=== block 1 ===
==> config.mk <==
export PLATFORM = sky130hd
export DESIGN_NAME = pipe_stage_reg
export DESIGN_NICKNAME = d
export VERILOG_FILES = /design/src/rtl/pipe_pkg.sv /design/src/rtl/pipe_stage_slot.sv /design/src/rtl/pipe_stage_reg.sv
export SDC_FILE = /design/constraint.sdc
export NUM_CORES = 1
export LEC_CHECK = 0
export CELL_PAD_IN_SITES_DETAIL_PLACEMENT = 2
export CELL_PAD_IN_SITES_GLOBAL_PLACEMENT = 2
export CORE_UTILIZATION = 20
export CTS_CLUSTER_SIZE = 8
export DETAILED_ROUTE_END_ITERATION = 10
export PLACE_DENSITY = 0.77
export SYNTH_ARGS = -nofsm -noshare
export SYNTH_HDL_FRONTEND = slang
export SYNTH_SLANG_ARGS = --single-unit
==> constraint.sdc <==
create_clock -name Clk -period 1.8 [get_ports Clk]
set_input_delay 0.36 -clock Clk [delete_from_list [all_inputs] [get_ports Clk]]
set_output_delay 0.36 -clock Clk [all_outputs]
set_load 0.01 [all_outputs]
==> src/rtl/pipe_pkg.sv <==
// Shared definitions for the elastic pipeline register (pipe_stage_reg).
// Holds the widths of the status outputs and a default payload word type.
// It also holds the MEM/WB field layout, so every caller packs and unpacks
// that payload the same way.
package pipe_pkg;

    // Status output widths
    localparam int unsigned OCC_W       = 3;
    localparam int unsigned STALL_CNT_W = 32;

    // Default payload word
    localparam int unsigned WORD_W = 32;
    typedef logic [WORD_W-1:0] pipe_word_t;

    // MEM/WB payload layout (bit offsets within the packed stage word)
    localparam int unsigned MEMWB_DEST_REG_LSB   = 0;
    localparam int unsigned MEMWB_DEST_REG_W     = 5;
    localparam int unsigned MEMWB_ALU_RESULT_LSB = 5;
    localparam int unsigned MEMWB_ALU_RESULT_W   = 32;
    localparam int unsigned MEMWB_READ_DATA_LSB  = 37;
    localparam int unsigned MEMWB_READ_DATA_W    = 32;
    localparam int unsigned MEMWB_BRANCH_BIT     = 69;
    localparam int unsigned MEMWB_MEM_TO_REG_BIT = 70;
    localparam int unsigned MEMWB_REG_WRITE_BIT  = 71;
    localparam int unsigned MEMWB_W              = 72;

    // MEM/WB fields as seen by the surrounding pipeline stages
    typedef struct packed {
        logic                          reg_write;
        logic                          mem_to_reg;
        logic                          branch;
        logic [MEMWB_READ_DATA_W-1:0]  read_data;
        logic [MEMWB_ALU_RESULT_W-1:0] alu_result;
        logic [MEMWB_DEST_REG_W-1:0]   dest_reg;
    } memwb_t;

    // Pack MEM/WB fields into a flat stage word using the offsets above
    function automatic logic [MEMWB_W-1:0] pack_memwb(input memwb_t f);
        logic [MEMWB_W-1:0] w;
        w = '0;
        w[MEMWB_DEST_REG_LSB   +: MEMWB_DEST_REG_W]   = f.dest_reg;
        w[MEMWB_ALU_RESULT_LSB +: MEMWB_ALU_RESULT_W] = f.alu_result;
        w[MEMWB_READ_DATA_LSB  +: MEMWB_READ_DATA_W]  = f.read_data;
        w[MEMWB_BRANCH_BIT]                           = f.branch;
        w[MEMWB_MEM_TO_REG_BIT]                       = f.mem_to_reg;
        w[MEMWB_REG_WRITE_BIT]                        = f.reg_write;
        return w;
    endfunction

    // Recover MEM/WB fields from a flat stage word
    function automatic memwb_t unpack_memwb(input logic [MEMWB_W-1:0] w);
        memwb_t f;
        f.dest_reg   = w[MEMWB_DEST_REG_LSB   +: MEMWB_DEST_REG_W];
        f.alu_result = w[MEMWB_ALU_RESULT_LSB +: MEMWB_ALU_RESULT_W];
        f.read_data  = w[MEMWB_READ_DATA_LSB  +: MEMWB_READ_DATA_W];
        f.branch     = w[MEMWB_BRANCH_BIT];
        f.mem_to_reg = w[MEMWB_MEM_TO_REG_BIT];
        f.reg_write  = w[MEMWB_REG_WRITE_BIT];
        return f;
    endfunction

endpackage

==> src/rtl/pipe_stage_slot.sv <==
// One valid/data register stage of pipe_stage_reg.
// Ports:
//   clk, rst        clock, asynchronous active-high reset
//   advance         stage may take its predecessor's contents this edge
//   flush           squash: clear valid, keep data
//   prev_valid/data predecessor stage (or upstream input for stage 0)
//   valid/data      registered stage contents
//   valid_next_c    combinational next value of valid (feeds occupancy)
module pipe_stage_slot #(
    parameter int unsigned      WIDTH      = 32,
    parameter logic [WIDTH-1:0] RESET_DATA = '0
) (
    input  logic             clk,
    input  logic             rst,
    input  logic             advance,
    input  logic             flush,
    input  logic             prev_valid,
    input  logic [WIDTH-1:0] prev_data,
    output logic             valid,
    output logic [WIDTH-1:0] data,
    output logic             valid_next_c
);

    // Next valid: flush wins, otherwise take predecessor when advancing
    always_comb begin
        valid_next_c = valid;
        if (flush) begin
            valid_next_c = 1'b0;
        end else if (advance) begin
            valid_next_c = prev_valid;
        end
    end

    always_ff @(posedge clk or posedge rst) begin
        if (rst) begin
            valid <= 1'b0;
        end else begin
            valid <= valid_next_c;
        end
    end

    // Data loads only with a real incoming word, so bubbles cause no toggling
    always_ff @(posedge clk or posedge rst) begin
        if (rst) begin
            data <= RESET_DATA;
        end else if (advance && prev_valid && !flush) begin
            data <= prev_data;
        end
    end

endmodule

==> src/rtl/pipe_stage_reg.sv <==
// Elastic, parametrised pipeline register: DEPTH valid/data stages with a
// valid/ready handshake, bubble collapse and a synchronous flush.
// Optional stall counter is enabled by defining PIPE_STAGE_PERF_EN.
// Ports:
//   Clk, Reset          clock, asynchronous active-high reset
//   InValid/InReady     upstream handshake (InReady is combinational)
//   InData              upstream payload
//   Flush               squash all in-flight words on the next edge
//   OutValid/OutReady   downstream handshake (OutValid registered)
//   OutData             last-stage payload (registered)
//   Occupancy           registered count of valid stages
//   StallCount          cycles with OutValid && !OutReady (0 when disabled)
module pipe_stage_reg
    import pipe_pkg::*;
#(
    parameter int unsigned      WIDTH      = 32,
    parameter int unsigned      DEPTH      = 1,
    parameter logic [WIDTH-1:0] RESET_DATA = '0
) (
    input  logic                   Clk,
    input  logic                   Reset,
    input  logic                   InValid,
    output logic                   InReady,
    input  logic [WIDTH-1:0]       InData,
    input  logic                   Flush,
    output logic                   OutValid,
    input  logic                   OutReady,
    output logic [WIDTH-1:0]       OutData,
    output logic [OCC_W-1:0]       Occupancy,
    output logic [STALL_CNT_W-1:0] StallCount
);

    // Chain index 0 is the upstream input; index i+1 is stage i
    logic [DEPTH:0]   chain_valid;
    logic [WIDTH-1:0] chain_data [DEPTH+1];
    logic [DEPTH-1:0] adv;
    logic [DEPTH-1:0] valid_next;
    logic [OCC_W-1:0] occ_next;

    assign chain_valid[0] = InValid;
    assign chain_data[0]  = InData;

    // Ready ripples back from OutReady; an empty stage is always ready
    always_comb begin : ready_chain
        logic ready_acc;
        adv            = '0;
        ready_acc      = OutReady || !chain_valid[DEPTH];
        adv[DEPTH-1]   = ready_acc;
        for (int i = int'(DEPTH) - 2; i >= 0; i--) begin
            ready_acc = ready_acc || !chain_valid[i+1];
            adv[i]    = ready_acc;
        end
    end

    // Flush does not gate InReady: upstream sees its word consumed
    assign InReady = adv[0];

    // Register stages
    for (genvar g = 0; g < int'(DEPTH); g++) begin : g_stage
        pipe_stage_slot #(
            .WIDTH      (WIDTH),
            .RESET_DATA (RESET_DATA)
        ) u_slot (
            .clk          (Clk),
            .rst          (Reset),
            .advance      (adv[g]),
            .flush        (Flush),
            .prev_valid   (chain_valid[g]),
            .prev_data    (chain_data[g]),
            .valid        (chain_valid[g+1]),
            .data         (chain_data[g+1]),
            .valid_next_c (valid_next[g])
        );
    end

    assign OutValid = chain_valid[DEPTH];
    assign OutData  = chain_data[DEPTH];

    // Occupancy tracks the post-edge valid bits
    always_comb begin
        occ_next = '0;
        for (int i = 0; i < int'(DEPTH); i++) begin
            occ_next = occ_next + OCC_W'(valid_next[i]);
        end
    end

    always_ff @(posedge Clk or posedge Reset) begin
        if (Reset) begin
            Occupancy <= '0;
        end else begin
            Occupancy <= occ_next;
        end
    end

`ifdef PIPE_STAGE_PERF_EN
    // Saturating stall counter; flush cycles are not counted as stalls
    always_ff @(posedge Clk or posedge Reset) begin
        if (Reset) begin
            StallCount <= '0;
        end else if (OutValid && !OutReady && !Flush && (StallCount != '1)) begin
            StallCount <= StallCount + STALL_CNT_W'(1);
        end
    end
`else
    assign StallCount = '0;
`endif

endmodule
### M1 wires, block 1

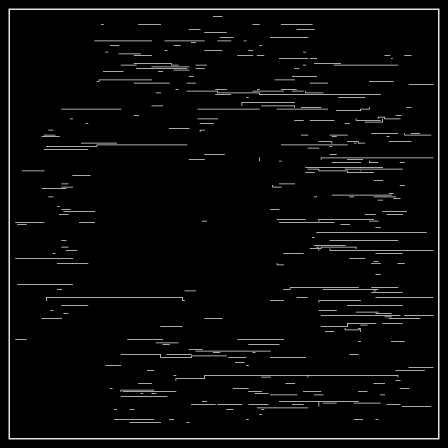
The wires run mostly horizontal. The layer carries 1330 um of wire.

### Signal wires on met2, block 1

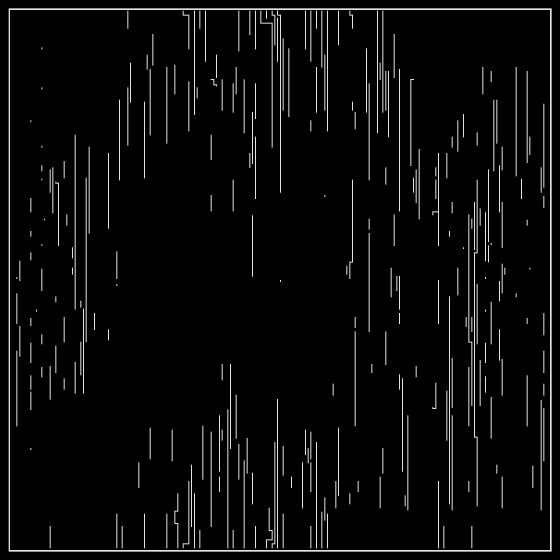
The layer holds 49% of the routed length. The wires run mostly vertical. The longest straight run is 34.3 um. 213 nets have wire on it. The layer carries 1720 um of wire.

### The metal 3 layer, block 1

Scale bar: 20 um. Cells faint in the background.
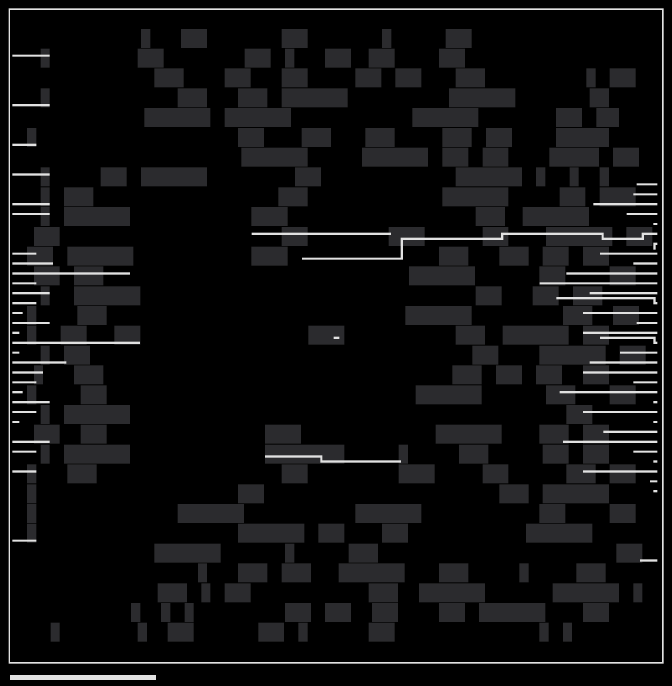
The layer holds 12% of the routed length. The wires run mostly horizontal.

logic make-up after synthesis:
group,count (synthesis)
buffers and inverters,40
flip-flops,33
multiplexers,32
other,1
AND/OR/NAND/NOR,4
power groups by stage:
stage / clock [mW] / combinational (mW) / sequential, mW
2_1_floorplan: 0 / 0.244 / 0.999
6_report: 0.723 / 0.615 / 0.928
3_5_place_dp: 0 / 0.624 / 0.946
3_3_place_gp: 0 / 0.611 / 0.935
4_1_cts: 0.759 / 0.625 / 0.932
5_1_grt: 0.786 / 0.663 / 0.945
flip-flops by register name, indices dropped and copies added (netlist names):
register and cells:
Occupancy 1, g_stage.u_slot.data 32
==> results.py <==
# Metrics from the implementation run
metrics = {
    "cts": {
        "cts_num_sinks": 33,
        "ctsHoldBuffers": 0,
        "clkLatencyLatePin_ns": 0.28,
    },
    "synthesis": {
        "syn_area_mm2": 0.001534,
        "synthSimpleGateAreaFrac_pct": 2.610,
        "ys.flops": 33,
        "edf_count": 0,
        "ys_sh_xor_pct": 0,
        "synth_stat.cells": 110,
        "mux_share_pct": 23.49,
        "netlist_logic_family_top": "multiplexers",
        "ys_warn_count": 0,
    },
    "critical_path": {
        "crit_cells": 4,
        "cp.required_ns": 1.44,
        "reg2regPathDepth": 4,
        "cp_cell_sequence": "clkdlybuf4s50_1 -> nor2b_4 -> inv_1 -> dlygate4sd2_1",
    },
    "global_routing": {
        "grt_use_met2_pct": 15.01,
        "grt.total_usage_pct": 8.821,
        "grt_util_met1_pct": 9.915,
        "antenna_found_initial": 0,
    },
    "cells_and_area": {
        "antenna_cells": 0,
        "layout-drive-gt1-share_pct": 23.12,
        "instances_no_fill": 285,
        "area_dominant_class": "flip-flops and latches",
        "synthToLayoutAreaGrowth_pct": 52.45,
        "nNetsFinal": 222,
        "layout.cells.most_common": "clkdlybuf4s50_1",
        "inverters": 2,
        "clkbuf_count": 7,
        "flop-count": 33,
        "seq_area_um2": 825.8,
    },
    "flow_run": {
        "maxCapViolCount": 0,
    },
    "floorplan": {
        "fp.coreArea_mm2": 0.007331,
    },
    "timing": {
        "rsz0062_at_grt": "no",
        "setup_viol": 0,
        "layout_setup_ws_ns": 0.1349,
        "fmax_mhz": 600.6,
        "setup_tns_ns": 0,
    },
    "power": {
        "p_sw_mw": 0.5614,
        "peakVddDrop_mv": 0.2904,
        "leakage_nw": 0.9883,
        "pwr-share-comb_pct": 27.1,
        "fin_total_pwr_mw": 2.266,
        "switching_share_pct": 24.78,
    },
    "min_path": {
        "min_path_type": "input port to async pin",
    },
    "place": {
        "dp.cells": 277,
        "port_buffers": 71,
        "gp_congestion": 0.6130,
    },
    "detailed_routing": {
        "wl_met3_um": 413,
        "first_pass_iters": 3,
        "wl_um": 3494,
    },
    "run_status": {
        "outcome": "completed",
    },
}

=== block 2 ===
## config.mk

```make
export PLATFORM = sky130hd
export DESIGN_NAME = mvau_stream_ctrl_hs
export DESIGN_NICKNAME = d
export VERILOG_FILES = /design/src/rtl/mvau_ctrl_pkg.sv /design/src/rtl/mvau_wrap_counter.sv /design/src/rtl/mvau_stream_ctrl_hs.sv
export SDC_FILE = /design/constraint.sdc
export NUM_CORES = 1
export LEC_CHECK = 0
export CAP_MARGIN = 0
export CORE_AREA = 2 2 39 41
export CTS_CLUSTER_DIAMETER = 120
export DETAILED_ROUTE_END_ITERATION = 7
export DIE_AREA = 0 0 41 43
export GPL_TIMING_DRIVEN = 0
export HOLD_SLACK_MARGIN = 0.08
export PLACE_DENSITY = 0.78
export SETUP_SLACK_MARGIN = 0.2
export SYNTH_ARGS = -nofsm -noshare
export SYNTH_HDL_FRONTEND = slang
export SYNTH_SLANG_ARGS = --single-unit
```

## constraint.sdc

```tcl
create_clock -name clk -period 2.4 [get_ports clk]
set_input_delay 0.48 -clock clk [delete_from_list [all_inputs] [get_ports clk]]
set_output_delay 0.48 -clock clk [all_outputs]
set_load 0.02 [all_outputs]
```

## src/rtl/mvau_ctrl_pkg.sv

```systemverilog
// mvau_ctrl_pkg: shared state type and width helper for the MVAU stream controller
package mvau_ctrl_pkg;
  typedef enum logic {S_FILL, S_REUSE} ctrl_state_t;
  function automatic int clog2_min1(input int n);
    return (n > 1) ? $clog2(n) : 1;
  endfunction
endpackage

```

## src/rtl/mvau_wrap_counter.sv

```systemverilog
// mvau_wrap_counter: enabled modulo-MAX counter with a wrap strobe for chaining
module mvau_wrap_counter import mvau_ctrl_pkg::*; #(
  parameter int MAX = 2,
  parameter int W = 1
) (
  input  logic         clk,
  input  logic         rst_n,
  input  logic         en,
  output logic [W-1:0] cnt,
  output logic         wrap
);
  assign wrap = en & (cnt == W'(MAX - 1));
  // Advance on enable, returning to zero after MAX-1
  always_ff @(posedge clk)
    if (!rst_n) cnt <= '0;
    else if (en) cnt <= wrap ? '0 : cnt + W'(1);
endmodule

```

## src/rtl/mvau_stream_ctrl_hs.sv

```systemverilog
// mvau_stream_ctrl_hs: handshaked SF x NF x NUM_VEC sequencer for the MVAU input buffer and accumulator
module mvau_stream_ctrl_hs import mvau_ctrl_pkg::*; #(
  parameter int SF = 8,
  parameter int NF = 2,
  parameter int NUM_VEC = 4,
  parameter int SF_T = clog2_min1(SF),
  parameter int NF_T = clog2_min1(NF),
  parameter int VEC_T = clog2_min1(NUM_VEC)
) (
  input  logic            clk,
  input  logic            rst_n,
  input  logic            in_v,
  output logic            in_rdy,
  input  logic            wt_v,
  output logic            wt_rdy,
  output logic            out_v,
  input  logic            out_rdy,
  output logic            out_last,
  output logic            ib_wen,
  output logic            ib_ren,
  output logic [SF_T-1:0] ib_addr,
  output logic            mac_en,
  output logic            sf_clr,
  output logic            sf_last
);
  ctrl_state_t      state;
  logic [SF_T-1:0]  sf_cnt;
  logic [NF_T-1:0]  nf_cnt;
  logic [VEC_T-1:0] vec_cnt;
  logic             fill, stall, fire, sf_wrap, nf_wrap, vec_wrap_unused;
  assign fill    = state == S_FILL;
  assign stall   = out_v & ~out_rdy;
  assign fire    = wt_v & ~stall & (fill ? in_v : 1'b1);
  assign in_rdy  = fill & wt_v & ~stall;
  assign wt_rdy  = fire;
  assign mac_en  = fire;
  assign ib_wen  = fill & fire;
  assign ib_ren  = ~fill & fire;
  assign ib_addr = sf_cnt;
  assign sf_clr  = fire & (sf_cnt == '0);
  assign sf_last = sf_wrap;
  mvau_wrap_counter #(.MAX(SF), .W(SF_T)) u_sf (
    .clk(clk), .rst_n(rst_n), .en(fire), .cnt(sf_cnt), .wrap(sf_wrap)
  );
  mvau_wrap_counter #(.MAX(NF), .W(NF_T)) u_nf (
    .clk(clk), .rst_n(rst_n), .en(sf_wrap), .cnt(nf_cnt), .wrap(nf_wrap)
  );
  mvau_wrap_counter #(.MAX(NUM_VEC), .W(VEC_T)) u_vec (
    .clk(clk), .rst_n(rst_n), .en(nf_wrap), .cnt(vec_cnt), .wrap(vec_wrap_unused)
  );
  // Buffer is filled on the first neuron fold and replayed for the rest; with NF==1 nf_wrap keeps it in S_FILL
  always_ff @(posedge clk)
    if (!rst_n) state <= S_FILL;
    else if (sf_wrap) state <= nf_wrap ? S_FILL : S_REUSE;
  // Column result becomes valid after its last chunk and is held until downstream takes it
  always_ff @(posedge clk)
    if (!rst_n) begin
      out_v    <= 1'b0;
      out_last <= 1'b0;
    end else if (sf_last) begin
      out_v    <= 1'b1;
      out_last <= (nf_cnt == NF_T'(NF - 1)) & (vec_cnt == VEC_T'(NUM_VEC - 1));
    end else if (out_rdy) begin
      out_v    <= 1'b0;
    end
endmodule

```

==> results.py <==
# Metrics from the implementation run
metrics = {
    "timing": {
        "slew_violations": 0,
        "setup_viol": 0,
        "finalCritPeriodShare_pct": 88.76,
        "finalHoldWorstSlack_ns": 0.4640,
        "layout_setup_ws_ns": 0.2697,
        "setup_tns_ns": 0,
    },
    "cts": {
        "cts_tree": "yes",
        "post-cts-setup-buffer-count": 2,
    },
    "global_routing": {
        "grt_first_pass_wirelength_um": 1600,
        "antenna_found_initial": 0,
    },
    "synthesis": {
        "synthSimpleGateAreaFrac_pct": 29.90,
        "ys.flops": 9,
        "mux_share_pct": 11.76,
        "ys_sh_xor_pct": 0,
        "top_cell_area_share_pct": 35.29,
        "synth_stat.cells": 61,
        "fa_ha_area_share_pct": 9.804,
    },
    "place": {
        "dp.cells": 93,
    },
    "cells_and_area": {
        "seq_area_um2": 181.4,
        "layout-drive-gt1-share_pct": 21.69,
        "instances_no_fill": 99,
        "synthToLayoutAreaGrowth_pct": 41.18,
        "nNetsFinal": 93,
    },
    "detailed_routing": {
        "dr_wl_met2_um": 452,
        "via_per_inst": 4.697,
        "wl_met1_um": 425,
        "top_layer": "met4",
        "wl_met3_um": 57,
    },
    "power": {
        "power.group.top": "registers",
        "power_frac_clock_pct": 36.4,
        "switching_share_pct": 25.11,
        "p_sw_mw": 0.08085,
    },
    "flow_run": {
        "warning_count": 27,
    },
    "critical_path": {
        "worst-setup-path-type": "input port to output pin",
        "reg2reg_setup_slack_ns": 0.88,
    },
    "min_path": {
        "hold_path_startpoint": "out_last$_SDFFE_PN0N_",
        "hold_path_end": "out_last$_SDFFE_PN0N_",
        "min_path_type": "flip-flop to flip-flop",
    },
    "floorplan": {
        "ioPinCount": 17,
    },
    "run_status": {
        "outcome": "completed",
    },
}
-- routing by layer --
| layer | global-route usage [%] | vias up |
|---|---|---|
| met2 | 18.75 | 12 |
| met5 | 0 | - |
| met3 | 3.141 | 4 |
| li1 | - | 243 |
| met1 | 17.15 | 206 |
| met4 | 12.00 | 0 |
-- critical path, cell delays in order --
cell           delay (ns)
dlygate4sd2_1        0.27
inv_1                0.07
or3_1                0.35
buf_6                0.13
nor3b_2              0.16
buf_2                0.18
-- sequential cells by signal, indices dropped and copies added (netlist names) --
signal     count
u_nf.cnt       1
u_sf.cnt       3
state          1
out_last       1
out_v          1
u_vec.cnt      2
### M1 wires, block 2

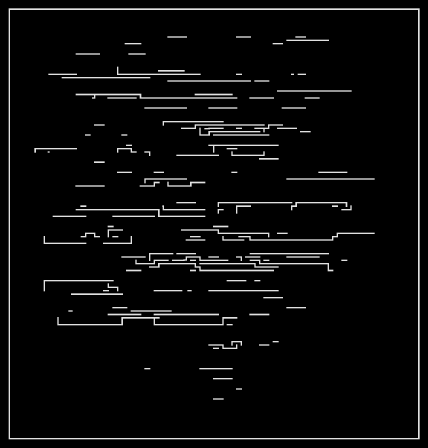
The layer holds 44% of the routed length. 78 nets have wire on it. The longest straight run is 9.70 um. The layer carries 426 um of wire.
met1 Track Usage GR: 17.15%
Vias: 465
total wire length: 965 um

### Signal wires on met2, block 2

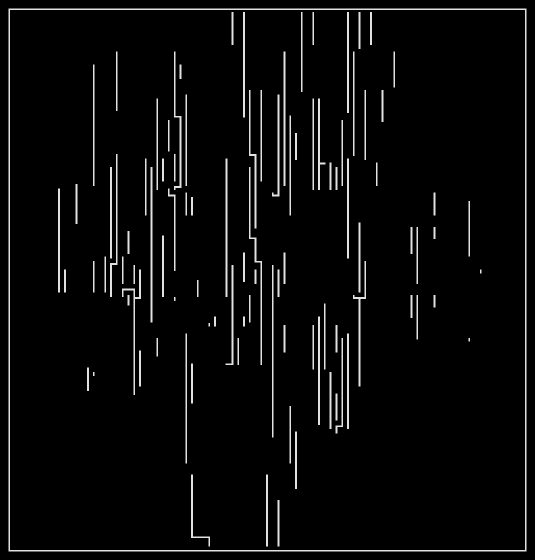
The longest straight run is 13.6 um. The layer holds 47% of the routed length. The layer carries 453 um of wire. The wires run mostly vertical. 77 nets have wire on it.
M2 GR Usage: 18.75%

### The metal 3 layer, block 2

Scale bar: 10 um. Cells faint in the background.
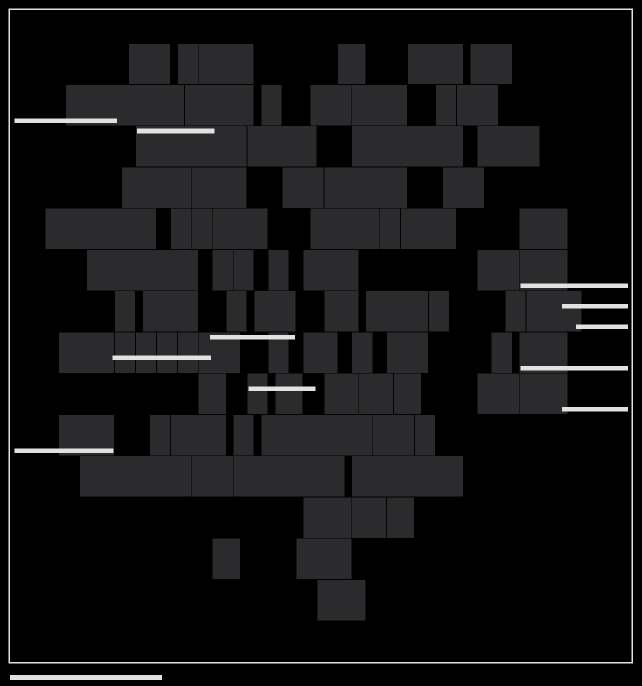
The layer carries 57.9 um of wire. The longest straight run is 6.80 um. The layer holds 6.0% of the routed length. The wires run mostly horizontal. 9 nets have wire on it.
Global Route met3 Usage: 3.141%


=== block 3 ===
### M1 wires, block 3

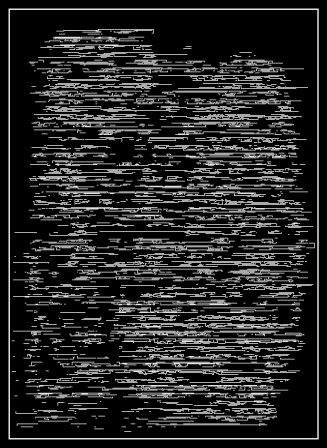
### Signal wires on met2, block 3

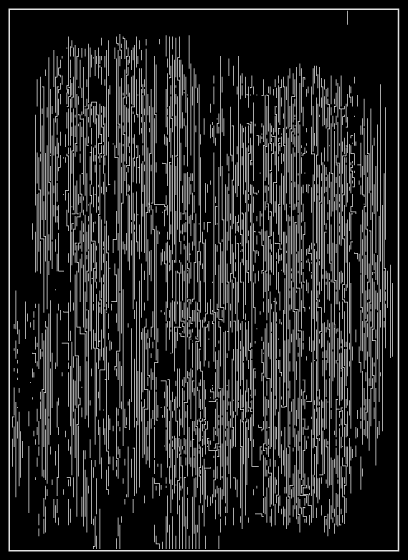
### src/rtl/mux_scan_n1_pkg.sv
// rtl/mux_scan_n1_pkg.sv - mode encodings and helpers shared by the N:1 scan selector
package mux_scan_n1_pkg;

   typedef enum logic [1:0] {
      MODE_MANUAL = 2'b00,
      MODE_SCAN   = 2'b01,
      MODE_HOLD   = 2'b10,
      MODE_RSVD   = 2'b11
   } mode_e;

   localparam int MODE_W = 2;

   function automatic logic mode_is_scan(input logic [MODE_W-1:0] m);
      return m == MODE_SCAN;
   endfunction

   function automatic logic mode_is_manual(input logic [MODE_W-1:0] m);
      return m == MODE_MANUAL;
   endfunction

endpackage

### src/rtl/mux_n1.sv
// rtl/mux_n1.sv - combinational N:1 data select of W-bit channels
module mux_n1 #(
   parameter int N    = 16,
   parameter int W    = 1,
   parameter int SELW = $clog2(N)
) (
   input  logic [N*W-1:0]  w,
   input  logic [SELW-1:0] sel,
   output logic [W-1:0]    y
);

   // Out-of-range selects yield zero; the caller never registers them.
   always_comb begin
      y = '0;
      for (int k = 0; k < N; k++) begin
         if (sel == SELW'(k)) y = w[k*W +: W];
      end
   end

endmodule

### src/rtl/mux_scan_n1.sv
// rtl/mux_scan_n1.sv - registered N:1 channel selector with manual, dwell-scan and hold modes
module mux_scan_n1
   import mux_scan_n1_pkg::*;
#(
   parameter int N     = 16,
   parameter int W     = 1,
   parameter int SELW  = $clog2(N),
   parameter int DWELL = 4
) (
   input  logic              Clock,
   input  logic              Resetn,
   input  logic [N*W-1:0]    w,
   input  logic [SELW-1:0]   s,
   input  logic [1:0]        mode,
   input  logic [N-1:0]      en_mask,
   input  logic              out_ready,
   output logic [W-1:0]      f,
   output logic              f_valid,
   output logic [SELW-1:0]   f_ch,
   output logic              sel_err
);

   localparam int CNTW = $clog2(DWELL + 1);

   logic [W-1:0]    f_q, f_d;
   logic            f_valid_q, f_valid_d;
   logic [SELW-1:0] f_ch_q, f_ch_d;
   logic            sel_err_q, sel_err_d;
   logic [SELW-1:0] ptr_q, ptr_d;
   logic [CNTW-1:0] cnt_q, cnt_d;
   logic [1:0]      mode_q, mode_d;

   logic            load;
   logic            mode_chg;
   logic [SELW-1:0] base_ptr;
   logic [CNTW-1:0] base_cnt;
   logic            skip;
   logic [SELW-1:0] samp_ptr;
   logic [CNTW-1:0] samp_cnt;
   logic [CNTW-1:0] cnt_inc;
   logic [SELW-1:0] mux_sel;
   logic [W-1:0]    mux_y;

   // First enabled channel strictly above p, wrapping; returns p itself if it is the only one.
   function automatic logic [SELW-1:0] next_en(input logic [N-1:0] m, input logic [SELW-1:0] p);
      logic [SELW-1:0] r;
      logic            found;
      int              idx;
      r     = p;
      found = 1'b0;
      for (int i = 1; i <= N; i++) begin
         idx = (int'(p) + i) % N;
         if (!found && m[idx]) begin
            r     = SELW'(idx);
            found = 1'b1;
         end
      end
      return r;
   endfunction

   mux_n1 #(.N(N), .W(W), .SELW(SELW)) u_mux (
      .w   (w),
      .sel (mux_sel),
      .y   (mux_y)
   );

   // Scan pointer resolution: mode entry restarts at the lowest enabled channel,
   // and a pointer whose channel was masked off skips forward with a fresh dwell.
   always_comb begin
      load     = !f_valid_q || out_ready;
      mode_chg = mode != mode_q;
      base_ptr = ptr_q;
      base_cnt = cnt_q;
      if (mode_chg) begin
         base_cnt = '0;
         if (mode_is_scan(mode)) base_ptr = next_en(en_mask, SELW'(N - 1));
      end
      skip     = !en_mask[base_ptr];
      samp_ptr = skip ? next_en(en_mask, base_ptr) : base_ptr;
      samp_cnt = skip ? '0 : base_cnt;
      cnt_inc  = samp_cnt + CNTW'(1);
      mux_sel  = mode_is_manual(mode) ? s : samp_ptr;
   end

   always_comb begin
      f_d       = f_q;
      f_valid_d = f_valid_q;
      f_ch_d    = f_ch_q;
      sel_err_d = sel_err_q;
      ptr_d     = ptr_q;
      cnt_d     = cnt_q;
      mode_d    = mode_q;
      if (load) begin
         mode_d = mode;
         cnt_d  = base_cnt;
         case (mode)
            MODE_MANUAL: begin
               if ({1'b0, s} < (SELW + 1)'(N)) begin
                  f_d       = mux_y;
                  f_ch_d    = s;
                  f_valid_d = 1'b1;
               end else begin
                  f_valid_d = 1'b0;
                  sel_err_d = 1'b1;
               end
            end
            MODE_SCAN: begin
               if (en_mask == '0) begin
                  f_valid_d = 1'b0;
               end else begin
                  f_d       = mux_y;
                  f_ch_d    = samp_ptr;
                  f_valid_d = 1'b1;
                  if (cnt_inc == CNTW'(DWELL)) begin
                     cnt_d = '0;
                     ptr_d = next_en(en_mask, samp_ptr);
                  end else begin
                     cnt_d = cnt_inc;
                     ptr_d = samp_ptr;
                  end
               end
            end
            default: begin
               f_valid_d = 1'b0;
            end
         endcase
      end
   end

   always_ff @(posedge Clock) begin
      if (!Resetn) begin
         f_q       <= '0;
         f_valid_q <= 1'b0;
         f_ch_q    <= '0;
         sel_err_q <= 1'b0;
         ptr_q     <= '0;
         cnt_q     <= '0;
         mode_q    <= MODE_MANUAL;
      end else begin
         f_q       <= f_d;
         f_valid_q <= f_valid_d;
         f_ch_q    <= f_ch_d;
         sel_err_q <= sel_err_d;
         ptr_q     <= ptr_d;
         cnt_q     <= cnt_d;
         mode_q    <= mode_d;
      end
   end

   assign f       = f_q;
   assign f_valid = f_valid_q;
   assign f_ch    = f_ch_q;
   assign sel_err = sel_err_q;

endmodule

### config.mk
export PLATFORM = sky130hd
export DESIGN_NAME = mux_scan_n1
export DESIGN_NICKNAME = d
export VERILOG_FILES = /design/src/rtl/mux_scan_n1_pkg.sv /design/src/rtl/mux_n1.sv /design/src/rtl/mux_scan_n1.sv
export SDC_FILE = /design/constraint.sdc
export NUM_CORES = 1
export LEC_CHECK = 0
export ABC_CLOCK_PERIOD_IN_PS = 15300
export CORE_ASPECT_RATIO = 1.4
export CORE_UTILIZATION = 45
export CTS_CLUSTER_DIAMETER = 30
export DETAILED_ROUTE_END_ITERATION = 8
export MAX_ROUTING_LAYER = met4
export SETUP_SLACK_MARGIN = 0.1
export SKIP_CTS_REPAIR_TIMING = 1
export SLEW_MARGIN = 10
export SYNTH_ARGS = -nofsm -noshare
export SYNTH_HDL_FRONTEND = slang
export SYNTH_SLANG_ARGS = --single-unit
### constraint.sdc
create_clock -name Clock -period 15.3 [get_ports Clock]
set_input_delay 2.295 -clock Clock [delete_from_list [all_inputs] [get_ports Clock]]
set_output_delay 2.295 -clock Clock [all_outputs]
set_load 0.01 [all_outputs]
==> results.py <==
# Metrics from the implementation run
metrics = {
    "detailed_routing": {
        "wl_um": 28030,
        "wl_met1_um": 10580,
        "ant_nets": 0,
        "dr_wl_met2_um": 13700,
        "via_per_inst": 6.983,
        "top_layer": "met4",
    },
    "cells_and_area": {
        "layout_top_cells": "nand2_1 (117), nor2_1 (91), mux2i_1 (78)",
        "flop-count": 15,
        "layout-drive-gt1-share_pct": 9.449,
        "combGateArea_mm2": 0.006297,
        "seq_area_um2": 300.3,
        "antenna_cells": 0,
    },
    "global_routing": {
        "grt_first_pass_wirelength_um": 43860,
        "overflow": 0,
        "grt_pass1_vias": 7962,
        "grt_use_met2_pct": 60.57,
        "grt_max_degree": 46,
    },
    "synthesis": {
        "top_area_cell": "mux2i_1",
        "most_common_cell": "nand2_1",
        "ys_warn_count": 0,
        "async_reset_ff_share_pct": 0,
        "synth_stat.cells": 1029,
        "ys.flops": 15,
        "yosys_area_mm2": 0.007082,
        "syn_area_mm2": 0.007082,
    },
    "cts": {
        "cts_num_sinks": 15,
        "cts_tree": "yes",
        "root_buffer": "clkbuf_16",
        "clkTransAtPathRegs_ns": 0.05,
        "clock_tree.buffer_depth": 2,
    },
    "power": {
        "switching_share_pct": 61.26,
        "p_sw_mw": 1.097,
        "clk-power_mw": 0.0517,
        "powerSeq_mw": 0.0455,
        "power.group.top": "combinational cells",
        "power_frac_clock_pct": 2.9,
        "leakage_nw": 2.835,
        "power_density_mw_per_mm2": 235.9,
        "pg_comb_mw": 1.69,
    },
    "floorplan": {
        "fp.coreArea_mm2": 0.01519,
        "die-area_mm2": 0.01625,
        "rows": 53,
        "dieWidth_um": 108.0,
    },
    "run_status": {
        "outcome": "completed",
    },
    "timing": {
        "fmax_mhz": 73.63,
        "tightest_slew_ns": 1.188,
        "slew-limit-headroom_pct": 20.24,
        "fin_crit_ns": 13.58,
        "slew_violations": 0,
    },
    "critical_path": {
        "reg2reg_setup_slack_ns": 4.41,
        "crit_cells": 29,
        "crit_path_end": "ptr_q[2]$_SDFFE_PN0P_",
        "critical_path_arrival_ns": 13.75,
        "reg2regPathDepth": 28,
    },
    "flow_run": {
        "maxCapViolCount": 0,
    },
    "min_path": {
        "min_path_type": "flip-flop to flip-flop",
        "whs_path_depth": 2,
    },
    "place": {
        "gp_congestion": 1.008,
        "dp.cells": 1204,
    },
}
Notes on 'M1 wires' of block 3 above:
The layer carries 10600 um of wire. 996 nets have wire on it. The layer holds 38% of the routed length. The wires run mostly horizontal.

Notes on 'Signal wires on met2' of block 3 above:
The layer holds 49% of the routed length. The longest straight run is 62.9 um. The layer carries 13700 um of wire. 897 nets have wire on it. The wires run mostly vertical.

[cell families after synthesis]
| kind of cell | after synthesis | synth area share (%) |
|---|---|---|
| AOI/OAI and AO/OA | 336 | 34.75 |
| xor gates and xnor gates | 19 | 2.721 |
| adders and majority gates | 16 | 2.827 |
| buffers and inverters | 108 | 6.837 |
| DFF | 15 | 4.240 |
| muxes | 110 | 18.02 |
| other | 1 | 0.05295 |
| and+or+nand+nor | 424 | 30.55 |

=== block 4 ===
File: src/rtl/pong_pkg.sv
// Shared definitions for the pong game: FSM state encoding, scoring defaults,
// datapath widths and screen geometry used by the game loop.
package pong_pkg;

  // Datapath widths
  localparam int unsigned SCORE_W = 5;
  localparam int unsigned DIGIT_W = 4;
  localparam int unsigned HOLD_W  = 8;

  // Match defaults
  localparam int unsigned WIN_SCORE_DEF   = 11;
  localparam int unsigned HOLD_FRAMES_DEF = 60;

  // Screen geometry consumed by the ball/paddle loop
  localparam int unsigned SCREEN_W = 640;
  localparam int unsigned SCREEN_H = 480;
  localparam int unsigned BORDER_W = 10;

  // Match sequencer states; values double as the debug LED code
  typedef enum logic [1:0] {
    ST_IDLE = 2'd0,
    ST_PLAY = 2'd1,
    ST_HOLD = 2'd2,
    ST_OVER = 2'd3
  } state_t;

endpackage

File: src/rtl/bin_to_bcd.sv
// Combinational 5-bit binary to two-digit BCD converter for score display.
// Ports:
//   i_bin  : binary value 0..31
//   o_tens : tens digit 0..3
//   o_ones : ones digit 0..9
module bin_to_bcd
  import pong_pkg::*;
(
  input  logic [SCORE_W-1:0] i_bin,
  output logic [DIGIT_W-1:0] o_tens,
  output logic [DIGIT_W-1:0] o_ones
);

  // Range compare is cheaper than a divider for a 0..31 input
  always_comb begin
    o_tens = 4'd0;
    o_ones = 4'(i_bin);
    if (i_bin >= 5'd30) begin
      o_tens = 4'd3;
      o_ones = 4'(i_bin - 5'd30);
    end else if (i_bin >= 5'd20) begin
      o_tens = 4'd2;
      o_ones = 4'(i_bin - 5'd20);
    end else if (i_bin >= 5'd10) begin
      o_tens = 4'd1;
      o_ones = 4'(i_bin - 5'd10);
    end
  end

endmodule

File: src/rtl/score_keeper.sv
// Match scoring stage: turns border-hit levels into point events, keeps both
// scores and sequences serve -> play -> point-hold -> match-over.
// Ports:
//   clk, reset        : clock, synchronous active-high reset
//   frame_tick        : one-cycle per-frame strobe (hold countdown)
//   launch, new_game  : serve request / match restart levels
//   left_hit/right_hit: border crossing levels (point to P2 / P1)
//   p1/p2_score       : binary scores, p*_tens/p*_ones BCD digits
//   play_en, hold, game_over, state_code : state decodes
//   serve_dir, point_pulse, winner       : point / match results
module score_keeper
  import pong_pkg::*;
#(
  parameter int unsigned WIN_SCORE   = WIN_SCORE_DEF,
  parameter int unsigned HOLD_FRAMES = HOLD_FRAMES_DEF
) (
  input  logic               clk,
  input  logic               reset,
  input  logic               frame_tick,
  input  logic               launch,
  input  logic               new_game,
  input  logic               left_hit,
  input  logic               right_hit,
  output logic [SCORE_W-1:0] p1_score,
  output logic [SCORE_W-1:0] p2_score,
  output logic [DIGIT_W-1:0] p1_tens,
  output logic [DIGIT_W-1:0] p1_ones,
  output logic [DIGIT_W-1:0] p2_tens,
  output logic [DIGIT_W-1:0] p2_ones,
  output logic               play_en,
  output logic               hold,
  output logic               serve_dir,
  output logic               point_pulse,
  output logic               game_over,
  output logic               winner,
  output logic [1:0]         state_code
);

  state_t               r_state, w_state;
  logic [SCORE_W-1:0]   r_p1, w_p1, r_p2, w_p2;
  logic [HOLD_W-1:0]    r_cnt, w_cnt;
  logic                 r_pulse, w_pulse;
  logic                 r_dir, w_dir;
  logic                 r_winner, w_winner;
  logic                 r_left_q, r_right_q;

  logic                 w_left_ev, w_right_ev;
  logic [SCORE_W-1:0]   w_p1_inc, w_p2_inc;

  // Rising-edge events; hit_q tracks the level in every state so a level
  // already high when PLAY is entered never registers as an event
  assign w_left_ev  = left_hit  & ~r_left_q;
  assign w_right_ev = right_hit & ~r_right_q;
  assign w_p1_inc   = r_p1 + 5'd1;
  assign w_p2_inc   = r_p2 + 5'd1;

  // State and datapath registers
  always_ff @(posedge clk) begin
    if (reset) begin
      r_state   <= ST_IDLE;
      r_p1      <= '0;
      r_p2      <= '0;
      r_cnt     <= '0;
      r_pulse   <= 1'b0;
      r_dir     <= 1'b0;
      r_winner  <= 1'b0;
      r_left_q  <= 1'b0;
      r_right_q <= 1'b0;
    end else begin
      r_state   <= w_state;
      r_p1      <= w_p1;
      r_p2      <= w_p2;
      r_cnt     <= w_cnt;
      r_pulse   <= w_pulse;
      r_dir     <= w_dir;
      r_winner  <= w_winner;
      r_left_q  <= left_hit;
      r_right_q <= right_hit;
    end
  end

  // Next-state and datapath update
  always_comb begin
    w_state  = r_state;
    w_p1     = r_p1;
    w_p2     = r_p2;
    w_cnt    = r_cnt;
    w_pulse  = 1'b0;
    w_dir    = r_dir;
    w_winner = r_winner;

    if (new_game) begin
      w_state  = ST_IDLE;
      w_p1     = '0;
      w_p2     = '0;
      w_cnt    = '0;
      w_dir    = 1'b0;
      w_winner = 1'b0;
    end else begin
      case (r_state)
        ST_IDLE: begin
          if (launch) w_state = ST_PLAY;
        end
        ST_PLAY: begin
          // Simultaneous events cancel: both are consumed, nothing scores
          if (w_left_ev ^ w_right_ev) begin
            w_pulse = 1'b1;
            if (w_right_ev) begin
              w_p1  = w_p1_inc;
              w_dir = 1'b1;
              if (w_p1_inc == 5'(WIN_SCORE)) begin
                w_state  = ST_OVER;
                w_winner = 1'b0;
              end else begin
                w_state = ST_HOLD;
                w_cnt   = 8'(HOLD_FRAMES);
              end
            end else begin
              w_p2  = w_p2_inc;
              w_dir = 1'b0;
              if (w_p2_inc == 5'(WIN_SCORE)) begin
                w_state  = ST_OVER;
                w_winner = 1'b1;
              end else begin
                w_state = ST_HOLD;
                w_cnt   = 8'(HOLD_FRAMES);
              end
            end
          end
        end
        ST_HOLD: begin
          // <= 1 also guards an impossible zero count from wrapping
          if (frame_tick) begin
            if (r_cnt <= 8'd1) begin
              w_state = ST_IDLE;
              w_cnt   = '0;
            end else begin
              w_cnt = r_cnt - 8'd1;
            end
          end
        end
        ST_OVER: begin
          w_state = ST_OVER;
        end
        default: begin
          w_state = ST_IDLE;
        end
      endcase
    end
  end

  bin_to_bcd u_p1_bcd (
    .i_bin  (r_p1),
    .o_tens (p1_tens),
    .o_ones (p1_ones)
  );

  bin_to_bcd u_p2_bcd (
    .i_bin  (r_p2),
    .o_tens (p2_tens),
    .o_ones (p2_ones)
  );

  assign p1_score    = r_p1;
  assign p2_score    = r_p2;
  assign point_pulse = r_pulse;
  assign serve_dir   = r_dir;
  assign winner      = r_winner;
  assign play_en     = (r_state == ST_PLAY);
  assign hold        = (r_state == ST_HOLD);
  assign game_over   = (r_state == ST_OVER);
  assign state_code  = 2'(r_state);

endmodule

File: config.mk
export PLATFORM = sky130hd
export DESIGN_NAME = score_keeper
export DESIGN_NICKNAME = d
export VERILOG_FILES = /design/src/rtl/pong_pkg.sv /design/src/rtl/bin_to_bcd.sv /design/src/rtl/score_keeper.sv
export SDC_FILE = /design/constraint.sdc
export NUM_CORES = 1
export LEC_CHECK = 0
export CAP_MARGIN = 20
export CORE_ASPECT_RATIO = 1.75
export CORE_MARGIN = 8
export CORE_UTILIZATION = 54
export DETAILED_ROUTE_END_ITERATION = 10
export PLACE_DENSITY = 0.88
export SLEW_MARGIN = 20
export SYNTH_ARGS = -nofsm -noshare
export SYNTH_HDL_FRONTEND = slang
export SYNTH_SLANG_ARGS = --single-unit
File: constraint.sdc
create_clock -name clk -period 3 [get_ports clk]
set_clock_uncertainty 0.1 [all_clocks]
set_input_delay 0.6 -clock clk [delete_from_list [all_inputs] [get_ports clk]]
set_output_delay 0.6 -clock clk [all_outputs]
set_load 0.02 [all_outputs]
### M1 wires, block 4

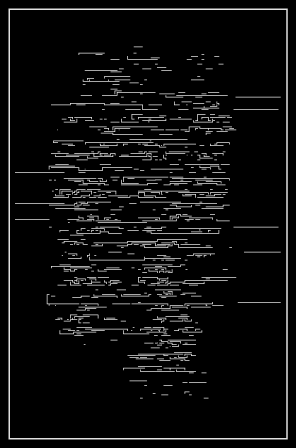
The layer holds 38% of the routed length. The longest straight run is 14.7 um. The layer carries 1630 um of wire. The wires run mostly horizontal.

### Signal wires on met2, block 4

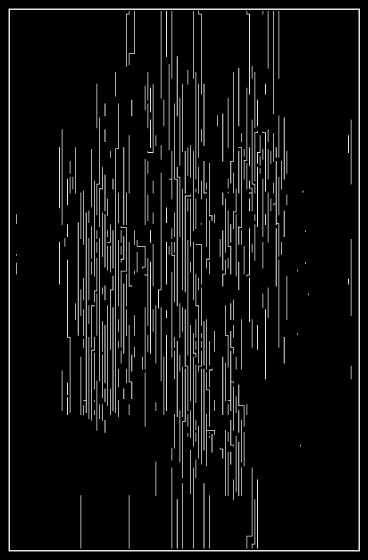
250 nets have wire on it. The layer holds 57% of the routed length.

==> results.py <==
# Metrics from the implementation run
metrics = {
    "global_routing": {
        "grt_use_met2_pct": 31.67,
        "grt.total_usage_pct": 15.83,
        "grt_max_degree": 20,
    },
    "floorplan": {
        "die-area_mm2": 0.005561,
        "die.size.y_um": 92.84,
        "ioPinCount": 41,
        "rows": 28,
        "dieWidth_um": 59.91,
    },
    "timing": {
        "setup_viol": 0,
        "slew-limit-headroom_pct": 49.65,
        "finalCritPeriodShare_pct": 96.09,
        "slew_violations": 0,
    },
    "cells_and_area": {
        "instances_no_fill": 315,
        "combGateArea_mm2": 0.001181,
        "layout_top_cells": "nand2_1 (29), clkdlybuf4s50_1 (29), dfxtp_1 (23)",
        "design_area_mm2": 0.002253,
        "area_dominant_class": "combinational gates",
        "buffer_area_share_pct": 18.43,
        "buffers": 43,
        "comb_share_pct": 52.42,
        "inverters": 14,
    },
    "detailed_routing": {
        "ant_nets": 0,
        "via_per_inst": 5.600,
        "drt-initial-drc-count": 54,
        "top_layer": "met4",
        "wl_met1_um": 1627,
        "post-route-drc-count": 0,
        "wl_met3_um": 178,
    },
    "power": {
        "clk-power_mw": 0.199,
        "leakage_nw": 1.004,
        "pwr-share-comb_pct": 10.7,
        "power_density_mw_per_mm2": 267.7,
        "pg_comb_mw": 0.0648,
        "p_sw_mw": 0.1463,
        "power_frac_clock_pct": 33.0,
    },
    "synthesis": {
        "syn_area_mm2": 0.001822,
        "async_reset_ff_share_pct": 0,
    },
    "critical_path": {
        "crit_buf_inv": 2,
        "reg2regPathDepth": 9,
        "cp_slowest_cell": "clkdlybuf4s50_1",
        "cp.required_ns": 2.30,
        "worst-setup-path-type": "flip-flop to output pin",
        "worstReg2RegEnd": "r_cnt[3]$_SDFFE_PP0P_",
    },
    "place": {
        "port_buffers": 36,
        "placed_area_mm2": 0.002203,
        "dp_hpwl_um": 3336,
        "pre_cts_ws_ns": 0.1497,
        "dp.cells": 311,
    },
    "run_status": {
        "outcome": "completed",
    },
    "flow_run": {
        "maxCapViolCount": 0,
    },
    "cts": {
        "cts_num_sinks": 25,
        "root_buffer": "clkbuf_8",
        "ctsResizeCount": 7,
        "clock_tree.buffer_depth": 2,
    },
}
cells by family (layout without fill, tap and decap cells):
logic type / after synthesis / after routing / share of synthesized area [%]
DFF: 25 / 25 / 27.47
adders and majority gates: 16 / 16 / 10.99
and+or+nand+nor: 92 / 92 / 25.00
muxes: 2 / 2 / 1.168
other: 1 / 4 / 0.2058
xor gates and xnor gates: 13 / 13 / 6.250
AOI/OAI and AO/OA: 57 / 57 / 20.60
buffers and inverters: 28 / 61 / 8.310

=== block 5 ===
$ cat src/rtl/serial_mac_neuron.sv
`default_nettype none
// ============================================================================
// Module      : serial_mac_neuron
// Description : Time-multiplexed neuron. One (input, weight) pair per cycle is
//               multiplied and accumulated over N_INPUTS beats. The sum gets a
//               fractionally aligned bias, is rescaled, optionally passed
//               through ReLU, and is saturated to DATA_W bits. The result is
//               held on a valid/ready output until it is taken.
// Revision    : 1.0 - initial release
// ============================================================================
module serial_mac_neuron #(
    parameter int N_INPUTS  = 784,
    parameter int DATA_W    = 8,
    parameter int FRAC_BITS = 6,
    parameter int ACT_MODE  = 0
) (
    input  logic              clk,
    input  logic              reset_n,
    input  logic              in_valid,
    output logic              in_ready,
    input  logic [DATA_W-1:0] in_data,
    input  logic [DATA_W-1:0] in_weight,
    input  logic [DATA_W-1:0] bias,
    output logic              out_valid,
    input  logic              out_ready,
    output logic [DATA_W-1:0] out_data,
    output logic              out_sat
);

    // Counter holds 0..N_INPUTS-1; the accumulator has one guard bit beyond
    // the worst-case sum of N_INPUTS full-scale products.
    localparam int CNT_W  = (N_INPUTS > 1) ? $clog2(N_INPUTS) : 1;
    localparam int PROD_W = 2 * DATA_W;
    localparam int ACC_W  = PROD_W + CNT_W + 1;

    localparam logic [1:0] c_st_accum  = 2'd0;
    localparam logic [1:0] c_st_finish = 2'd1;
    localparam logic [1:0] c_st_out    = 2'd2;

    localparam logic [CNT_W-1:0] c_last = CNT_W'(N_INPUTS - 1);

    // Saturation bounds in the widened post-shift domain; ~max == min.
    localparam logic signed [ACC_W:0] c_sat_max =
        {{(ACC_W + 2 - DATA_W){1'b0}}, {(DATA_W - 1){1'b1}}};
    localparam logic signed [ACC_W:0] c_sat_min = ~c_sat_max;

    logic [1:0]              r_state;
    logic [CNT_W-1:0]        r_cnt;
    logic signed [ACC_W-1:0] r_acc;
    logic                    r_out_valid;
    logic [DATA_W-1:0]       r_out_data;
    logic                    r_out_sat;

    logic signed [PROD_W-1:0] w_a;
    logic signed [PROD_W-1:0] w_b;
    logic signed [PROD_W-1:0] w_prod;
    logic signed [ACC_W-1:0]  w_prod_ext;
    logic signed [ACC_W:0]    w_acc_ext;
    logic signed [ACC_W:0]    w_bias_ext;
    logic signed [ACC_W:0]    w_z;
    logic signed [ACC_W:0]    w_y;
    logic signed [ACC_W:0]    w_act;
    logic [DATA_W-1:0]        w_sat_data;
    logic                     w_sat_flag;
    logic                     w_accept;

    // Operands are sign-extended to the product width so the multiply is a
    // full-precision signed product without relying on context widening.
    assign w_a        = {{DATA_W{in_data[DATA_W-1]}}, in_data};
    assign w_b        = {{DATA_W{in_weight[DATA_W-1]}}, in_weight};
    assign w_prod     = w_a * w_b;
    assign w_prod_ext = {{(ACC_W - PROD_W){w_prod[PROD_W-1]}}, w_prod};

    // The bias carries FRAC_BITS of fraction while products carry
    // 2*FRAC_BITS, so it is shifted up before the add; the sum is then
    // shifted back down with floor semantics.
    assign w_acc_ext  = {r_acc[ACC_W-1], r_acc};
    assign w_bias_ext = {{(ACC_W + 1 - DATA_W){bias[DATA_W-1]}}, bias};
    assign w_z        = w_acc_ext + (w_bias_ext <<< FRAC_BITS);
    assign w_y        = w_z >>> FRAC_BITS;

    assign w_accept  = in_valid && (r_state == c_st_accum);
    assign in_ready  = (r_state == c_st_accum);
    assign out_valid = r_out_valid;
    assign out_data  = r_out_data;
    assign out_sat   = r_out_sat;

    // Activation followed by clipping to the signed DATA_W range.
    always_comb begin
        w_act = w_y;
        if ((ACT_MODE == 1) && w_y[ACC_W]) begin
            w_act = '0;
        end
        w_sat_data = w_act[DATA_W-1:0];
        w_sat_flag = 1'b0;
        if (w_act > c_sat_max) begin
            w_sat_data = c_sat_max[DATA_W-1:0];
            w_sat_flag = 1'b1;
        end else if (w_act < c_sat_min) begin
            w_sat_data = c_sat_min[DATA_W-1:0];
            w_sat_flag = 1'b1;
        end
    end

    // Control FSM, beat counter, accumulator and the held output register.
    always_ff @(posedge clk or negedge reset_n) begin
        if (!reset_n) begin
            r_state     <= c_st_accum;
            r_cnt       <= '0;
            r_acc       <= '0;
            r_out_valid <= 1'b0;
            r_out_data  <= '0;
            r_out_sat   <= 1'b0;
        end else begin
            case (r_state)
                c_st_accum: begin
                    if (w_accept) begin
                        r_acc <= r_acc + w_prod_ext;
                        r_cnt <= r_cnt + 1'b1;
                        if (r_cnt == c_last) begin
                            r_state <= c_st_finish;
                        end
                    end
                end
                c_st_finish: begin
                    r_out_data  <= w_sat_data;
                    r_out_sat   <= w_sat_flag;
                    r_out_valid <= 1'b1;
                    r_state     <= c_st_out;
                end
                c_st_out: begin
                    if (out_ready) begin
                        r_out_valid <= 1'b0;
                        r_acc       <= '0;
                        r_cnt       <= '0;
                        r_state     <= c_st_accum;
                    end
                end
                default: begin
                    r_state <= c_st_accum;
                end
            endcase
        end
    end

endmodule
`default_nettype wire
$ cat config.mk
export PLATFORM = sky130hd
export DESIGN_NAME = serial_mac_neuron
export DESIGN_NICKNAME = d
export VERILOG_FILES = /design/src/rtl/serial_mac_neuron.sv
export SDC_FILE = /design/constraint.sdc
export NUM_CORES = 1
export LEC_CHECK = 0
export ABC_AREA = 1
export CAP_MARGIN = 20
export CORE_ASPECT_RATIO = 1.75
export CORE_MARGIN = 4
export CORE_UTILIZATION = 45
export CTS_CLUSTER_DIAMETER = 120
export DETAILED_ROUTE_END_ITERATION = 10
export PLACE_DENSITY = 0.65
export SLEW_MARGIN = 20
export SYNTH_ARGS = -nofsm -noshare
export SYNTH_HDL_FRONTEND = slang
export SYNTH_SLANG_ARGS = --single-unit
$ cat constraint.sdc
create_clock -name clk -period 6.2 [get_ports clk]
set_input_delay 1.24 -clock clk [delete_from_list [all_inputs] [get_ports clk]]
set_output_delay 1.24 -clock clk [all_outputs]
set_load 0.01 [all_outputs]
==> results.py <==
# Metrics from the implementation run
metrics = {
    "min_path": {
        "hold_path_startpoint": "out_data[5]$_DFFE_PN0P_",
    },
    "synthesis": {
        "synth-main-ff-cell": "dfrtp_1",
        "ys.flops": 49,
        "top_cells_by_count": "nand2_1 (321), inv_1 (220), fa_1 (117), ha_1 (82), nor2_1 (69)",
        "synthesis.nets": 1328,
        "ys_warn_count": 0,
        "edf_count": 0,
        "synth.area.top_cells": "fa_1 (28%), dfrtp_1 (15%), nand2_1 (14%)",
        "syn_avg_cell_area_um2": 7.550,
        "ys_sh_aoi_pct": 7.435,
        "async_reset_ff_share_pct": 100.0,
    },
    "detailed_routing": {
        "via_per_inst": 4.911,
        "drt-initial-drc-count": 233,
        "top_layer": "met4",
        "wl_met3_um": 310,
        "dr_wl_met2_um": 12390,
        "post-route-drc-count": 0,
        "wl_met1_um": 7293,
    },
    "timing": {
        "setup_tns_ns": 0,
        "fin_crit_ns": 5.963,
        "slew-limit-headroom_pct": 56.52,
        "finalCritPeriodShare_pct": 96.18,
        "finClkSkew_ns": 0.01269,
    },
    "critical_path": {
        "cp_max_fo": 3,
        "critPathTopFamily": "adder cells",
        "worst-setup-path-type": "input port to flip-flop",
        "critPathCaptureType": "flip-flop",
        "cp.required_ns": 6.38,
        "cp_slowest_stage_delay_ns": 0.55,
    },
    "cells_and_area": {
        "buffer_area_share_pct": 10.70,
        "flop-count": 49,
        "num-fill-cells": 1792,
        "nNetsFinal": 1435,
        "comb_share_pct": 63.28,
        "largest_reg_flops": 27,
        "layout-drive-gt1-share_pct": 10.75,
        "layout.cells.most_common": "nand2_1",
        "design_area_mm2": 0.009752,
        "regMostFlops": "r_acc",
        "seq_area_mm2": 0.001226,
        "seq_area_share_pct": 12.57,
        "clockNetworkAreaShare_pct": 1.578,
    },
    "cts": {
        "ctsHoldBuffers": 0,
        "ctsResizeCount": 0,
        "post-cts-setup-buffer-count": 0,
        "clkLatencyLatePin_ns": 0.30,
    },
    "run_status": {
        "outcome": "completed",
    },
    "floorplan": {
        "initial_core_util_pct": 45.84,
        "die.size.y_um": 187.8,
        "ioPinCount": 39,
        "taps": 234,
    },
    "global_routing": {
        "grt_util_met1_pct": 21.25,
        "grt_max_degree": 50,
        "grt_pass1_vias": 7616,
        "met3_usage_pct": 1.711,
        "grt_first_pass_wirelength_um": 35940,
    },
    "place": {
        "gp_congestion": 0.8969,
        "dp.cells": 1434,
        "dp_hpwl_um": 18850,
    },
    "flow_run": {
        "warning_count": 29,
    },
}
## worst paths after layout
check                                          endpoint  slack, ns  depth (start not counted)
worst max register to register    r_acc[20]$_DFFE_PN0P_       1.56                         24
worst min register to register  out_data[5]$_DFFE_PN0P_       0.49                          2
worst min-delay path            out_data[5]$_DFFE_PN0P_       0.49                          2
worst max-delay path              r_acc[20]$_DFFE_PN0P_       0.24                         24
max in group asynchronous         r_acc[15]$_DFFE_PN0P_       4.72                          2
min in group asynchronous          r_cnt[7]$_DFFE_PN0P_       1.04                          2
### Track usage over the die, block 5

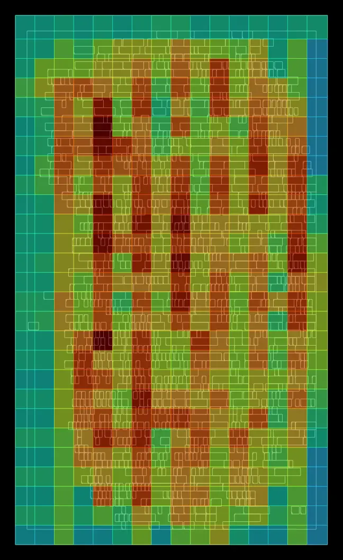
GRT busiest layer: met2
M2 GR Usage: 43.24%
Avg WL per Cell: 14.56 um
Total Routing Usage GR: 21.27%

### The metal 4 layer, block 5

Scale bar: 20 um.
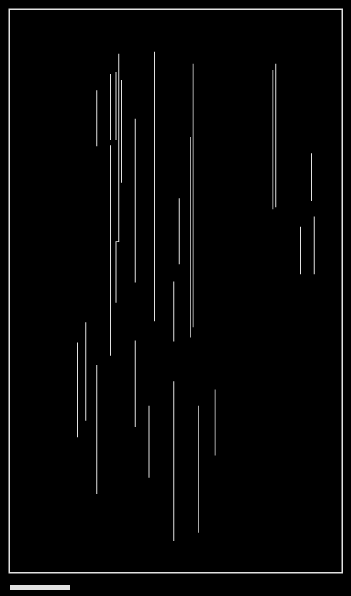
The layer holds 4.8% of the routed length. The wires run mostly vertical. The layer carries 1010 um of wire. The longest straight run is 89.8 um. 23 nets have wire on it.
Vias: 7086
total wire length: 21010 um

### Signal wires on met2, block 5

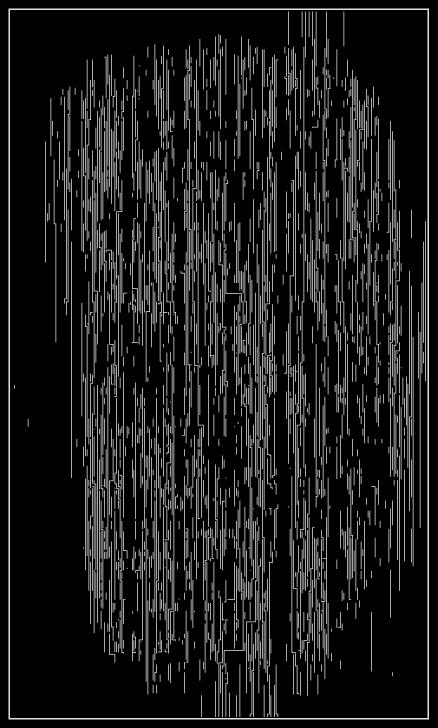
The longest straight run is 67.6 um. The layer carries 12400 um of wire.


=== block 6 ===
<file path="config.mk">
export PLATFORM = sky130hd
export DESIGN_NAME = ras_ckpt_ctrl
export DESIGN_NICKNAME = d
export VERILOG_FILES = /design/src/rtl/ras_pkg.sv /design/src/rtl/ras_ckpt_ctrl_ckpt_ring.sv /design/src/rtl/ras_ckpt_ctrl.sv
export SDC_FILE = /design/constraint.sdc
export NUM_CORES = 1
export LEC_CHECK = 0
export CAP_MARGIN = 30
export CORE_ASPECT_RATIO = 0.7
export CORE_MARGIN = 2
export CORE_UTILIZATION = 48
export DETAILED_ROUTE_END_ITERATION = 12
export GPL_TIMING_DRIVEN = 0
export PLACE_DENSITY = 0.91
export SLEW_MARGIN = 5
export SYNTH_ARGS = -nofsm -noshare
export SYNTH_HDL_FRONTEND = slang
export SYNTH_SLANG_ARGS = --single-unit
export TNS_END_PERCENT = 20
</file>
<file path="constraint.sdc">
create_clock -name clk_in -period 10.3 [get_ports clk_in]
set_clock_uncertainty 0.2 [all_clocks]
set_input_delay 2.06 -clock clk_in [delete_from_list [all_inputs] [get_ports clk_in]]
set_output_delay 2.06 -clock clk_in [all_outputs]
set_load 0.005 [all_outputs]
</file>
<file path="src/rtl/ras_pkg.sv">
// Return-address-stack checkpoint package: shared widths, types and tag-age helper.
// Latency: n/a (types and a pure function only).
// Backpressure: n/a.
//
// Contents:
//   STACK_DEPTH / NUM_CKPT  sizes of the controlled stack and of the checkpoint ring
//   TW / GW                 tail and tag widths
//   tail_t / tag_t / ckpt_t stack tail index, checkpoint tag, checkpoint record
//   tag_age()               distance of a tag from the ring head, mod NUM_CKPT
package ras_pkg;

   localparam int STACK_DEPTH = 8;
   localparam int NUM_CKPT    = 8;   // must be a power of 2
   localparam int TW          = $clog2(STACK_DEPTH);
   localparam int GW          = $clog2(NUM_CKPT);

   typedef logic [TW-1:0] tail_t;
   typedef logic [GW-1:0] tag_t;

   typedef struct packed {
      tail_t tail;
   } ckpt_t;

   // GW-bit subtraction wraps naturally, which is the mod NUM_CKPT distance.
   function automatic tag_t tag_age(input tag_t tag, input tag_t head);
      tag_age = tag - head;
   endfunction

endpackage

</file>
<file path="src/rtl/ras_ckpt_ctrl_ckpt_ring.sv">
// Checkpoint ring storage: NUM_CKPT x TW register file, one write port, one async read port.
// Latency: write lands on the next clk edge; read is combinational.
// Backpressure: none; occupancy is tracked by the owner (ras_ckpt_ctrl).
//
// Ports:
//   i_clk, i_rst            clock, synchronous active-high reset (clears all entries)
//   i_wr_en/i_wr_idx/i_wr_dat  allocate-side write
//   i_rd_idx/o_rd_dat       restore-side read
module ckpt_ring
   import ras_pkg::*;
(
   input  logic  i_clk,
   input  logic  i_rst,
   input  logic  i_wr_en,
   input  tag_t  i_wr_idx,
   input  ckpt_t i_wr_dat,
   input  tag_t  i_rd_idx,
   output ckpt_t o_rd_dat
);

   ckpt_t r_mem [NUM_CKPT];

   always_ff @(posedge i_clk) begin
      if (i_rst) begin
         for (int i = 0; i < NUM_CKPT; i++) begin
            r_mem[i] <= '0;
         end
      end else if (i_wr_en) begin
         r_mem[i_wr_idx] <= i_wr_dat;
      end
   end

   assign o_rd_dat = r_mem[i_rd_idx];

endmodule

</file>
<file path="src/rtl/ras_ckpt_ctrl.sv">
// Return-address-stack front-end: call/ret -> push/pop/pushee, per-branch tail checkpoints, mispredict restore.
// Latency: push/pop/pushee/restore/new_tail are combinational in the accepting/resolving cycle; state updates next edge.
// Backpressure: br_ready_out drops when all NUM_CKPT checkpoints are live or a mispredict is resolving this cycle.
//
// Ports:
//   clk_in, rst_in                      clock, synchronous active-high reset
//   br_valid_in/br_ready_out            predicted-branch allocate handshake
//   is_call_in/is_ret_in/call_pc_in     branch kind and call PC
//   br_tag_out                          tag handed to the allocating branch
//   resolve_valid_in/resolve_tag_in/resolve_mispredict_in   branch resolution
//   push_out/pop_out/pushee_out         stack push/pop control
//   restore_tail_out/new_tail_out       stack tail restore
//   count_out                           live checkpoint count
//   error_out                           sticky protocol-violation flag
module ras_ckpt_ctrl
   import ras_pkg::*;
#(
   parameter int ENTRY_SIZE = 64,
   parameter int RET_OFFSET = 4
)
(
   input  logic                  clk_in,
   input  logic                  rst_in,
   input  logic                  br_valid_in,
   output logic                  br_ready_out,
   input  logic                  is_call_in,
   input  logic                  is_ret_in,
   input  logic [ENTRY_SIZE-1:0] call_pc_in,
   output logic [GW-1:0]         br_tag_out,
   input  logic                  resolve_valid_in,
   input  logic [GW-1:0]         resolve_tag_in,
   input  logic                  resolve_mispredict_in,
   output logic                  push_out,
   output logic                  pop_out,
   output logic [ENTRY_SIZE-1:0] pushee_out,
   output logic                  restore_tail_out,
   output logic [TW-1:0]         new_tail_out,
   output logic [GW:0]           count_out,
   output logic                  error_out
);

   localparam logic [GW:0] FULL_CNT = (GW+1)'(NUM_CKPT);

   tag_t        r_head;
   tag_t        r_alloc;
   logic [GW:0] r_count;
   tail_t       r_shadow;
   logic        r_error;

   logic        w_mis;
   logic        w_free_req;
   tag_t        w_age;
   logic        w_outst;
   logic        w_restore;
   logic        w_free;
   logic        w_bad;
   logic        w_ready;
   logic        w_alloc;
   tail_t       w_tail_next;
   logic [GW:0] w_count_next;
   ckpt_t       w_wr_ckpt;
   ckpt_t       w_rd_ckpt;

   // ------------------------------------------------------------------
   // Resolve classification
   // ------------------------------------------------------------------
   assign w_mis      = resolve_valid_in & resolve_mispredict_in;
   assign w_free_req = resolve_valid_in & ~resolve_mispredict_in;
   assign w_age      = tag_age(resolve_tag_in, r_head);
   assign w_outst    = ({1'b0, w_age} < r_count);
   assign w_restore  = w_mis & w_outst & ~rst_in;
   // With a live ring, age 0 is exactly tag==head; count==0 makes nothing outstanding.
   assign w_free     = w_free_req & w_outst & (resolve_tag_in == r_head);
   assign w_bad      = (w_free_req & ~w_free) | (w_mis & ~w_outst);

   // A resolving mispredict blocks allocation even if it will shrink the ring;
   // a freeing resolve is not bypassed into this cycle's ready.
   assign w_ready = (r_count != FULL_CNT) & ~w_mis & ~rst_in;
   assign w_alloc = br_valid_in & w_ready;

   // Call and ret together (or neither) leave the tail where it was.
   always_comb begin
      w_tail_next = r_shadow;
      if (is_call_in && !is_ret_in) begin
         w_tail_next = r_shadow + tail_t'(1);
      end else if (is_ret_in && !is_call_in) begin
         w_tail_next = r_shadow - tail_t'(1);
      end
   end

   // Same-cycle allocate and free cancel out.
   always_comb begin
      w_count_next = r_count;
      if (w_alloc && !w_free) begin
         w_count_next = r_count + (GW+1)'(1);
      end else if (!w_alloc && w_free) begin
         w_count_next = r_count - (GW+1)'(1);
      end
   end

   assign w_wr_ckpt.tail = w_tail_next;

   ckpt_ring u_ring (
      .i_clk    (clk_in),
      .i_rst    (rst_in),
      .i_wr_en  (w_alloc),
      .i_wr_idx (r_alloc),
      .i_wr_dat (w_wr_ckpt),
      .i_rd_idx (resolve_tag_in),
      .o_rd_dat (w_rd_ckpt)
   );

   // ------------------------------------------------------------------
   // State
   // ------------------------------------------------------------------
   always_ff @(posedge clk_in) begin
      if (rst_in) begin
         r_head   <= '0;
         r_alloc  <= '0;
         r_count  <= '0;
         r_shadow <= '0;
         r_error  <= 1'b0;
      end else begin
         if (w_restore) begin
            // Roll back to the mispredicted branch; it stays live until its own free.
            r_shadow <= w_rd_ckpt.tail;
            r_alloc  <= resolve_tag_in + tag_t'(1);
            r_count  <= {1'b0, w_age} + (GW+1)'(1);
         end else begin
            if (w_alloc) begin
               r_shadow <= w_tail_next;
               r_alloc  <= r_alloc + tag_t'(1);
            end
            r_count <= w_count_next;
         end
         if (w_free) begin
            r_head <= r_head + tag_t'(1);
         end
         if (w_bad) begin
            r_error <= 1'b1;
         end
      end
   end

   // ------------------------------------------------------------------
   // Outputs
   // ------------------------------------------------------------------
   assign br_ready_out     = w_ready;
   assign br_tag_out       = r_alloc;
   assign push_out         = w_alloc & is_call_in;
   assign pop_out          = w_alloc & is_ret_in;
   assign pushee_out       = rst_in ? '0 : (call_pc_in + ENTRY_SIZE'(RET_OFFSET));
   assign restore_tail_out = w_restore;
   assign new_tail_out     = w_restore ? w_rd_ckpt.tail : '0;
   assign count_out        = r_count;
   assign error_out        = r_error;

endmodule

</file>
### M1 wires, block 6

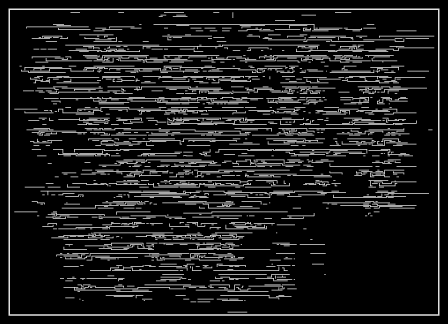
675 nets have wire on it. The layer carries 5430 um of wire. The wires run mostly horizontal. The longest straight run is 41.9 um. The layer holds 39% of the routed length.
Vias: 4791
total wire length: 14040 um
met1 Track Usage GR: 37.57%

### Signal wires on met2, block 6

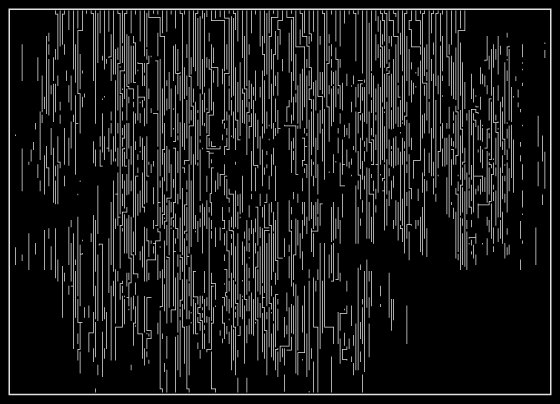
675 nets have wire on it. The wires run mostly vertical. The longest straight run is 27.5 um. The layer holds 47% of the routed length. The layer carries 6550 um of wire.
M2 GR Usage: 51.52%

### The metal 3 layer, block 6

Scale bar: 20 um. Cells faint in the background.
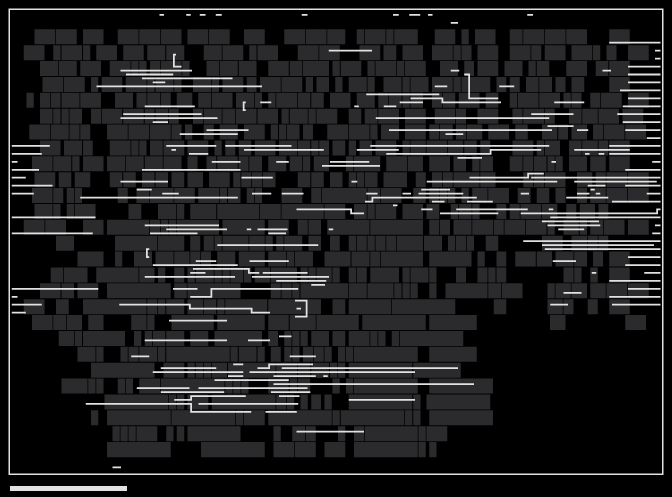
The layer carries 1520 um of wire. 151 nets have wire on it. The wires run mostly horizontal. The longest straight run is 34.0 um.

==> results.py <==
# Metrics from the implementation run
metrics = {
    "power": {
        "peakVddDrop_mv": 0.07348,
        "power_density_mw_per_mm2": 89.45,
        "pwr-share-comb_pct": 34.4,
        "power.group.top": "registers",
        "leakage_nw": 1.999,
        "p_sw_mw": 0.1498,
        "fin_total_pwr_mw": 0.5064,
    },
    "timing": {
        "fmax_mhz": 128.6,
        "slew_violations": 0,
        "fin_crit_ns": 7.775,
        "slew-limit-headroom_pct": 34.61,
        "tightest_slew_ns": 0.9738,
    },
    "detailed_routing": {
        "post-route-drc-count": 0,
        "dr_wl_met2_um": 6551,
        "top_layer": "met4",
        "wire_per_inst_um": 18.33,
        "wl_met3_um": 1516,
        "first_pass_iters": 6,
    },
    "place": {
        "dp_hpwl_um": 10970,
        "gp_congestion": 1.005,
    },
    "critical_path": {
        "timing.rr.start": "r_head[0]$_SDFFE_PP0P_",
        "cp_cell_sequence": "clkbuf_1 -> inv_1 -> ha_1 -> inv_1 -> fa_1 -> ha_1 -> a21boi_0 -> o31ai_1 -> nand2_1 -> inv_1 -> clkbuf_1 -> clkdlybuf4s50_1",
        "worst-setup-path-type": "input port to output pin",
        "critPathCaptureType": "output pin",
        "reg2regPathDepth": 15,
        "crit_cells": 12,
        "cp_max_fo": 10,
        "cp.required_ns": 8.04,
        "cp_slowest_cell": "clkdlybuf4s50_1",
    },
    "synthesis": {
        "synthCells": 508,
        "mux_share_pct": 4.815,
        "top_area_cell": "edfxtp_1",
        "yosys_area_mm2": 0.003897,
        "ys_warn_count": 0,
        "ys_types": 53,
        "edf_count": 24,
        "top_cell_area_share_pct": 18.49,
    },
    "cells_and_area": {
        "comb_share_pct": 47.62,
        "buffer_area_share_pct": 28.88,
        "layout_top_cells": "clkdlybuf4s50_1 (149), nor2_1 (78), nand2_1 (44)",
        "seq_area_share_pct": 17.68,
        "regMostFlops": "u_ring.r_mem",
    },
    "cts": {
        "root_buffer": "clkbuf_16",
        "cts_tree": "yes",
        "h-tree-depth": 2,
        "clock_tree.buffer_depth": 2,
        "numCtsBuffers": 5,
    },
    "floorplan": {
        "rows": 27,
        "ioPinCount": 153,
        "dieWidth_um": 111.7,
    },
    "global_routing": {
        "grt_pass1_vias": 4667,
        "grt_max_degree": 12,
    },
    "run_status": {
        "outcome": "completed",
    },
    "min_path": {
        "hold_path_end": "error_out$_SDFFE_PP0P_",
        "whs_path_depth": 2,
    },
    "flow_run": {
        "warning_count": 28,
    },
}
-- metrics by stage --
| stage | worst slack, ns | util [%] | area, um^2 |
|---|---|---|---|
| 2_1_floorplan | 3.643 | - | 3897 |
| 3_3_place_gp | 2.712 | 70.07 | 5515 |
| 3_5_place_dp | 2.596 | 70.07 | 5515 |
| 4_1_cts | 2.582 | 71.93 | 5662 |
| 5_1_grt | 2.255 | 71.93 | 5662 |
| 6_report | 2.525 | 71.93 | 5662 |

=== block 7 ===
### M1 wires, block 7

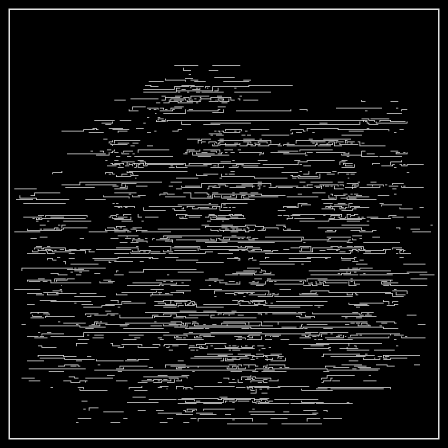
### Signal wires on met2, block 7

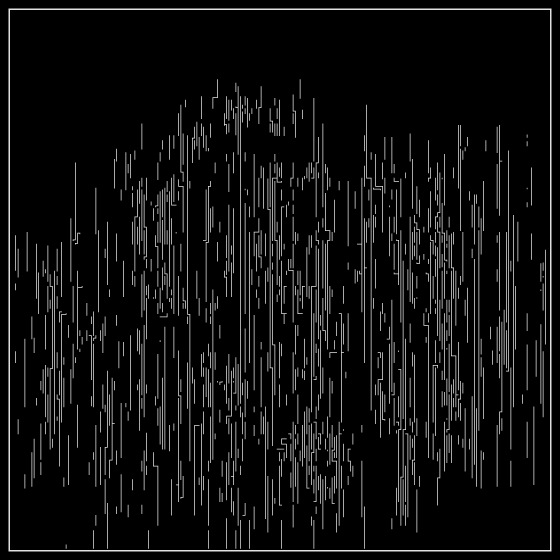
--- src/rtl/video_capture.sv ---
// Receive side of the PET video interface: samples serial video and its syncs and
// writes the picture into a frame buffer as a row-major, MSB-first bitmap.
module video_capture #(
    parameter int H_SKIP  = 8,
    parameter int H_BYTES = 40,
    parameter int V_SKIP  = 4,
    parameter int V_LINES = 200,
    parameter int ADDR_W  = 14
) (
    input  logic              clk16_i,
    input  logic              reset_ni,
    input  logic              pixel_en_i,
    input  logic              h_sync_i,
    input  logic              v_sync_i,
    input  logic              video_i,
    input  logic              enable_i,
    output logic              wr_en_o,
    output logic [ADDR_W-1:0] wr_addr_o,
    output logic [7:0]        wr_data_o,
    output logic              frame_done_o,
    output logic              sync_err_o
);

    localparam int SKIP_MAX = (H_SKIP > V_SKIP) ? H_SKIP : V_SKIP;
    localparam int SKIP_W   = (SKIP_MAX < 1) ? 1 : $clog2(SKIP_MAX + 1);
    localparam int BYTE_W   = $clog2(H_BYTES + 1);
    localparam int LINE_W   = $clog2(V_LINES + 1);

    if (H_BYTES < 1 || V_LINES < 1 || H_BYTES * V_LINES > (1 << ADDR_W)) begin : g_bad_geometry
        $error("video_capture: H_BYTES*V_LINES must be non-zero and fit in ADDR_W bits");
    end

    typedef enum logic [2:0] {
        ST_IDLE,
        ST_V_SKIP,
        ST_H_WAIT,
        ST_H_SKIP,
        ST_CAPTURE
    } state_t;

    localparam state_t FRAME_ST = (V_SKIP == 0) ? ST_H_WAIT  : ST_V_SKIP;
    localparam state_t LINE_ST  = (H_SKIP == 0) ? ST_CAPTURE : ST_H_SKIP;

    state_t state, state_nxt;

    logic [1:0]        h_ff, v_ff, vid_ff;
    logic              h_prev, v_prev;
    logic              h_edge, v_edge, vid_s;

    logic [SKIP_W-1:0] skip_cnt;
    logic [2:0]        bit_cnt;
    logic [BYTE_W-1:0] byte_idx;
    logic [LINE_W-1:0] line;
    logic [ADDR_W-1:0] addr, line_base, next_base;
    logic [7:0]        shift_q, byte_nxt;

    logic start_frame, in_line, h_abort, line_start, vskip_edge;
    logic skip_px, cap_px, byte_done, line_done, last_line, sync_err_set;

    // All three inputs share one 2-FF depth so video stays aligned with its syncs.
    always_ff @(posedge clk16_i or negedge reset_ni) begin
        if (!reset_ni) begin
            // NOTE: synchronizers reset to 0 so a high sync after reset reads as a rising
            // edge, which is ignored, instead of a spurious falling edge.
            h_ff   <= '0;
            v_ff   <= '0;
            vid_ff <= '0;
            h_prev <= 1'b0;
            v_prev <= 1'b0;
        end else begin
            // NOTE: non-blocking assignments make each stage load the previous stage's old
            // value, which is what turns these lines into a real two-stage chain.
            h_ff   <= {h_ff[0], h_sync_i};
            v_ff   <= {v_ff[0], v_sync_i};
            vid_ff <= {vid_ff[0], video_i};
            h_prev <= h_ff[1];
            v_prev <= v_ff[1];
        end
    end

    assign h_edge    = h_prev & ~h_ff[1];
    assign v_edge    = v_prev & ~v_ff[1];
    assign vid_s     = vid_ff[1];
    assign byte_nxt  = {shift_q[6:0], vid_s};
    assign next_base = line_base + ADDR_W'(H_BYTES);

    always_ff @(posedge clk16_i or negedge reset_ni) begin
        if (!reset_ni) state <= ST_IDLE;
        else           state <= state_nxt;
    end

    // V edges win over H edges; strobes landing on an edge cycle belong to no line.
    always_comb begin
        start_frame  = enable_i & v_edge;
        in_line      = (state == ST_H_SKIP) || (state == ST_CAPTURE);
        h_abort      = enable_i & ~v_edge & h_edge & in_line;
        line_start   = enable_i & ~v_edge & h_edge & (in_line || state == ST_H_WAIT);
        vskip_edge   = enable_i & ~v_edge & h_edge & (state == ST_V_SKIP);
        skip_px      = enable_i & ~v_edge & ~h_edge & pixel_en_i & (state == ST_H_SKIP);
        cap_px       = enable_i & ~v_edge & ~h_edge & pixel_en_i & (state == ST_CAPTURE);
        byte_done    = cap_px & (bit_cnt == 3'd7);
        line_done    = byte_done & (int'(byte_idx) == H_BYTES - 1);
        last_line    = (int'(line) == V_LINES - 1);
        sync_err_set = (start_frame & ~(state == ST_IDLE || state == ST_V_SKIP)) | h_abort;
    end

    always_comb begin
        // NOTE: default first, so every path drives state_nxt and no latch is inferred.
        state_nxt = state;
        if (!enable_i) begin
            state_nxt = ST_IDLE;
        end else if (start_frame) begin
            state_nxt = FRAME_ST;
        end else begin
            case (state)
                ST_V_SKIP: begin
                    if (vskip_edge && int'(skip_cnt) == V_SKIP - 1) state_nxt = ST_H_WAIT;
                end
                ST_H_WAIT: begin
                    if (line_start) state_nxt = LINE_ST;
                end
                ST_H_SKIP, ST_CAPTURE: begin
                    if (h_abort)
                        state_nxt = last_line ? ST_IDLE : LINE_ST;
                    else if (skip_px && int'(skip_cnt) == H_SKIP - 1)
                        state_nxt = ST_CAPTURE;
                    else if (line_done)
                        state_nxt = last_line ? ST_IDLE : ST_H_WAIT;
                end
                default: ;
            endcase
        end
    end

    always_ff @(posedge clk16_i or negedge reset_ni) begin
        if (!reset_ni) begin
            wr_en_o      <= 1'b0;
            wr_addr_o    <= '0;
            wr_data_o    <= '0;
            frame_done_o <= 1'b0;
            sync_err_o   <= 1'b0;
            skip_cnt     <= '0;
            bit_cnt      <= '0;
            byte_idx     <= '0;
            line         <= '0;
            addr         <= '0;
            line_base    <= '0;
            shift_q      <= '0;
        end else begin
            wr_en_o      <= 1'b0;
            frame_done_o <= 1'b0;
            if (!enable_i) begin
                sync_err_o <= 1'b0;
            end else begin
                if (sync_err_set) sync_err_o <= 1'b1;
                if (start_frame) begin
                    skip_cnt  <= '0;
                    line      <= '0;
                    line_base <= '0;
                    addr      <= '0;
                end else if (vskip_edge) begin
                    skip_cnt <= skip_cnt + 1'b1;
                end else if (line_start) begin
                    skip_cnt <= '0;
                    bit_cnt  <= '0;
                    byte_idx <= '0;
                    // An aborted line still consumes its full slot in the bitmap.
                    if (h_abort) begin
                        line      <= line + 1'b1;
                        line_base <= next_base;
                        addr      <= next_base;
                    end
                end else if (skip_px) begin
                    skip_cnt <= skip_cnt + 1'b1;
                end else if (cap_px) begin
                    shift_q <= byte_nxt;
                    bit_cnt <= bit_cnt + 1'b1;
                    if (byte_done) begin
                        wr_en_o      <= 1'b1;
                        wr_data_o    <= byte_nxt;
                        wr_addr_o    <= addr;
                        frame_done_o <= line_done & last_line;
                        addr         <= addr + 1'b1;
                        byte_idx     <= byte_idx + 1'b1;
                        if (line_done) begin
                            line      <= line + 1'b1;
                            line_base <= next_base;
                        end
                    end
                end
            end
        end
    end

endmodule
--- config.mk ---
export PLATFORM = sky130hd
export DESIGN_NAME = video_capture
export DESIGN_NICKNAME = d
export VERILOG_FILES = /design/src/rtl/video_capture.sv
export SDC_FILE = /design/constraint.sdc
export NUM_CORES = 1
export LEC_CHECK = 0
export ABC_AREA = 1
export CORE_UTILIZATION = 40
export DETAILED_ROUTE_END_ITERATION = 10
export GPL_TIMING_DRIVEN = 0
export PLACE_DENSITY = 0.67
export SLEW_MARGIN = 20
export SYNTH_ARGS = -nofsm -noshare
export SYNTH_HDL_FRONTEND = slang
export SYNTH_SLANG_ARGS = --single-unit
--- constraint.sdc ---
create_clock -name clk16_i -period 2.36 [get_ports clk16_i]
set_input_delay 0.236 -clock clk16_i [delete_from_list [all_inputs] [get_ports clk16_i]]
set_output_delay 0.236 -clock clk16_i [all_outputs]
set_load 0.005 [all_outputs]
==> results.py <==
# Metrics from the implementation run
metrics = {
    "power": {
        "p_sw_mw": 0.9525,
        "sequentialPowerShare_pct": 48.8,
        "fin_total_pwr_mw": 3.400,
        "peakVddDrop_mv": 0.4250,
    },
    "synthesis": {
        "ys_sh_aoi_pct": 8.022,
        "synthSimpleGateAreaFrac_pct": 31.12,
        "edf_count": 0,
        "synthCells": 580,
        "syn_area_mm2": 0.004523,
        "most_common_cell": "nand2_1",
        "synthesis.nets": 594,
        "synth_stat.cells": 580,
        "top_cells_by_count": "nand2_1 (199), dfrtp_1 (89), inv_1 (57), nand3_1 (55), nor2_1 (46)",
    },
    "place": {
        "dp_hpwl_um": 7483,
        "pre_cts_ws_ns": 0.002478,
        "gp_congestion": 0.9190,
    },
    "critical_path": {
        "timing.rr.start": "bit_cnt[0]$_DFFE_PN0P_",
        "reg2reg_setup_slack_ns": 0.33,
        "critPathTopFamily": "buffers and inverters",
        "reg2regPathDepth": 7,
    },
    "detailed_routing": {
        "top_layer": "met4",
        "ant_nets": 0,
        "wl_met3_um": 508,
        "drt-initial-drc-count": 205,
    },
    "global_routing": {
        "grt_pass1_vias": 3926,
        "overflow": 0,
        "grt_util_met1_pct": 25.16,
    },
    "cts": {
        "clkLatencyLatePin_ns": 0.34,
        "cts_tree": "yes",
    },
    "cells_and_area": {
        "flop-count": 89,
        "area_dominant_class": "flip-flops and latches",
        "reg_top3": "addr: 14 flops, wr_addr_o: 14 flops, line_base: 11 flops",
        "layout_top_cells": "nand2_1 (199), dfrtp_1 (89), inv_1 (57)",
        "layout.cells.most_common": "nand2_1",
        "clockNetworkAreaShare_pct": 5.507,
    },
    "timing": {
        "finClkSkew_ns": 0.004485,
        "slew_violations": 0,
        "finalHoldViolCount": 0,
        "setup_tns_ns": 0,
    },
    "run_status": {
        "outcome": "completed",
    },
    "min_path": {
        "hold_path_startpoint": "h_sync_i",
    },
}
About 'M1 wires' of block 7:
The layer carries 4890 um of wire. The layer holds 47% of the routed length. The wires run mostly horizontal.

About 'Signal wires on met2' of block 7:
The wires run mostly vertical. The layer holds 47% of the routed length. The layer carries 4900 um of wire. 508 nets have wire on it. The longest straight run is 61.5 um.
M2 GR Usage: 34.39%
total wire length: 10490 um
Vias: 3874

## power groups by stage
stage                     Combinational, mW  Clock (mW)  Sequential [mW]
after floorplan                       0.229           0             1.67
after global placement                0.315           0             1.68
after detailed placement              0.330           0             1.69
after CTS                             0.334        1.44             1.66
after global routing                  0.386        1.51             1.67
final                                 0.332        1.41             1.66
## through the flow
| stage | hold WS, ns | instances |
|---|---|---|
| after floorplan | -0.05959 | 580 |
| after global placement | 0.3331 | 751 |
| after detailed placement | 0.2540 | 752 |
| after CTS | 0.3218 | 769 |
| after global routing | 0.3399 | 769 |
| final | 0.3249 | 769 |

=== block 8 ===
### The metal 3 layer, block 8

Scale bar: 20 um. Cells faint in the background.
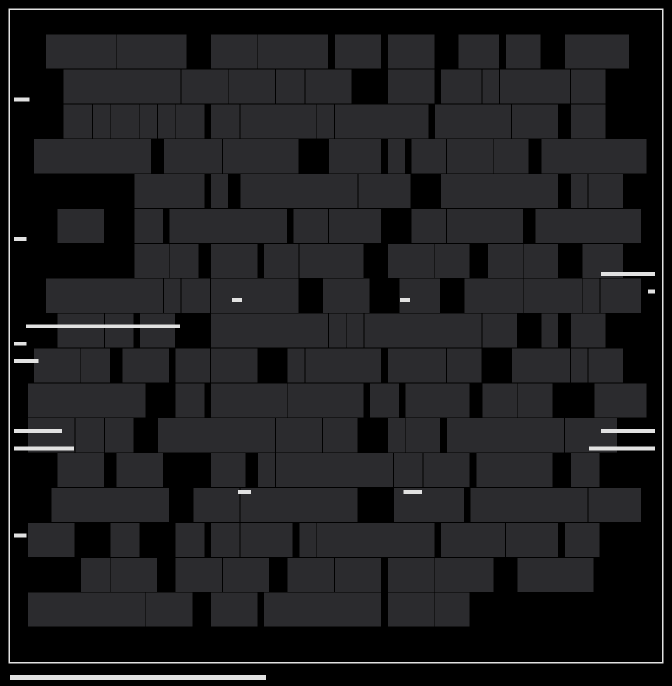
### M1 wires, block 8

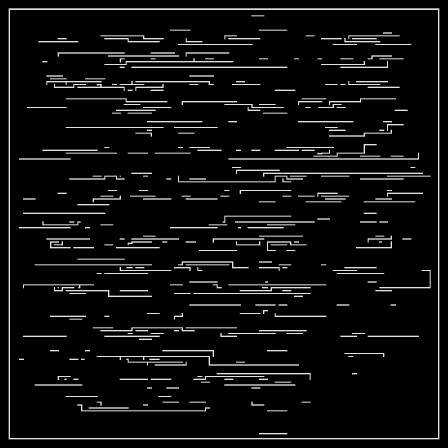
## config.mk

```make
export PLATFORM = sky130hd
export DESIGN_NAME = err_accum
export DESIGN_NICKNAME = d
export VERILOG_FILES = /design/src/rtl/err_chk_pkg.sv /design/src/rtl/err_accum.sv
export SDC_FILE = /design/constraint.sdc
export NUM_CORES = 1
export LEC_CHECK = 0
export CAP_MARGIN = 40
export CORE_UTILIZATION = 43
export DETAILED_ROUTE_END_ITERATION = 10
export GPL_ROUTABILITY_DRIVEN = 0
export PLACE_DENSITY_LB_ADDON = 0.12
export SETUP_SLACK_MARGIN = 0.2
export SLEW_MARGIN = 30
export SYNTH_ARGS = -nofsm -noshare
export SYNTH_HDL_FRONTEND = slang
export SYNTH_SLANG_ARGS = --single-unit
```

## constraint.sdc

```tcl
create_clock -name clk -period 2 [get_ports clk]
set_input_delay 0.3 -clock clk [delete_from_list [all_inputs] [get_ports clk]]
set_output_delay 0.3 -clock clk [all_outputs]
set_load 0.005 [all_outputs]
```

## src/rtl/err_chk_pkg.sv

```systemverilog
// Shared types and helpers for the exhaustive error checker.
package err_chk_pkg;

  // Width of the settle-delay counter (supports SETTLE up to 15).
  localparam int SETTLE_CW = 4;

  // Working width of the absolute-difference helper; output words must fit.
  localparam int ABS_W = 16;

  typedef enum logic [2:0] {
    S_IDLE   = 3'd0,
    S_DRIVE  = 3'd1,
    S_SETTLE = 3'd2,
    S_CHECK  = 3'd3,
    S_DONE   = 3'd4
  } state_t;

  // Unsigned |a - b| without relying on signed wrap-around.
  function automatic logic [ABS_W-1:0] abs_diff_u(input logic [ABS_W-1:0] a,
                                                  input logic [ABS_W-1:0] b);
    return (a >= b) ? (a - b) : (b - a);
  endfunction

endpackage

```

## src/rtl/err_accum.sv

```systemverilog
// Error accumulator: absolute difference of the two circuit outputs and the
// running max / violation count / first-violating-vector statistics.
module err_accum
  import err_chk_pkg::*;
#(
  parameter int N_IN  = 4,
  parameter int N_OUT = 3,
  parameter int ET    = 2
) (
  input  logic             clk,
  input  logic             rst_n,
  input  logic             clr,
  input  logic             en,
  input  logic [N_IN-1:0]  vec_i,
  input  logic [N_OUT-1:0] exact_i,
  input  logic [N_OUT-1:0] approx_i,
  output logic             viol_now,
  output logic [N_OUT-1:0] max_err,
  output logic [N_IN:0]    viol_cnt,
  output logic [N_IN-1:0]  first_viol,
  output logic             first_viol_v
);

  logic [N_OUT-1:0] err;
  logic [N_OUT-1:0] max_err_d,  max_err_q;
  logic [N_IN:0]    viol_cnt_d, viol_cnt_q;
  logic [N_IN-1:0]  first_viol_d, first_viol_q;
  logic             first_viol_v_d, first_viol_v_q;

  // Error of the current vector and whether it exceeds the threshold.
  always_comb begin
    err      = N_OUT'(abs_diff_u(ABS_W'(exact_i), ABS_W'(approx_i)));
    viol_now = (int'(err) > ET);
  end

  // Next statistics: clear on a new sweep, fold in the current error in CHECK.
  always_comb begin
    max_err_d      = max_err_q;
    viol_cnt_d     = viol_cnt_q;
    first_viol_d   = first_viol_q;
    first_viol_v_d = first_viol_v_q;
    if (clr) begin
      max_err_d      = '0;
      viol_cnt_d     = '0;
      first_viol_d   = '0;
      first_viol_v_d = 1'b0;
    end else if (en) begin
      if (err > max_err_q) max_err_d = err;
      if (viol_now) begin
        viol_cnt_d = viol_cnt_q + (N_IN+1)'(1);
        if (!first_viol_v_q) begin
          first_viol_d   = vec_i;
          first_viol_v_d = 1'b1;
        end
      end
    end
  end

  // Statistics registers.
  always_ff @(posedge clk or negedge rst_n) begin
    if (!rst_n) begin
      max_err_q      <= '0;
      viol_cnt_q     <= '0;
      first_viol_q   <= '0;
      first_viol_v_q <= 1'b0;
    end else begin
      max_err_q      <= max_err_d;
      viol_cnt_q     <= viol_cnt_d;
      first_viol_q   <= first_viol_d;
      first_viol_v_q <= first_viol_v_d;
    end
  end

  assign max_err      = max_err_q;
  assign viol_cnt     = viol_cnt_q;
  assign first_viol   = first_viol_q;
  assign first_viol_v = first_viol_v_q;

endmodule

```

==> results.py <==
# Metrics from the implementation run
metrics = {
    "cells_and_area": {
        "flop-count": 13,
        "antenna_cells": 0,
        "layout.cells.most_common": "buf_4",
        "num-fill-cells": 140,
        "layout-drive-gt1-share_pct": 46.50,
        "instances_no_fill": 185,
        "clockNetworkAreaShare_pct": 1.470,
        "inverters": 12,
        "buffers": 53,
        "buffer_area_share_pct": 27.50,
    },
    "place": {
        "port_buffers": 27,
        "pre_cts_ws_ns": -1.238,
        "placed_area_mm2": 0.001509,
    },
    "detailed_routing": {
        "via_per_inst": 5.059,
        "ant_nets": 0,
        "dr_wl_met2_um": 1479,
        "post-route-drc-count": 0,
        "top_layer": "met4",
        "drt-initial-drc-count": 19,
    },
    "cts": {
        "ctsResizeCount": 48,
        "post-cts-setup-buffer-count": 7,
        "h-tree-depth": 1,
        "cts_num_sinks": 13,
    },
    "run_status": {
        "violations": "negative setup slack",
        "outcome": "finished with violations",
    },
    "critical_path": {
        "critPathTopFamily": "buffers and inverters",
        "worstSetupStartpointType": "input port",
        "crit_buf_inv": 7,
        "cp_slowest_stage_delay_ns": 0.54,
        "worst-setup-path-type": "input port to flip-flop",
    },
    "global_routing": {
        "grt_util_met1_pct": 24.81,
        "grt_first_pass_wirelength_um": 4077,
        "grt_pass1_vias": 922,
        "grt.total_usage_pct": 21.39,
    },
    "synthesis": {
        "synth-main-ff-cell": "dfrtp_1",
        "ys_seq_share_pct": 31.71,
        "most_common_cell": "dfrtp_1",
        "synth.area.top_cells": "dfrtp_1 (32%), ha_1 (11%), mux2i_1 (7.8%)",
        "ys_warn_count": 0,
        "syn_area_mm2": 0.001026,
        "fa_ha_area_share_pct": 14.88,
        "ys_sh_aoi_pct": 10.61,
        "top_cell_area_share_pct": 31.71,
    },
    "floorplan": {
        "taps": 28,
        "ioPinCount": 28,
        "die.size.y_um": 50.85,
        "fp.coreArea_mm2": 0.002233,
        "initial_core_util_pct": 45.94,
        "rows": 17,
        "die-area_mm2": 0.002585,
    },
    "flow_run": {
        "maxCapViolCount": 0,
        "warning_count": 32,
    },
    "power": {
        "sequentialPowerShare_pct": 29.1,
        "power.group.top": "combinational cells",
        "powerSeq_mw": 0.314,
        "switching_share_pct": 33.98,
        "power_density_mw_per_mm2": 602.1,
        "p_sw_mw": 0.3658,
    },
    "timing": {
        "finalHoldWorstSlack_ns": 0.4216,
        "layout_setup_ws_ns": -0.5493,
        "setup_viol": 14,
        "finClkSkew_ns": 0.0002756,
        "tightest_slew_ns": 0.6382,
    },
}
About 'The metal 3 layer' of block 8:
13 nets have wire on it. The layer holds 1.5% of the routed length. The longest straight run is 11.7 um. The wires run mostly horizontal.
total wire length: 2636 um
Global Route met3 Usage: 1.786%
Vias: 936

About 'M1 wires' of block 8:
The layer holds 41% of the routed length. The longest straight run is 22.5 um. 163 nets have wire on it.

==> path summary, 6_finish.rpt <==
path	slack (ns)	end	depth (start not counted)
max	-0.55	viol_cnt[0]$_DFFE_PN0P_	14
min	0.42	viol_cnt[2]$_DFFE_PN0P_	1
max reg2reg	0.46	max_err[2]$_DFFE_PN0P_	9
min reg2reg	0.54	first_viol[0]$_DFFE_PN0P_	2
max in group asynchronous	1.17	max_err[1]$_DFFE_PN0P_	1
min in group clk	0.54	first_viol[0]$_DFFE_PN0P_	2

=== block 9 ===
$ cat src/rtl/fp_divsqrt_pool_pkg.sv
// Shared types for the FP div/sqrt unit pool: slot states, unit index, flag width
// and the active-list range check used by selective flush.
package fp_divsqrt_pool_pkg;

    localparam int FFLAGS_PATH  = 5;
    localparam int ALPTR_MAX_W  = 16;
    localparam int UNIT_INDEX_W = 4;

    typedef enum logic [1:0] {
        DS_FREE     = 2'd0,
        DS_RESERVED = 2'd1,
        DS_BUSY     = 2'd2,
        DS_DONE     = 2'd3
    } divsqrt_unit_state_e;

    typedef logic [UNIT_INDEX_W-1:0] divsqrt_unit_index_t;
    typedef logic [FFLAGS_PATH-1:0]  fflags_path_t;

    // Pointer lies in the ring range [head, tail); head == tail is an empty range.
    function automatic logic selective_flush_detector(
        input logic                   valid,
        input logic                   full,
        input logic [ALPTR_MAX_W-1:0] head,
        input logic [ALPTR_MAX_W-1:0] tail,
        input logic [ALPTR_MAX_W-1:0] ptr
    );
        logic hit;
        if (head <= tail) begin
            hit = (ptr >= head) && (ptr < tail);
        end else begin
            hit = (ptr >= head) || (ptr < tail);
        end
        return valid && (full || hit);
    endfunction

endpackage

$ cat src/rtl/fp_divsqrt_pool_if.sv
// Lane-side handshake between the FP issue/exec stages and the div/sqrt pool.
interface fp_divsqrt_pool_if #(
    parameter int FP_LANES    = 2,
    parameter int DATA_WIDTH  = 32,
    parameter int ALPTR_WIDTH = 6
);
    import fp_divsqrt_pool_pkg::*;

    logic [FP_LANES-1:0]             reserve_req;
    logic [FP_LANES-1:0]             reserve_grant;
    logic [FP_LANES-1:0]             start_req;
    logic [FP_LANES*ALPTR_WIDTH-1:0] start_alptr;
    logic [FP_LANES-1:0]             start_is_div;
    logic [FP_LANES*DATA_WIDTH-1:0]  start_a;
    logic [FP_LANES*DATA_WIDTH-1:0]  start_b;
    logic [FP_LANES*3-1:0]           start_rm;
    logic [FP_LANES-1:0]             finished;
    logic [FP_LANES*DATA_WIDTH-1:0]  data_out;
    logic [FP_LANES*FFLAGS_PATH-1:0] fflags_out;
    logic [FP_LANES-1:0]             release_req;

    modport master (
        output reserve_req, start_req, start_alptr, start_is_div,
               start_a, start_b, start_rm, release_req,
        input  reserve_grant, finished, data_out, fflags_out
    );

    modport slave (
        input  reserve_req, start_req, start_alptr, start_is_div,
               start_a, start_b, start_rm, release_req,
        output reserve_grant, finished, data_out, fflags_out
    );

endinterface

$ cat src/rtl/fp_divsqrt_unit_slot.sv
// One pool slot: FREE/RESERVED/BUSY/DONE FSM, owning lane, alptr tag,
// registered operands towards the core and the latched result.
module fp_divsqrt_unit_slot
    import fp_divsqrt_pool_pkg::*;
#(
    parameter int FP_LANES    = 2,
    parameter int DATA_WIDTH  = 32,
    parameter int ALPTR_WIDTH = 6,
    parameter int LANE_W      = (FP_LANES > 1) ? $clog2(FP_LANES) : 1
) (
    input  logic                            clk,
    input  logic                            rst,
    input  logic                            stall,
    input  logic                            grant,
    input  logic [LANE_W-1:0]               grant_lane,
    input  logic [FP_LANES-1:0]             start_req,
    input  logic [FP_LANES*ALPTR_WIDTH-1:0] start_alptr,
    input  logic [FP_LANES-1:0]             start_is_div,
    input  logic [FP_LANES*DATA_WIDTH-1:0]  start_a,
    input  logic [FP_LANES*DATA_WIDTH-1:0]  start_b,
    input  logic [FP_LANES*3-1:0]           start_rm,
    input  logic [FP_LANES-1:0]             release_req,
    input  logic                            flush_valid,
    input  logic                            flush_all,
    input  logic [ALPTR_WIDTH-1:0]          flush_head,
    input  logic [ALPTR_WIDTH-1:0]          flush_tail,
    input  logic                            unit_done,
    input  logic [DATA_WIDTH-1:0]           unit_result,
    input  logic [FFLAGS_PATH-1:0]          unit_fflags,
    output divsqrt_unit_state_e             state,
    output logic [LANE_W-1:0]               owner,
    output logic [DATA_WIDTH-1:0]           result,
    output logic [FFLAGS_PATH-1:0]          fflags,
    output logic                            unit_start,
    output logic                            unit_abort,
    output logic                            unit_is_div,
    output logic [DATA_WIDTH-1:0]           unit_a,
    output logic [DATA_WIDTH-1:0]           unit_b,
    output logic [2:0]                      unit_rm
);

    divsqrt_unit_state_e      state_r, state_n_s;
    logic [LANE_W-1:0]        owner_r, owner_n_s;
    logic [ALPTR_WIDTH-1:0]   tag_r;
    logic                     start_r, is_div_r;
    logic [DATA_WIDTH-1:0]    a_r, b_r, result_r;
    logic [2:0]               rm_r;
    logic [FFLAGS_PATH-1:0]   fflags_r;
    logic                     load_op_s, load_res_s, abort_s;
    logic                     tag_hit_s, start_hit_s;
    logic                     sel_start_s, sel_release_s;
    logic [ALPTR_WIDTH-1:0]   sel_alptr_s;

    assign sel_start_s   = start_req[owner_r];
    assign sel_release_s = release_req[owner_r];
    assign sel_alptr_s   = start_alptr[int'(owner_r)*ALPTR_WIDTH +: ALPTR_WIDTH];

    assign tag_hit_s = selective_flush_detector(flush_valid, flush_all,
        ALPTR_MAX_W'(flush_head), ALPTR_MAX_W'(flush_tail), ALPTR_MAX_W'(tag_r));
    // An op whose tag is being flushed as it starts must not reach the core.
    assign start_hit_s = selective_flush_detector(flush_valid, flush_all,
        ALPTR_MAX_W'(flush_head), ALPTR_MAX_W'(flush_tail), ALPTR_MAX_W'(sel_alptr_s));

    // Next-state: flush beats unit_done, which beats start/release.
    always_comb begin
        state_n_s  = state_r;
        owner_n_s  = owner_r;
        load_op_s  = 1'b0;
        load_res_s = 1'b0;
        abort_s    = 1'b0;
        if (rst) begin
            state_n_s = DS_FREE;
            abort_s   = (state_r == DS_BUSY);
        end else begin
            case (state_r)
                DS_FREE: begin
                    if (grant) begin
                        state_n_s = DS_RESERVED;
                        owner_n_s = grant_lane;
                    end else begin
                        state_n_s = DS_FREE;
                    end
                end
                DS_RESERVED: begin
                    if (flush_valid && flush_all) begin
                        state_n_s = DS_FREE;
                    end else if (sel_start_s && !stall) begin
                        if (start_hit_s) begin
                            state_n_s = DS_FREE;
                        end else begin
                            state_n_s = DS_BUSY;
                            load_op_s = 1'b1;
                        end
                    end else begin
                        state_n_s = DS_RESERVED;
                    end
                end
                DS_BUSY: begin
                    if (tag_hit_s) begin
                        state_n_s = DS_FREE;
                        abort_s   = !unit_done;
                    end else if (unit_done) begin
                        state_n_s  = DS_DONE;
                        load_res_s = 1'b1;
                    end else begin
                        state_n_s = DS_BUSY;
                    end
                end
                DS_DONE: begin
                    if (tag_hit_s || (sel_release_s && !stall)) begin
                        state_n_s = DS_FREE;
                    end else begin
                        state_n_s = DS_DONE;
                    end
                end
                default: state_n_s = DS_FREE;
            endcase
        end
    end

    // State, operand and result registers.
    always_ff @(posedge clk) begin
        if (rst) begin
            state_r  <= DS_FREE;
            owner_r  <= '0;
            tag_r    <= '0;
            start_r  <= 1'b0;
            is_div_r <= 1'b0;
            a_r      <= '0;
            b_r      <= '0;
            rm_r     <= 3'd0;
            result_r <= '0;
            fflags_r <= '0;
        end else begin
            state_r <= state_n_s;
            owner_r <= owner_n_s;
            start_r <= load_op_s;
            if (load_op_s) begin
                tag_r    <= sel_alptr_s;
                is_div_r <= start_is_div[owner_r];
                a_r      <= start_a[int'(owner_r)*DATA_WIDTH +: DATA_WIDTH];
                b_r      <= start_b[int'(owner_r)*DATA_WIDTH +: DATA_WIDTH];
                rm_r     <= start_rm[int'(owner_r)*3 +: 3];
            end
            if (load_res_s) begin
                result_r <= unit_result;
                fflags_r <= unit_fflags;
            end
        end
    end

    assign state       = state_r;
    assign owner       = owner_r;
    assign result      = result_r;
    assign fflags      = fflags_r;
    assign unit_start  = start_r;
    assign unit_abort  = abort_s;
    assign unit_is_div = is_div_r;
    assign unit_a      = a_r;
    assign unit_b      = b_r;
    assign unit_rm     = rm_r;

endmodule

$ cat src/rtl/fp_divsqrt_pool.sv
// Pool of DIVSQRT_UNITS iterative div/sqrt slots shared by FP_LANES lanes:
// grant arbiter, per-unit slots and the lane-side result muxes.
module fp_divsqrt_pool
    import fp_divsqrt_pool_pkg::*;
#(
    parameter int FP_LANES      = 2,
    parameter int DIVSQRT_UNITS = 1,
    parameter int DATA_WIDTH    = 32,
    parameter int ALPTR_WIDTH   = 6
) (
    input  logic                                clk,
    input  logic                                rst,
    input  logic                                stall,
    fp_divsqrt_pool_if.slave                    lane,
    input  logic                                flush_valid,
    input  logic                                flush_all,
    input  logic [ALPTR_WIDTH-1:0]              flush_head,
    input  logic [ALPTR_WIDTH-1:0]              flush_tail,
    output logic [DIVSQRT_UNITS-1:0]            unit_start,
    output logic [DIVSQRT_UNITS-1:0]            unit_abort,
    output logic [DIVSQRT_UNITS-1:0]            unit_is_div,
    output logic [DIVSQRT_UNITS*DATA_WIDTH-1:0] unit_a,
    output logic [DIVSQRT_UNITS*DATA_WIDTH-1:0] unit_b,
    output logic [DIVSQRT_UNITS*3-1:0]          unit_rm,
    input  logic [DIVSQRT_UNITS-1:0]            unit_done,
    input  logic [DIVSQRT_UNITS*DATA_WIDTH-1:0] unit_result,
    input  logic [DIVSQRT_UNITS*FFLAGS_PATH-1:0] unit_fflags
);

    localparam int LANE_W = (FP_LANES > 1) ? $clog2(FP_LANES) : 1;

    divsqrt_unit_state_e          slot_state_s  [DIVSQRT_UNITS];
    logic [LANE_W-1:0]            slot_owner_s  [DIVSQRT_UNITS];
    logic [DATA_WIDTH-1:0]        slot_result_s [DIVSQRT_UNITS];
    logic [FFLAGS_PATH-1:0]       slot_fflags_s [DIVSQRT_UNITS];
    logic [LANE_W-1:0]            slot_lane_s   [DIVSQRT_UNITS];
    logic [DIVSQRT_UNITS-1:0]     slot_grant_s;
    logic [DIVSQRT_UNITS-1:0]     avail_s;
    logic [FP_LANES-1:0]          owns_s, fin_s, grant_s;
    logic [FP_LANES*DATA_WIDTH-1:0]  data_s;
    logic [FP_LANES*FFLAGS_PATH-1:0] flags_s;
    logic                         block_s;

    assign block_s = rst || stall || flush_valid;

    // Ownership map and lane-side mux of finished/result/flags.
    always_comb begin
        owns_s  = '0;
        fin_s   = '0;
        data_s  = '0;
        flags_s = '0;
        for (int l = 0; l < FP_LANES; l++) begin
            for (int u = 0; u < DIVSQRT_UNITS; u++) begin
                if (slot_state_s[u] != DS_FREE && slot_owner_s[u] == LANE_W'(l)) begin
                    owns_s[l] = 1'b1;
                    if (slot_state_s[u] == DS_DONE) begin
                        fin_s[l] = 1'b1;
                        data_s[l*DATA_WIDTH +: DATA_WIDTH]    = slot_result_s[u];
                        flags_s[l*FFLAGS_PATH +: FFLAGS_PATH] = slot_fflags_s[u];
                    end else begin
                        fin_s[l] = fin_s[l];
                    end
                end else begin
                    owns_s[l] = owns_s[l];
                end
            end
        end
    end

    // Ascending-lane arbiter; each lane takes the lowest FREE unit left over.
    always_comb begin
        grant_s      = '0;
        slot_grant_s = '0;
        for (int u = 0; u < DIVSQRT_UNITS; u++) begin
            slot_lane_s[u] = '0;
            avail_s[u]     = (slot_state_s[u] == DS_FREE);
        end
        for (int l = 0; l < FP_LANES; l++) begin
            for (int u = 0; u < DIVSQRT_UNITS; u++) begin
                if (!block_s && lane.reserve_req[l] && !owns_s[l] && !grant_s[l] && avail_s[u]) begin
                    grant_s[l]      = 1'b1;
                    slot_grant_s[u] = 1'b1;
                    slot_lane_s[u]  = LANE_W'(l);
                    avail_s[u]      = 1'b0;
                end else begin
                    avail_s[u] = avail_s[u];
                end
            end
        end
    end

    assign lane.reserve_grant = grant_s;
    assign lane.finished      = fin_s;
    assign lane.data_out      = data_s;
    assign lane.fflags_out    = flags_s;

    for (genvar u = 0; u < DIVSQRT_UNITS; u++) begin : g_slot
        fp_divsqrt_unit_slot #(
            .FP_LANES    (FP_LANES),
            .DATA_WIDTH  (DATA_WIDTH),
            .ALPTR_WIDTH (ALPTR_WIDTH),
            .LANE_W      (LANE_W)
        ) u_slot (
            .clk          (clk),
            .rst          (rst),
            .stall        (stall),
            .grant        (slot_grant_s[u]),
            .grant_lane   (slot_lane_s[u]),
            .start_req    (lane.start_req),
            .start_alptr  (lane.start_alptr),
            .start_is_div (lane.start_is_div),
            .start_a      (lane.start_a),
            .start_b      (lane.start_b),
            .start_rm     (lane.start_rm),
            .release_req  (lane.release_req),
            .flush_valid  (flush_valid),
            .flush_all    (flush_all),
            .flush_head   (flush_head),
            .flush_tail   (flush_tail),
            .unit_done    (unit_done[u]),
            .unit_result  (unit_result[u*DATA_WIDTH +: DATA_WIDTH]),
            .unit_fflags  (unit_fflags[u*FFLAGS_PATH +: FFLAGS_PATH]),
            .state        (slot_state_s[u]),
            .owner        (slot_owner_s[u]),
            .result       (slot_result_s[u]),
            .fflags       (slot_fflags_s[u]),
            .unit_start   (unit_start[u]),
            .unit_abort   (unit_abort[u]),
            .unit_is_div  (unit_is_div[u]),
            .unit_a       (unit_a[u*DATA_WIDTH +: DATA_WIDTH]),
            .unit_b       (unit_b[u*DATA_WIDTH +: DATA_WIDTH]),
            .unit_rm      (unit_rm[u*3 +: 3])
        );
    end

endmodule
$ cat src/flat_wrapper.sv
// flat-port wrapper written by rule: the top's interface ports become plain ports
module fp_divsqrt_pool_flat import fp_divsqrt_pool_pkg::*;
#(
    parameter int FP_LANES      = 2,
    parameter int DIVSQRT_UNITS = 1,
    parameter int DATA_WIDTH    = 32,
    parameter int ALPTR_WIDTH   = 6
)
  (clk, rst, stall, flush_valid, flush_all, flush_head, flush_tail, unit_start, unit_abort, unit_is_div, unit_a, unit_b, unit_rm, unit_done, unit_result, unit_fflags, lane_reserve_req, lane_start_req, lane_start_alptr, lane_start_is_div, lane_start_a, lane_start_b, lane_start_rm, lane_release_req, lane_reserve_grant, lane_finished, lane_data_out, lane_fflags_out);
  fp_divsqrt_pool_if #(.FP_LANES(FP_LANES), .DATA_WIDTH(DATA_WIDTH), .ALPTR_WIDTH(ALPTR_WIDTH)) lane_i ();
  input  logic clk;
  input  logic rst;
  input  logic stall;
  input  logic flush_valid;
  input  logic flush_all;
  input  logic [ALPTR_WIDTH-1:0] flush_head;
  input  logic [ALPTR_WIDTH-1:0] flush_tail;
  output logic [DIVSQRT_UNITS-1:0] unit_start;
  output logic [DIVSQRT_UNITS-1:0] unit_abort;
  output logic [DIVSQRT_UNITS-1:0] unit_is_div;
  output logic [DIVSQRT_UNITS*DATA_WIDTH-1:0] unit_a;
  output logic [DIVSQRT_UNITS*DATA_WIDTH-1:0] unit_b;
  output logic [DIVSQRT_UNITS*3-1:0] unit_rm;
  input  logic [DIVSQRT_UNITS-1:0] unit_done;
  input  logic [DIVSQRT_UNITS*DATA_WIDTH-1:0] unit_result;
  input  logic [DIVSQRT_UNITS*FFLAGS_PATH-1:0] unit_fflags;
  input wire logic [$bits(lane_i.reserve_req)-1:0] lane_reserve_req;
  input wire logic [$bits(lane_i.start_req)-1:0] lane_start_req;
  input wire logic [$bits(lane_i.start_alptr)-1:0] lane_start_alptr;
  input wire logic [$bits(lane_i.start_is_div)-1:0] lane_start_is_div;
  input wire logic [$bits(lane_i.start_a)-1:0] lane_start_a;
  input wire logic [$bits(lane_i.start_b)-1:0] lane_start_b;
  input wire logic [$bits(lane_i.start_rm)-1:0] lane_start_rm;
  input wire logic [$bits(lane_i.release_req)-1:0] lane_release_req;
  output wire logic [$bits(lane_i.reserve_grant)-1:0] lane_reserve_grant;
  output wire logic [$bits(lane_i.finished)-1:0] lane_finished;
  output wire logic [$bits(lane_i.data_out)-1:0] lane_data_out;
  output wire logic [$bits(lane_i.fflags_out)-1:0] lane_fflags_out;
  assign lane_i.reserve_req = lane_reserve_req;
  assign lane_i.start_req = lane_start_req;
  assign lane_i.start_alptr = lane_start_alptr;
  assign lane_i.start_is_div = lane_start_is_div;
  assign lane_i.start_a = lane_start_a;
  assign lane_i.start_b = lane_start_b;
  assign lane_i.start_rm = lane_start_rm;
  assign lane_i.release_req = lane_release_req;
  assign lane_reserve_grant = lane_i.reserve_grant;
  assign lane_finished = lane_i.finished;
  assign lane_data_out = lane_i.data_out;
  assign lane_fflags_out = lane_i.fflags_out;
  fp_divsqrt_pool #(.FP_LANES(FP_LANES), .DIVSQRT_UNITS(DIVSQRT_UNITS), .DATA_WIDTH(DATA_WIDTH), .ALPTR_WIDTH(ALPTR_WIDTH)) u_core (.clk(clk), .rst(rst), .stall(stall), .lane(lane_i), .flush_valid(flush_valid), .flush_all(flush_all), .flush_head(flush_head), .flush_tail(flush_tail), .unit_start(unit_start), .unit_abort(unit_abort), .unit_is_div(unit_is_div), .unit_a(unit_a), .unit_b(unit_b), .unit_rm(unit_rm), .unit_done(unit_done), .unit_result(unit_result), .unit_fflags(unit_fflags));
endmodule
$ cat config.mk
export PLATFORM = sky130hd
export DESIGN_NAME = fp_divsqrt_pool_flat
export DESIGN_NICKNAME = d
export VERILOG_FILES = /design/src/rtl/fp_divsqrt_pool_pkg.sv /design/src/rtl/fp_divsqrt_pool_if.sv /design/src/rtl/fp_divsqrt_unit_slot.sv /design/src/rtl/fp_divsqrt_pool.sv /design/src/flat_wrapper.sv
export SDC_FILE = /design/constraint.sdc
export NUM_CORES = 1
export LEC_CHECK = 0
export ABC_CLOCK_PERIOD_IN_PS = 4100
export CORE_MARGIN = 4
export CORE_UTILIZATION = 41
export CTS_CLUSTER_DIAMETER = 40
export CTS_CLUSTER_SIZE = 12
export DETAILED_ROUTE_END_ITERATION = 7
export GPL_TIMING_DRIVEN = 0
export PLACE_DENSITY_LB_ADDON = 0.1
export SLEW_MARGIN = 20
export SYNTH_ARGS = -nofsm -noshare
export SYNTH_HDL_FRONTEND = slang
export SYNTH_HIERARCHICAL = 1
export SYNTH_SLANG_ARGS = --single-unit
$ cat constraint.sdc
create_clock -name clk -period 4.1 [get_ports clk]
set_clock_uncertainty 0.2 [all_clocks]
set_input_delay 0.82 -clock clk [delete_from_list [all_inputs] [get_ports clk]]
set_output_delay 0.82 -clock clk [all_outputs]
set_load 0.01 [all_outputs]
### M1 wires, block 9

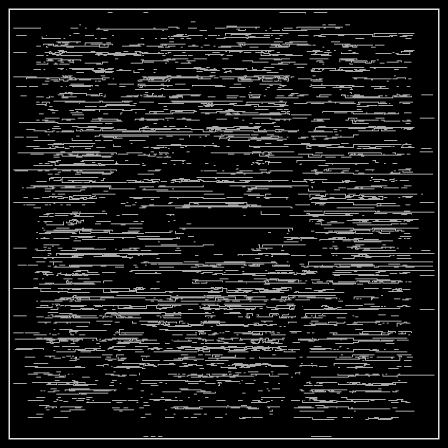
The layer carries 9560 um of wire. The layer holds 38% of the routed length. The wires run mostly horizontal.

==> results.py <==
# Metrics from the implementation run
metrics = {
    "floorplan": {
        "rows": 47,
        "ioPinCount": 357,
        "dieWidth_um": 137.6,
        "initial_core_util_pct": 41.67,
        "die-area_mm2": 0.01893,
    },
    "critical_path": {
        "reg2regPathDepth": 10,
        "crit_cells": 10,
        "cp_slowest_cell": "clkdlybuf4s50_1",
        "crit_path_end": "unit_abort",
        "worstReg2RegEnd": "u_core/g_slot[0].u_slot/unit_b[2]$_SDFFE_PP0P_",
        "cp_cell_sequence": "clkdlybuf4s50_1 -> inv_1 -> ha_1 -> o21ai_2 -> nor2_1 -> a211oi_1 -> o21ai_2 -> nor3_2 -> o21a_1 -> dlygate4sd2_1",
        "critical_path_arrival_ns": 2.97,
        "critPathLaunch": "flush_tail[4]",
        "crit_buf_inv": 3,
    },
    "detailed_routing": {
        "via_per_inst": 5.130,
        "via_count": 7254,
        "top_layer": "met4",
        "drt-initial-drc-count": 240,
        "first_pass_iters": 4,
        "ant_nets": 0,
    },
    "synthesis": {
        "synth.area.top_cells": "dfxtp_1 (33%), a211oi_1 (16%), nand2b_1 (7.3%)",
        "yosys_area_mm2": 0.006885,
        "top_cells_by_count": "a211oi_1 (143), dfxtp_1 (115), nand2b_1 (80), nor3_1 (77), and2_1 (74)",
        "edf_count": 0,
        "synth-main-ff-cell": "dfxtp_1",
        "netlist_logic_family_top": "simple AND/OR/NAND/NOR gates",
        "ys_sh_xor_pct": 0,
        "most_common_cell": "a211oi_1",
        "syn_avg_cell_area_um2": 8.543,
    },
    "cells_and_area": {
        "antenna_cells": 0,
        "comb_share_pct": 36.64,
        "post-route-util_pct": 69.38,
        "synthToLayoutAreaGrowth_pct": 66.51,
        "nNetsFinal": 1419,
        "clockNetworkAreaShare_pct": 5.806,
        "seq_area_share_pct": 20.08,
    },
    "global_routing": {
        "antenna_found_initial": 0,
        "grt_use_met2_pct": 46.01,
        "grt_util_met1_pct": 27.84,
    },
    "place": {
        "placed_area_mm2": 0.01072,
        "gp_congestion": 0.8557,
        "dp.cells": 1382,
        "pre_cts_ws_ns": -0.3200,
    },
    "timing": {
        "fin_crit_ns": 3.990,
        "slew_violations": 0,
        "rsz0062_at_grt": "no",
        "finalCritPeriodShare_pct": 97.33,
        "finalHoldViolCount": 0,
        "setup_viol": 0,
    },
    "run_status": {
        "outcome": "completed",
    },
    "power": {
        "power_frac_clock_pct": 51.0,
        "power.internal_mw": 2.590,
        "power_density_mw_per_mm2": 287.7,
        "leakage_nw": 4.098,
    },
    "cts": {
        "cts_tree": "yes",
        "h-tree-depth": 4,
    },
    "min_path": {
        "min_path_type": "flip-flop to flip-flop",
        "whs_path_depth": 2,
    },
}
[power by group through the flow]
| stage | Combinational (mW) | Clock, mW | Sequential (mW) |
|---|---|---|---|
| after floorplan | 0.175 | 0 | 1.17 |
| after global placement | 0.452 | 0 | 1.17 |
| after detailed placement | 0.459 | 0 | 1.17 |
| after CTS | 0.465 | 1.70 | 1.14 |
| after global routing | 0.512 | 1.75 | 1.14 |
| final | 0.472 | 1.68 | 1.14 |


==> notes/layouts.md <==
Pictures saved along the way, in no particular order.

The metal 3 layer.
image #1
Scale bar: 50 um. Cells faint in the background.
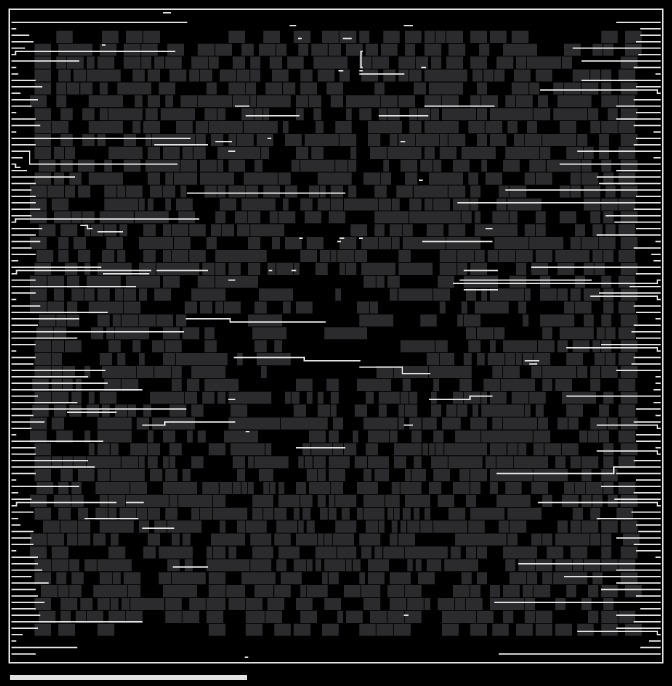
image #2
Scale bar: 20 um. Cells faint in the background.
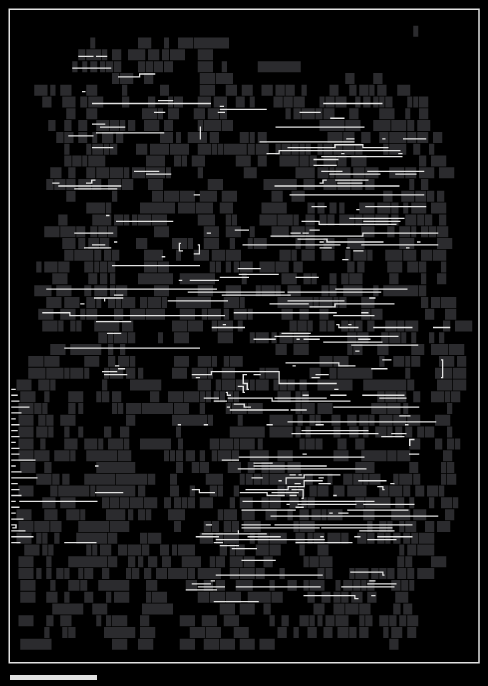
image #3
Scale bar: 20 um. Cells faint in the background.
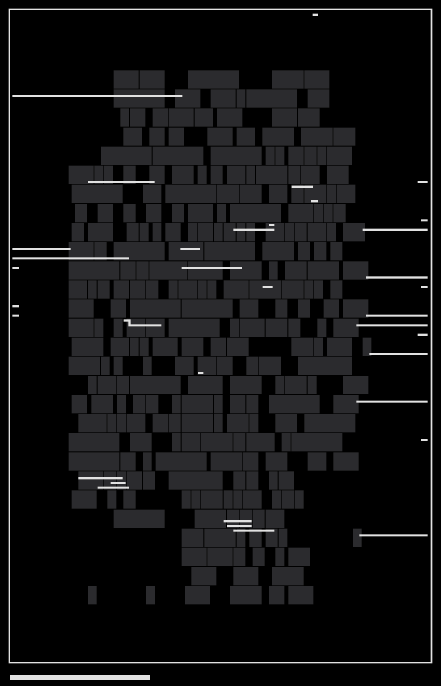
image #4
Scale bar: 20 um. Cells faint in the background.
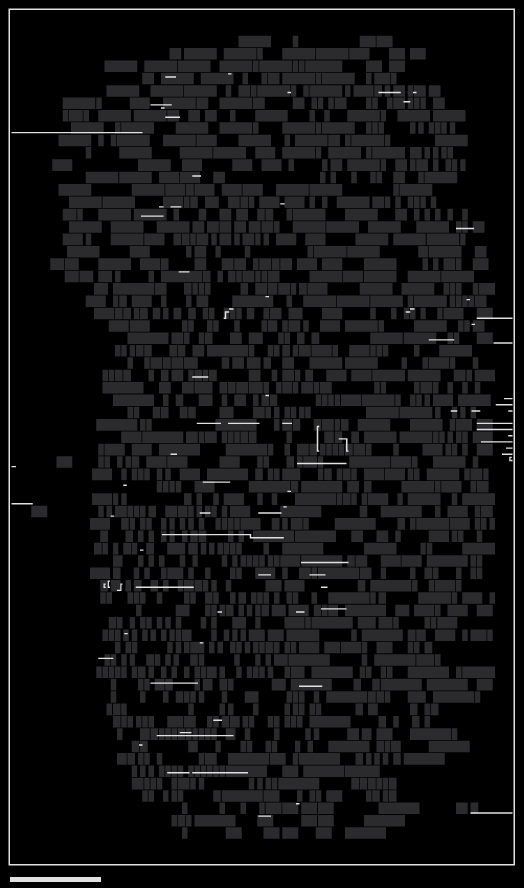
image #5
Scale bar: 20 um. Cells faint in the background.
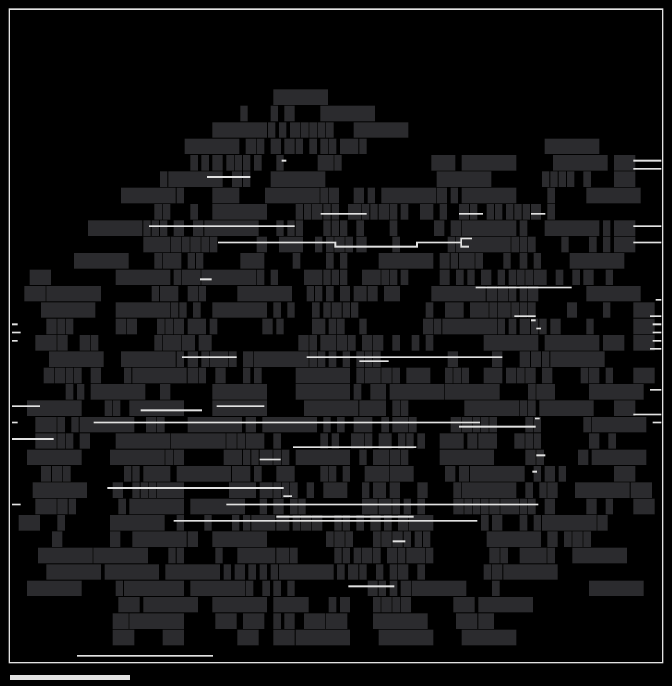
block 7: image #5
block 5: image #4
block 9: image #1
block 4: image #3
block 3: image #2

Key to image #2:
The layer carries 2020 um of wire. The longest straight run is 39.1 um. 164 nets have wire on it. The wires run mostly horizontal. The layer holds 7.2% of the routed length.


==> screenshots <==
Register map, names as in the netlist.
panel A
Scale bar: 20 um. Other sequential cells in the stronger grey, the rest of the logic in the fainter grey.
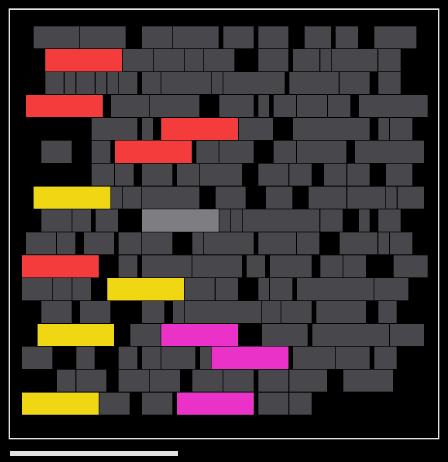
panel B
Scale bar: 20 um. Other sequential cells in the stronger grey, the rest of the logic in the fainter grey.
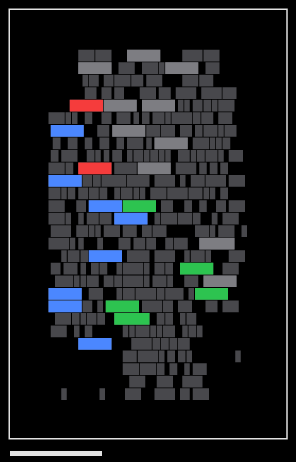
panel C
Scale bar: 10 um. Other sequential cells in the stronger grey, the rest of the logic in the fainter grey.
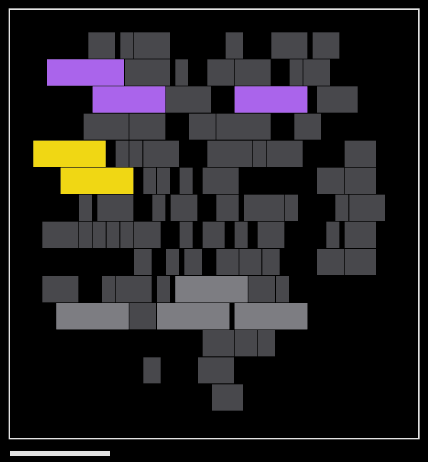
block 2: panel C
block 4: panel B
block 8: panel A

Key to panel A:
viol_cnt: shown in red, sequential cells 5. first_viol: shown in yellow, sequential cells 4. max_err: shown in magenta, sequential cells 3.
Another 1 sequential cells are not coloured.

Power is estimated from default activity; no workload was simulated.
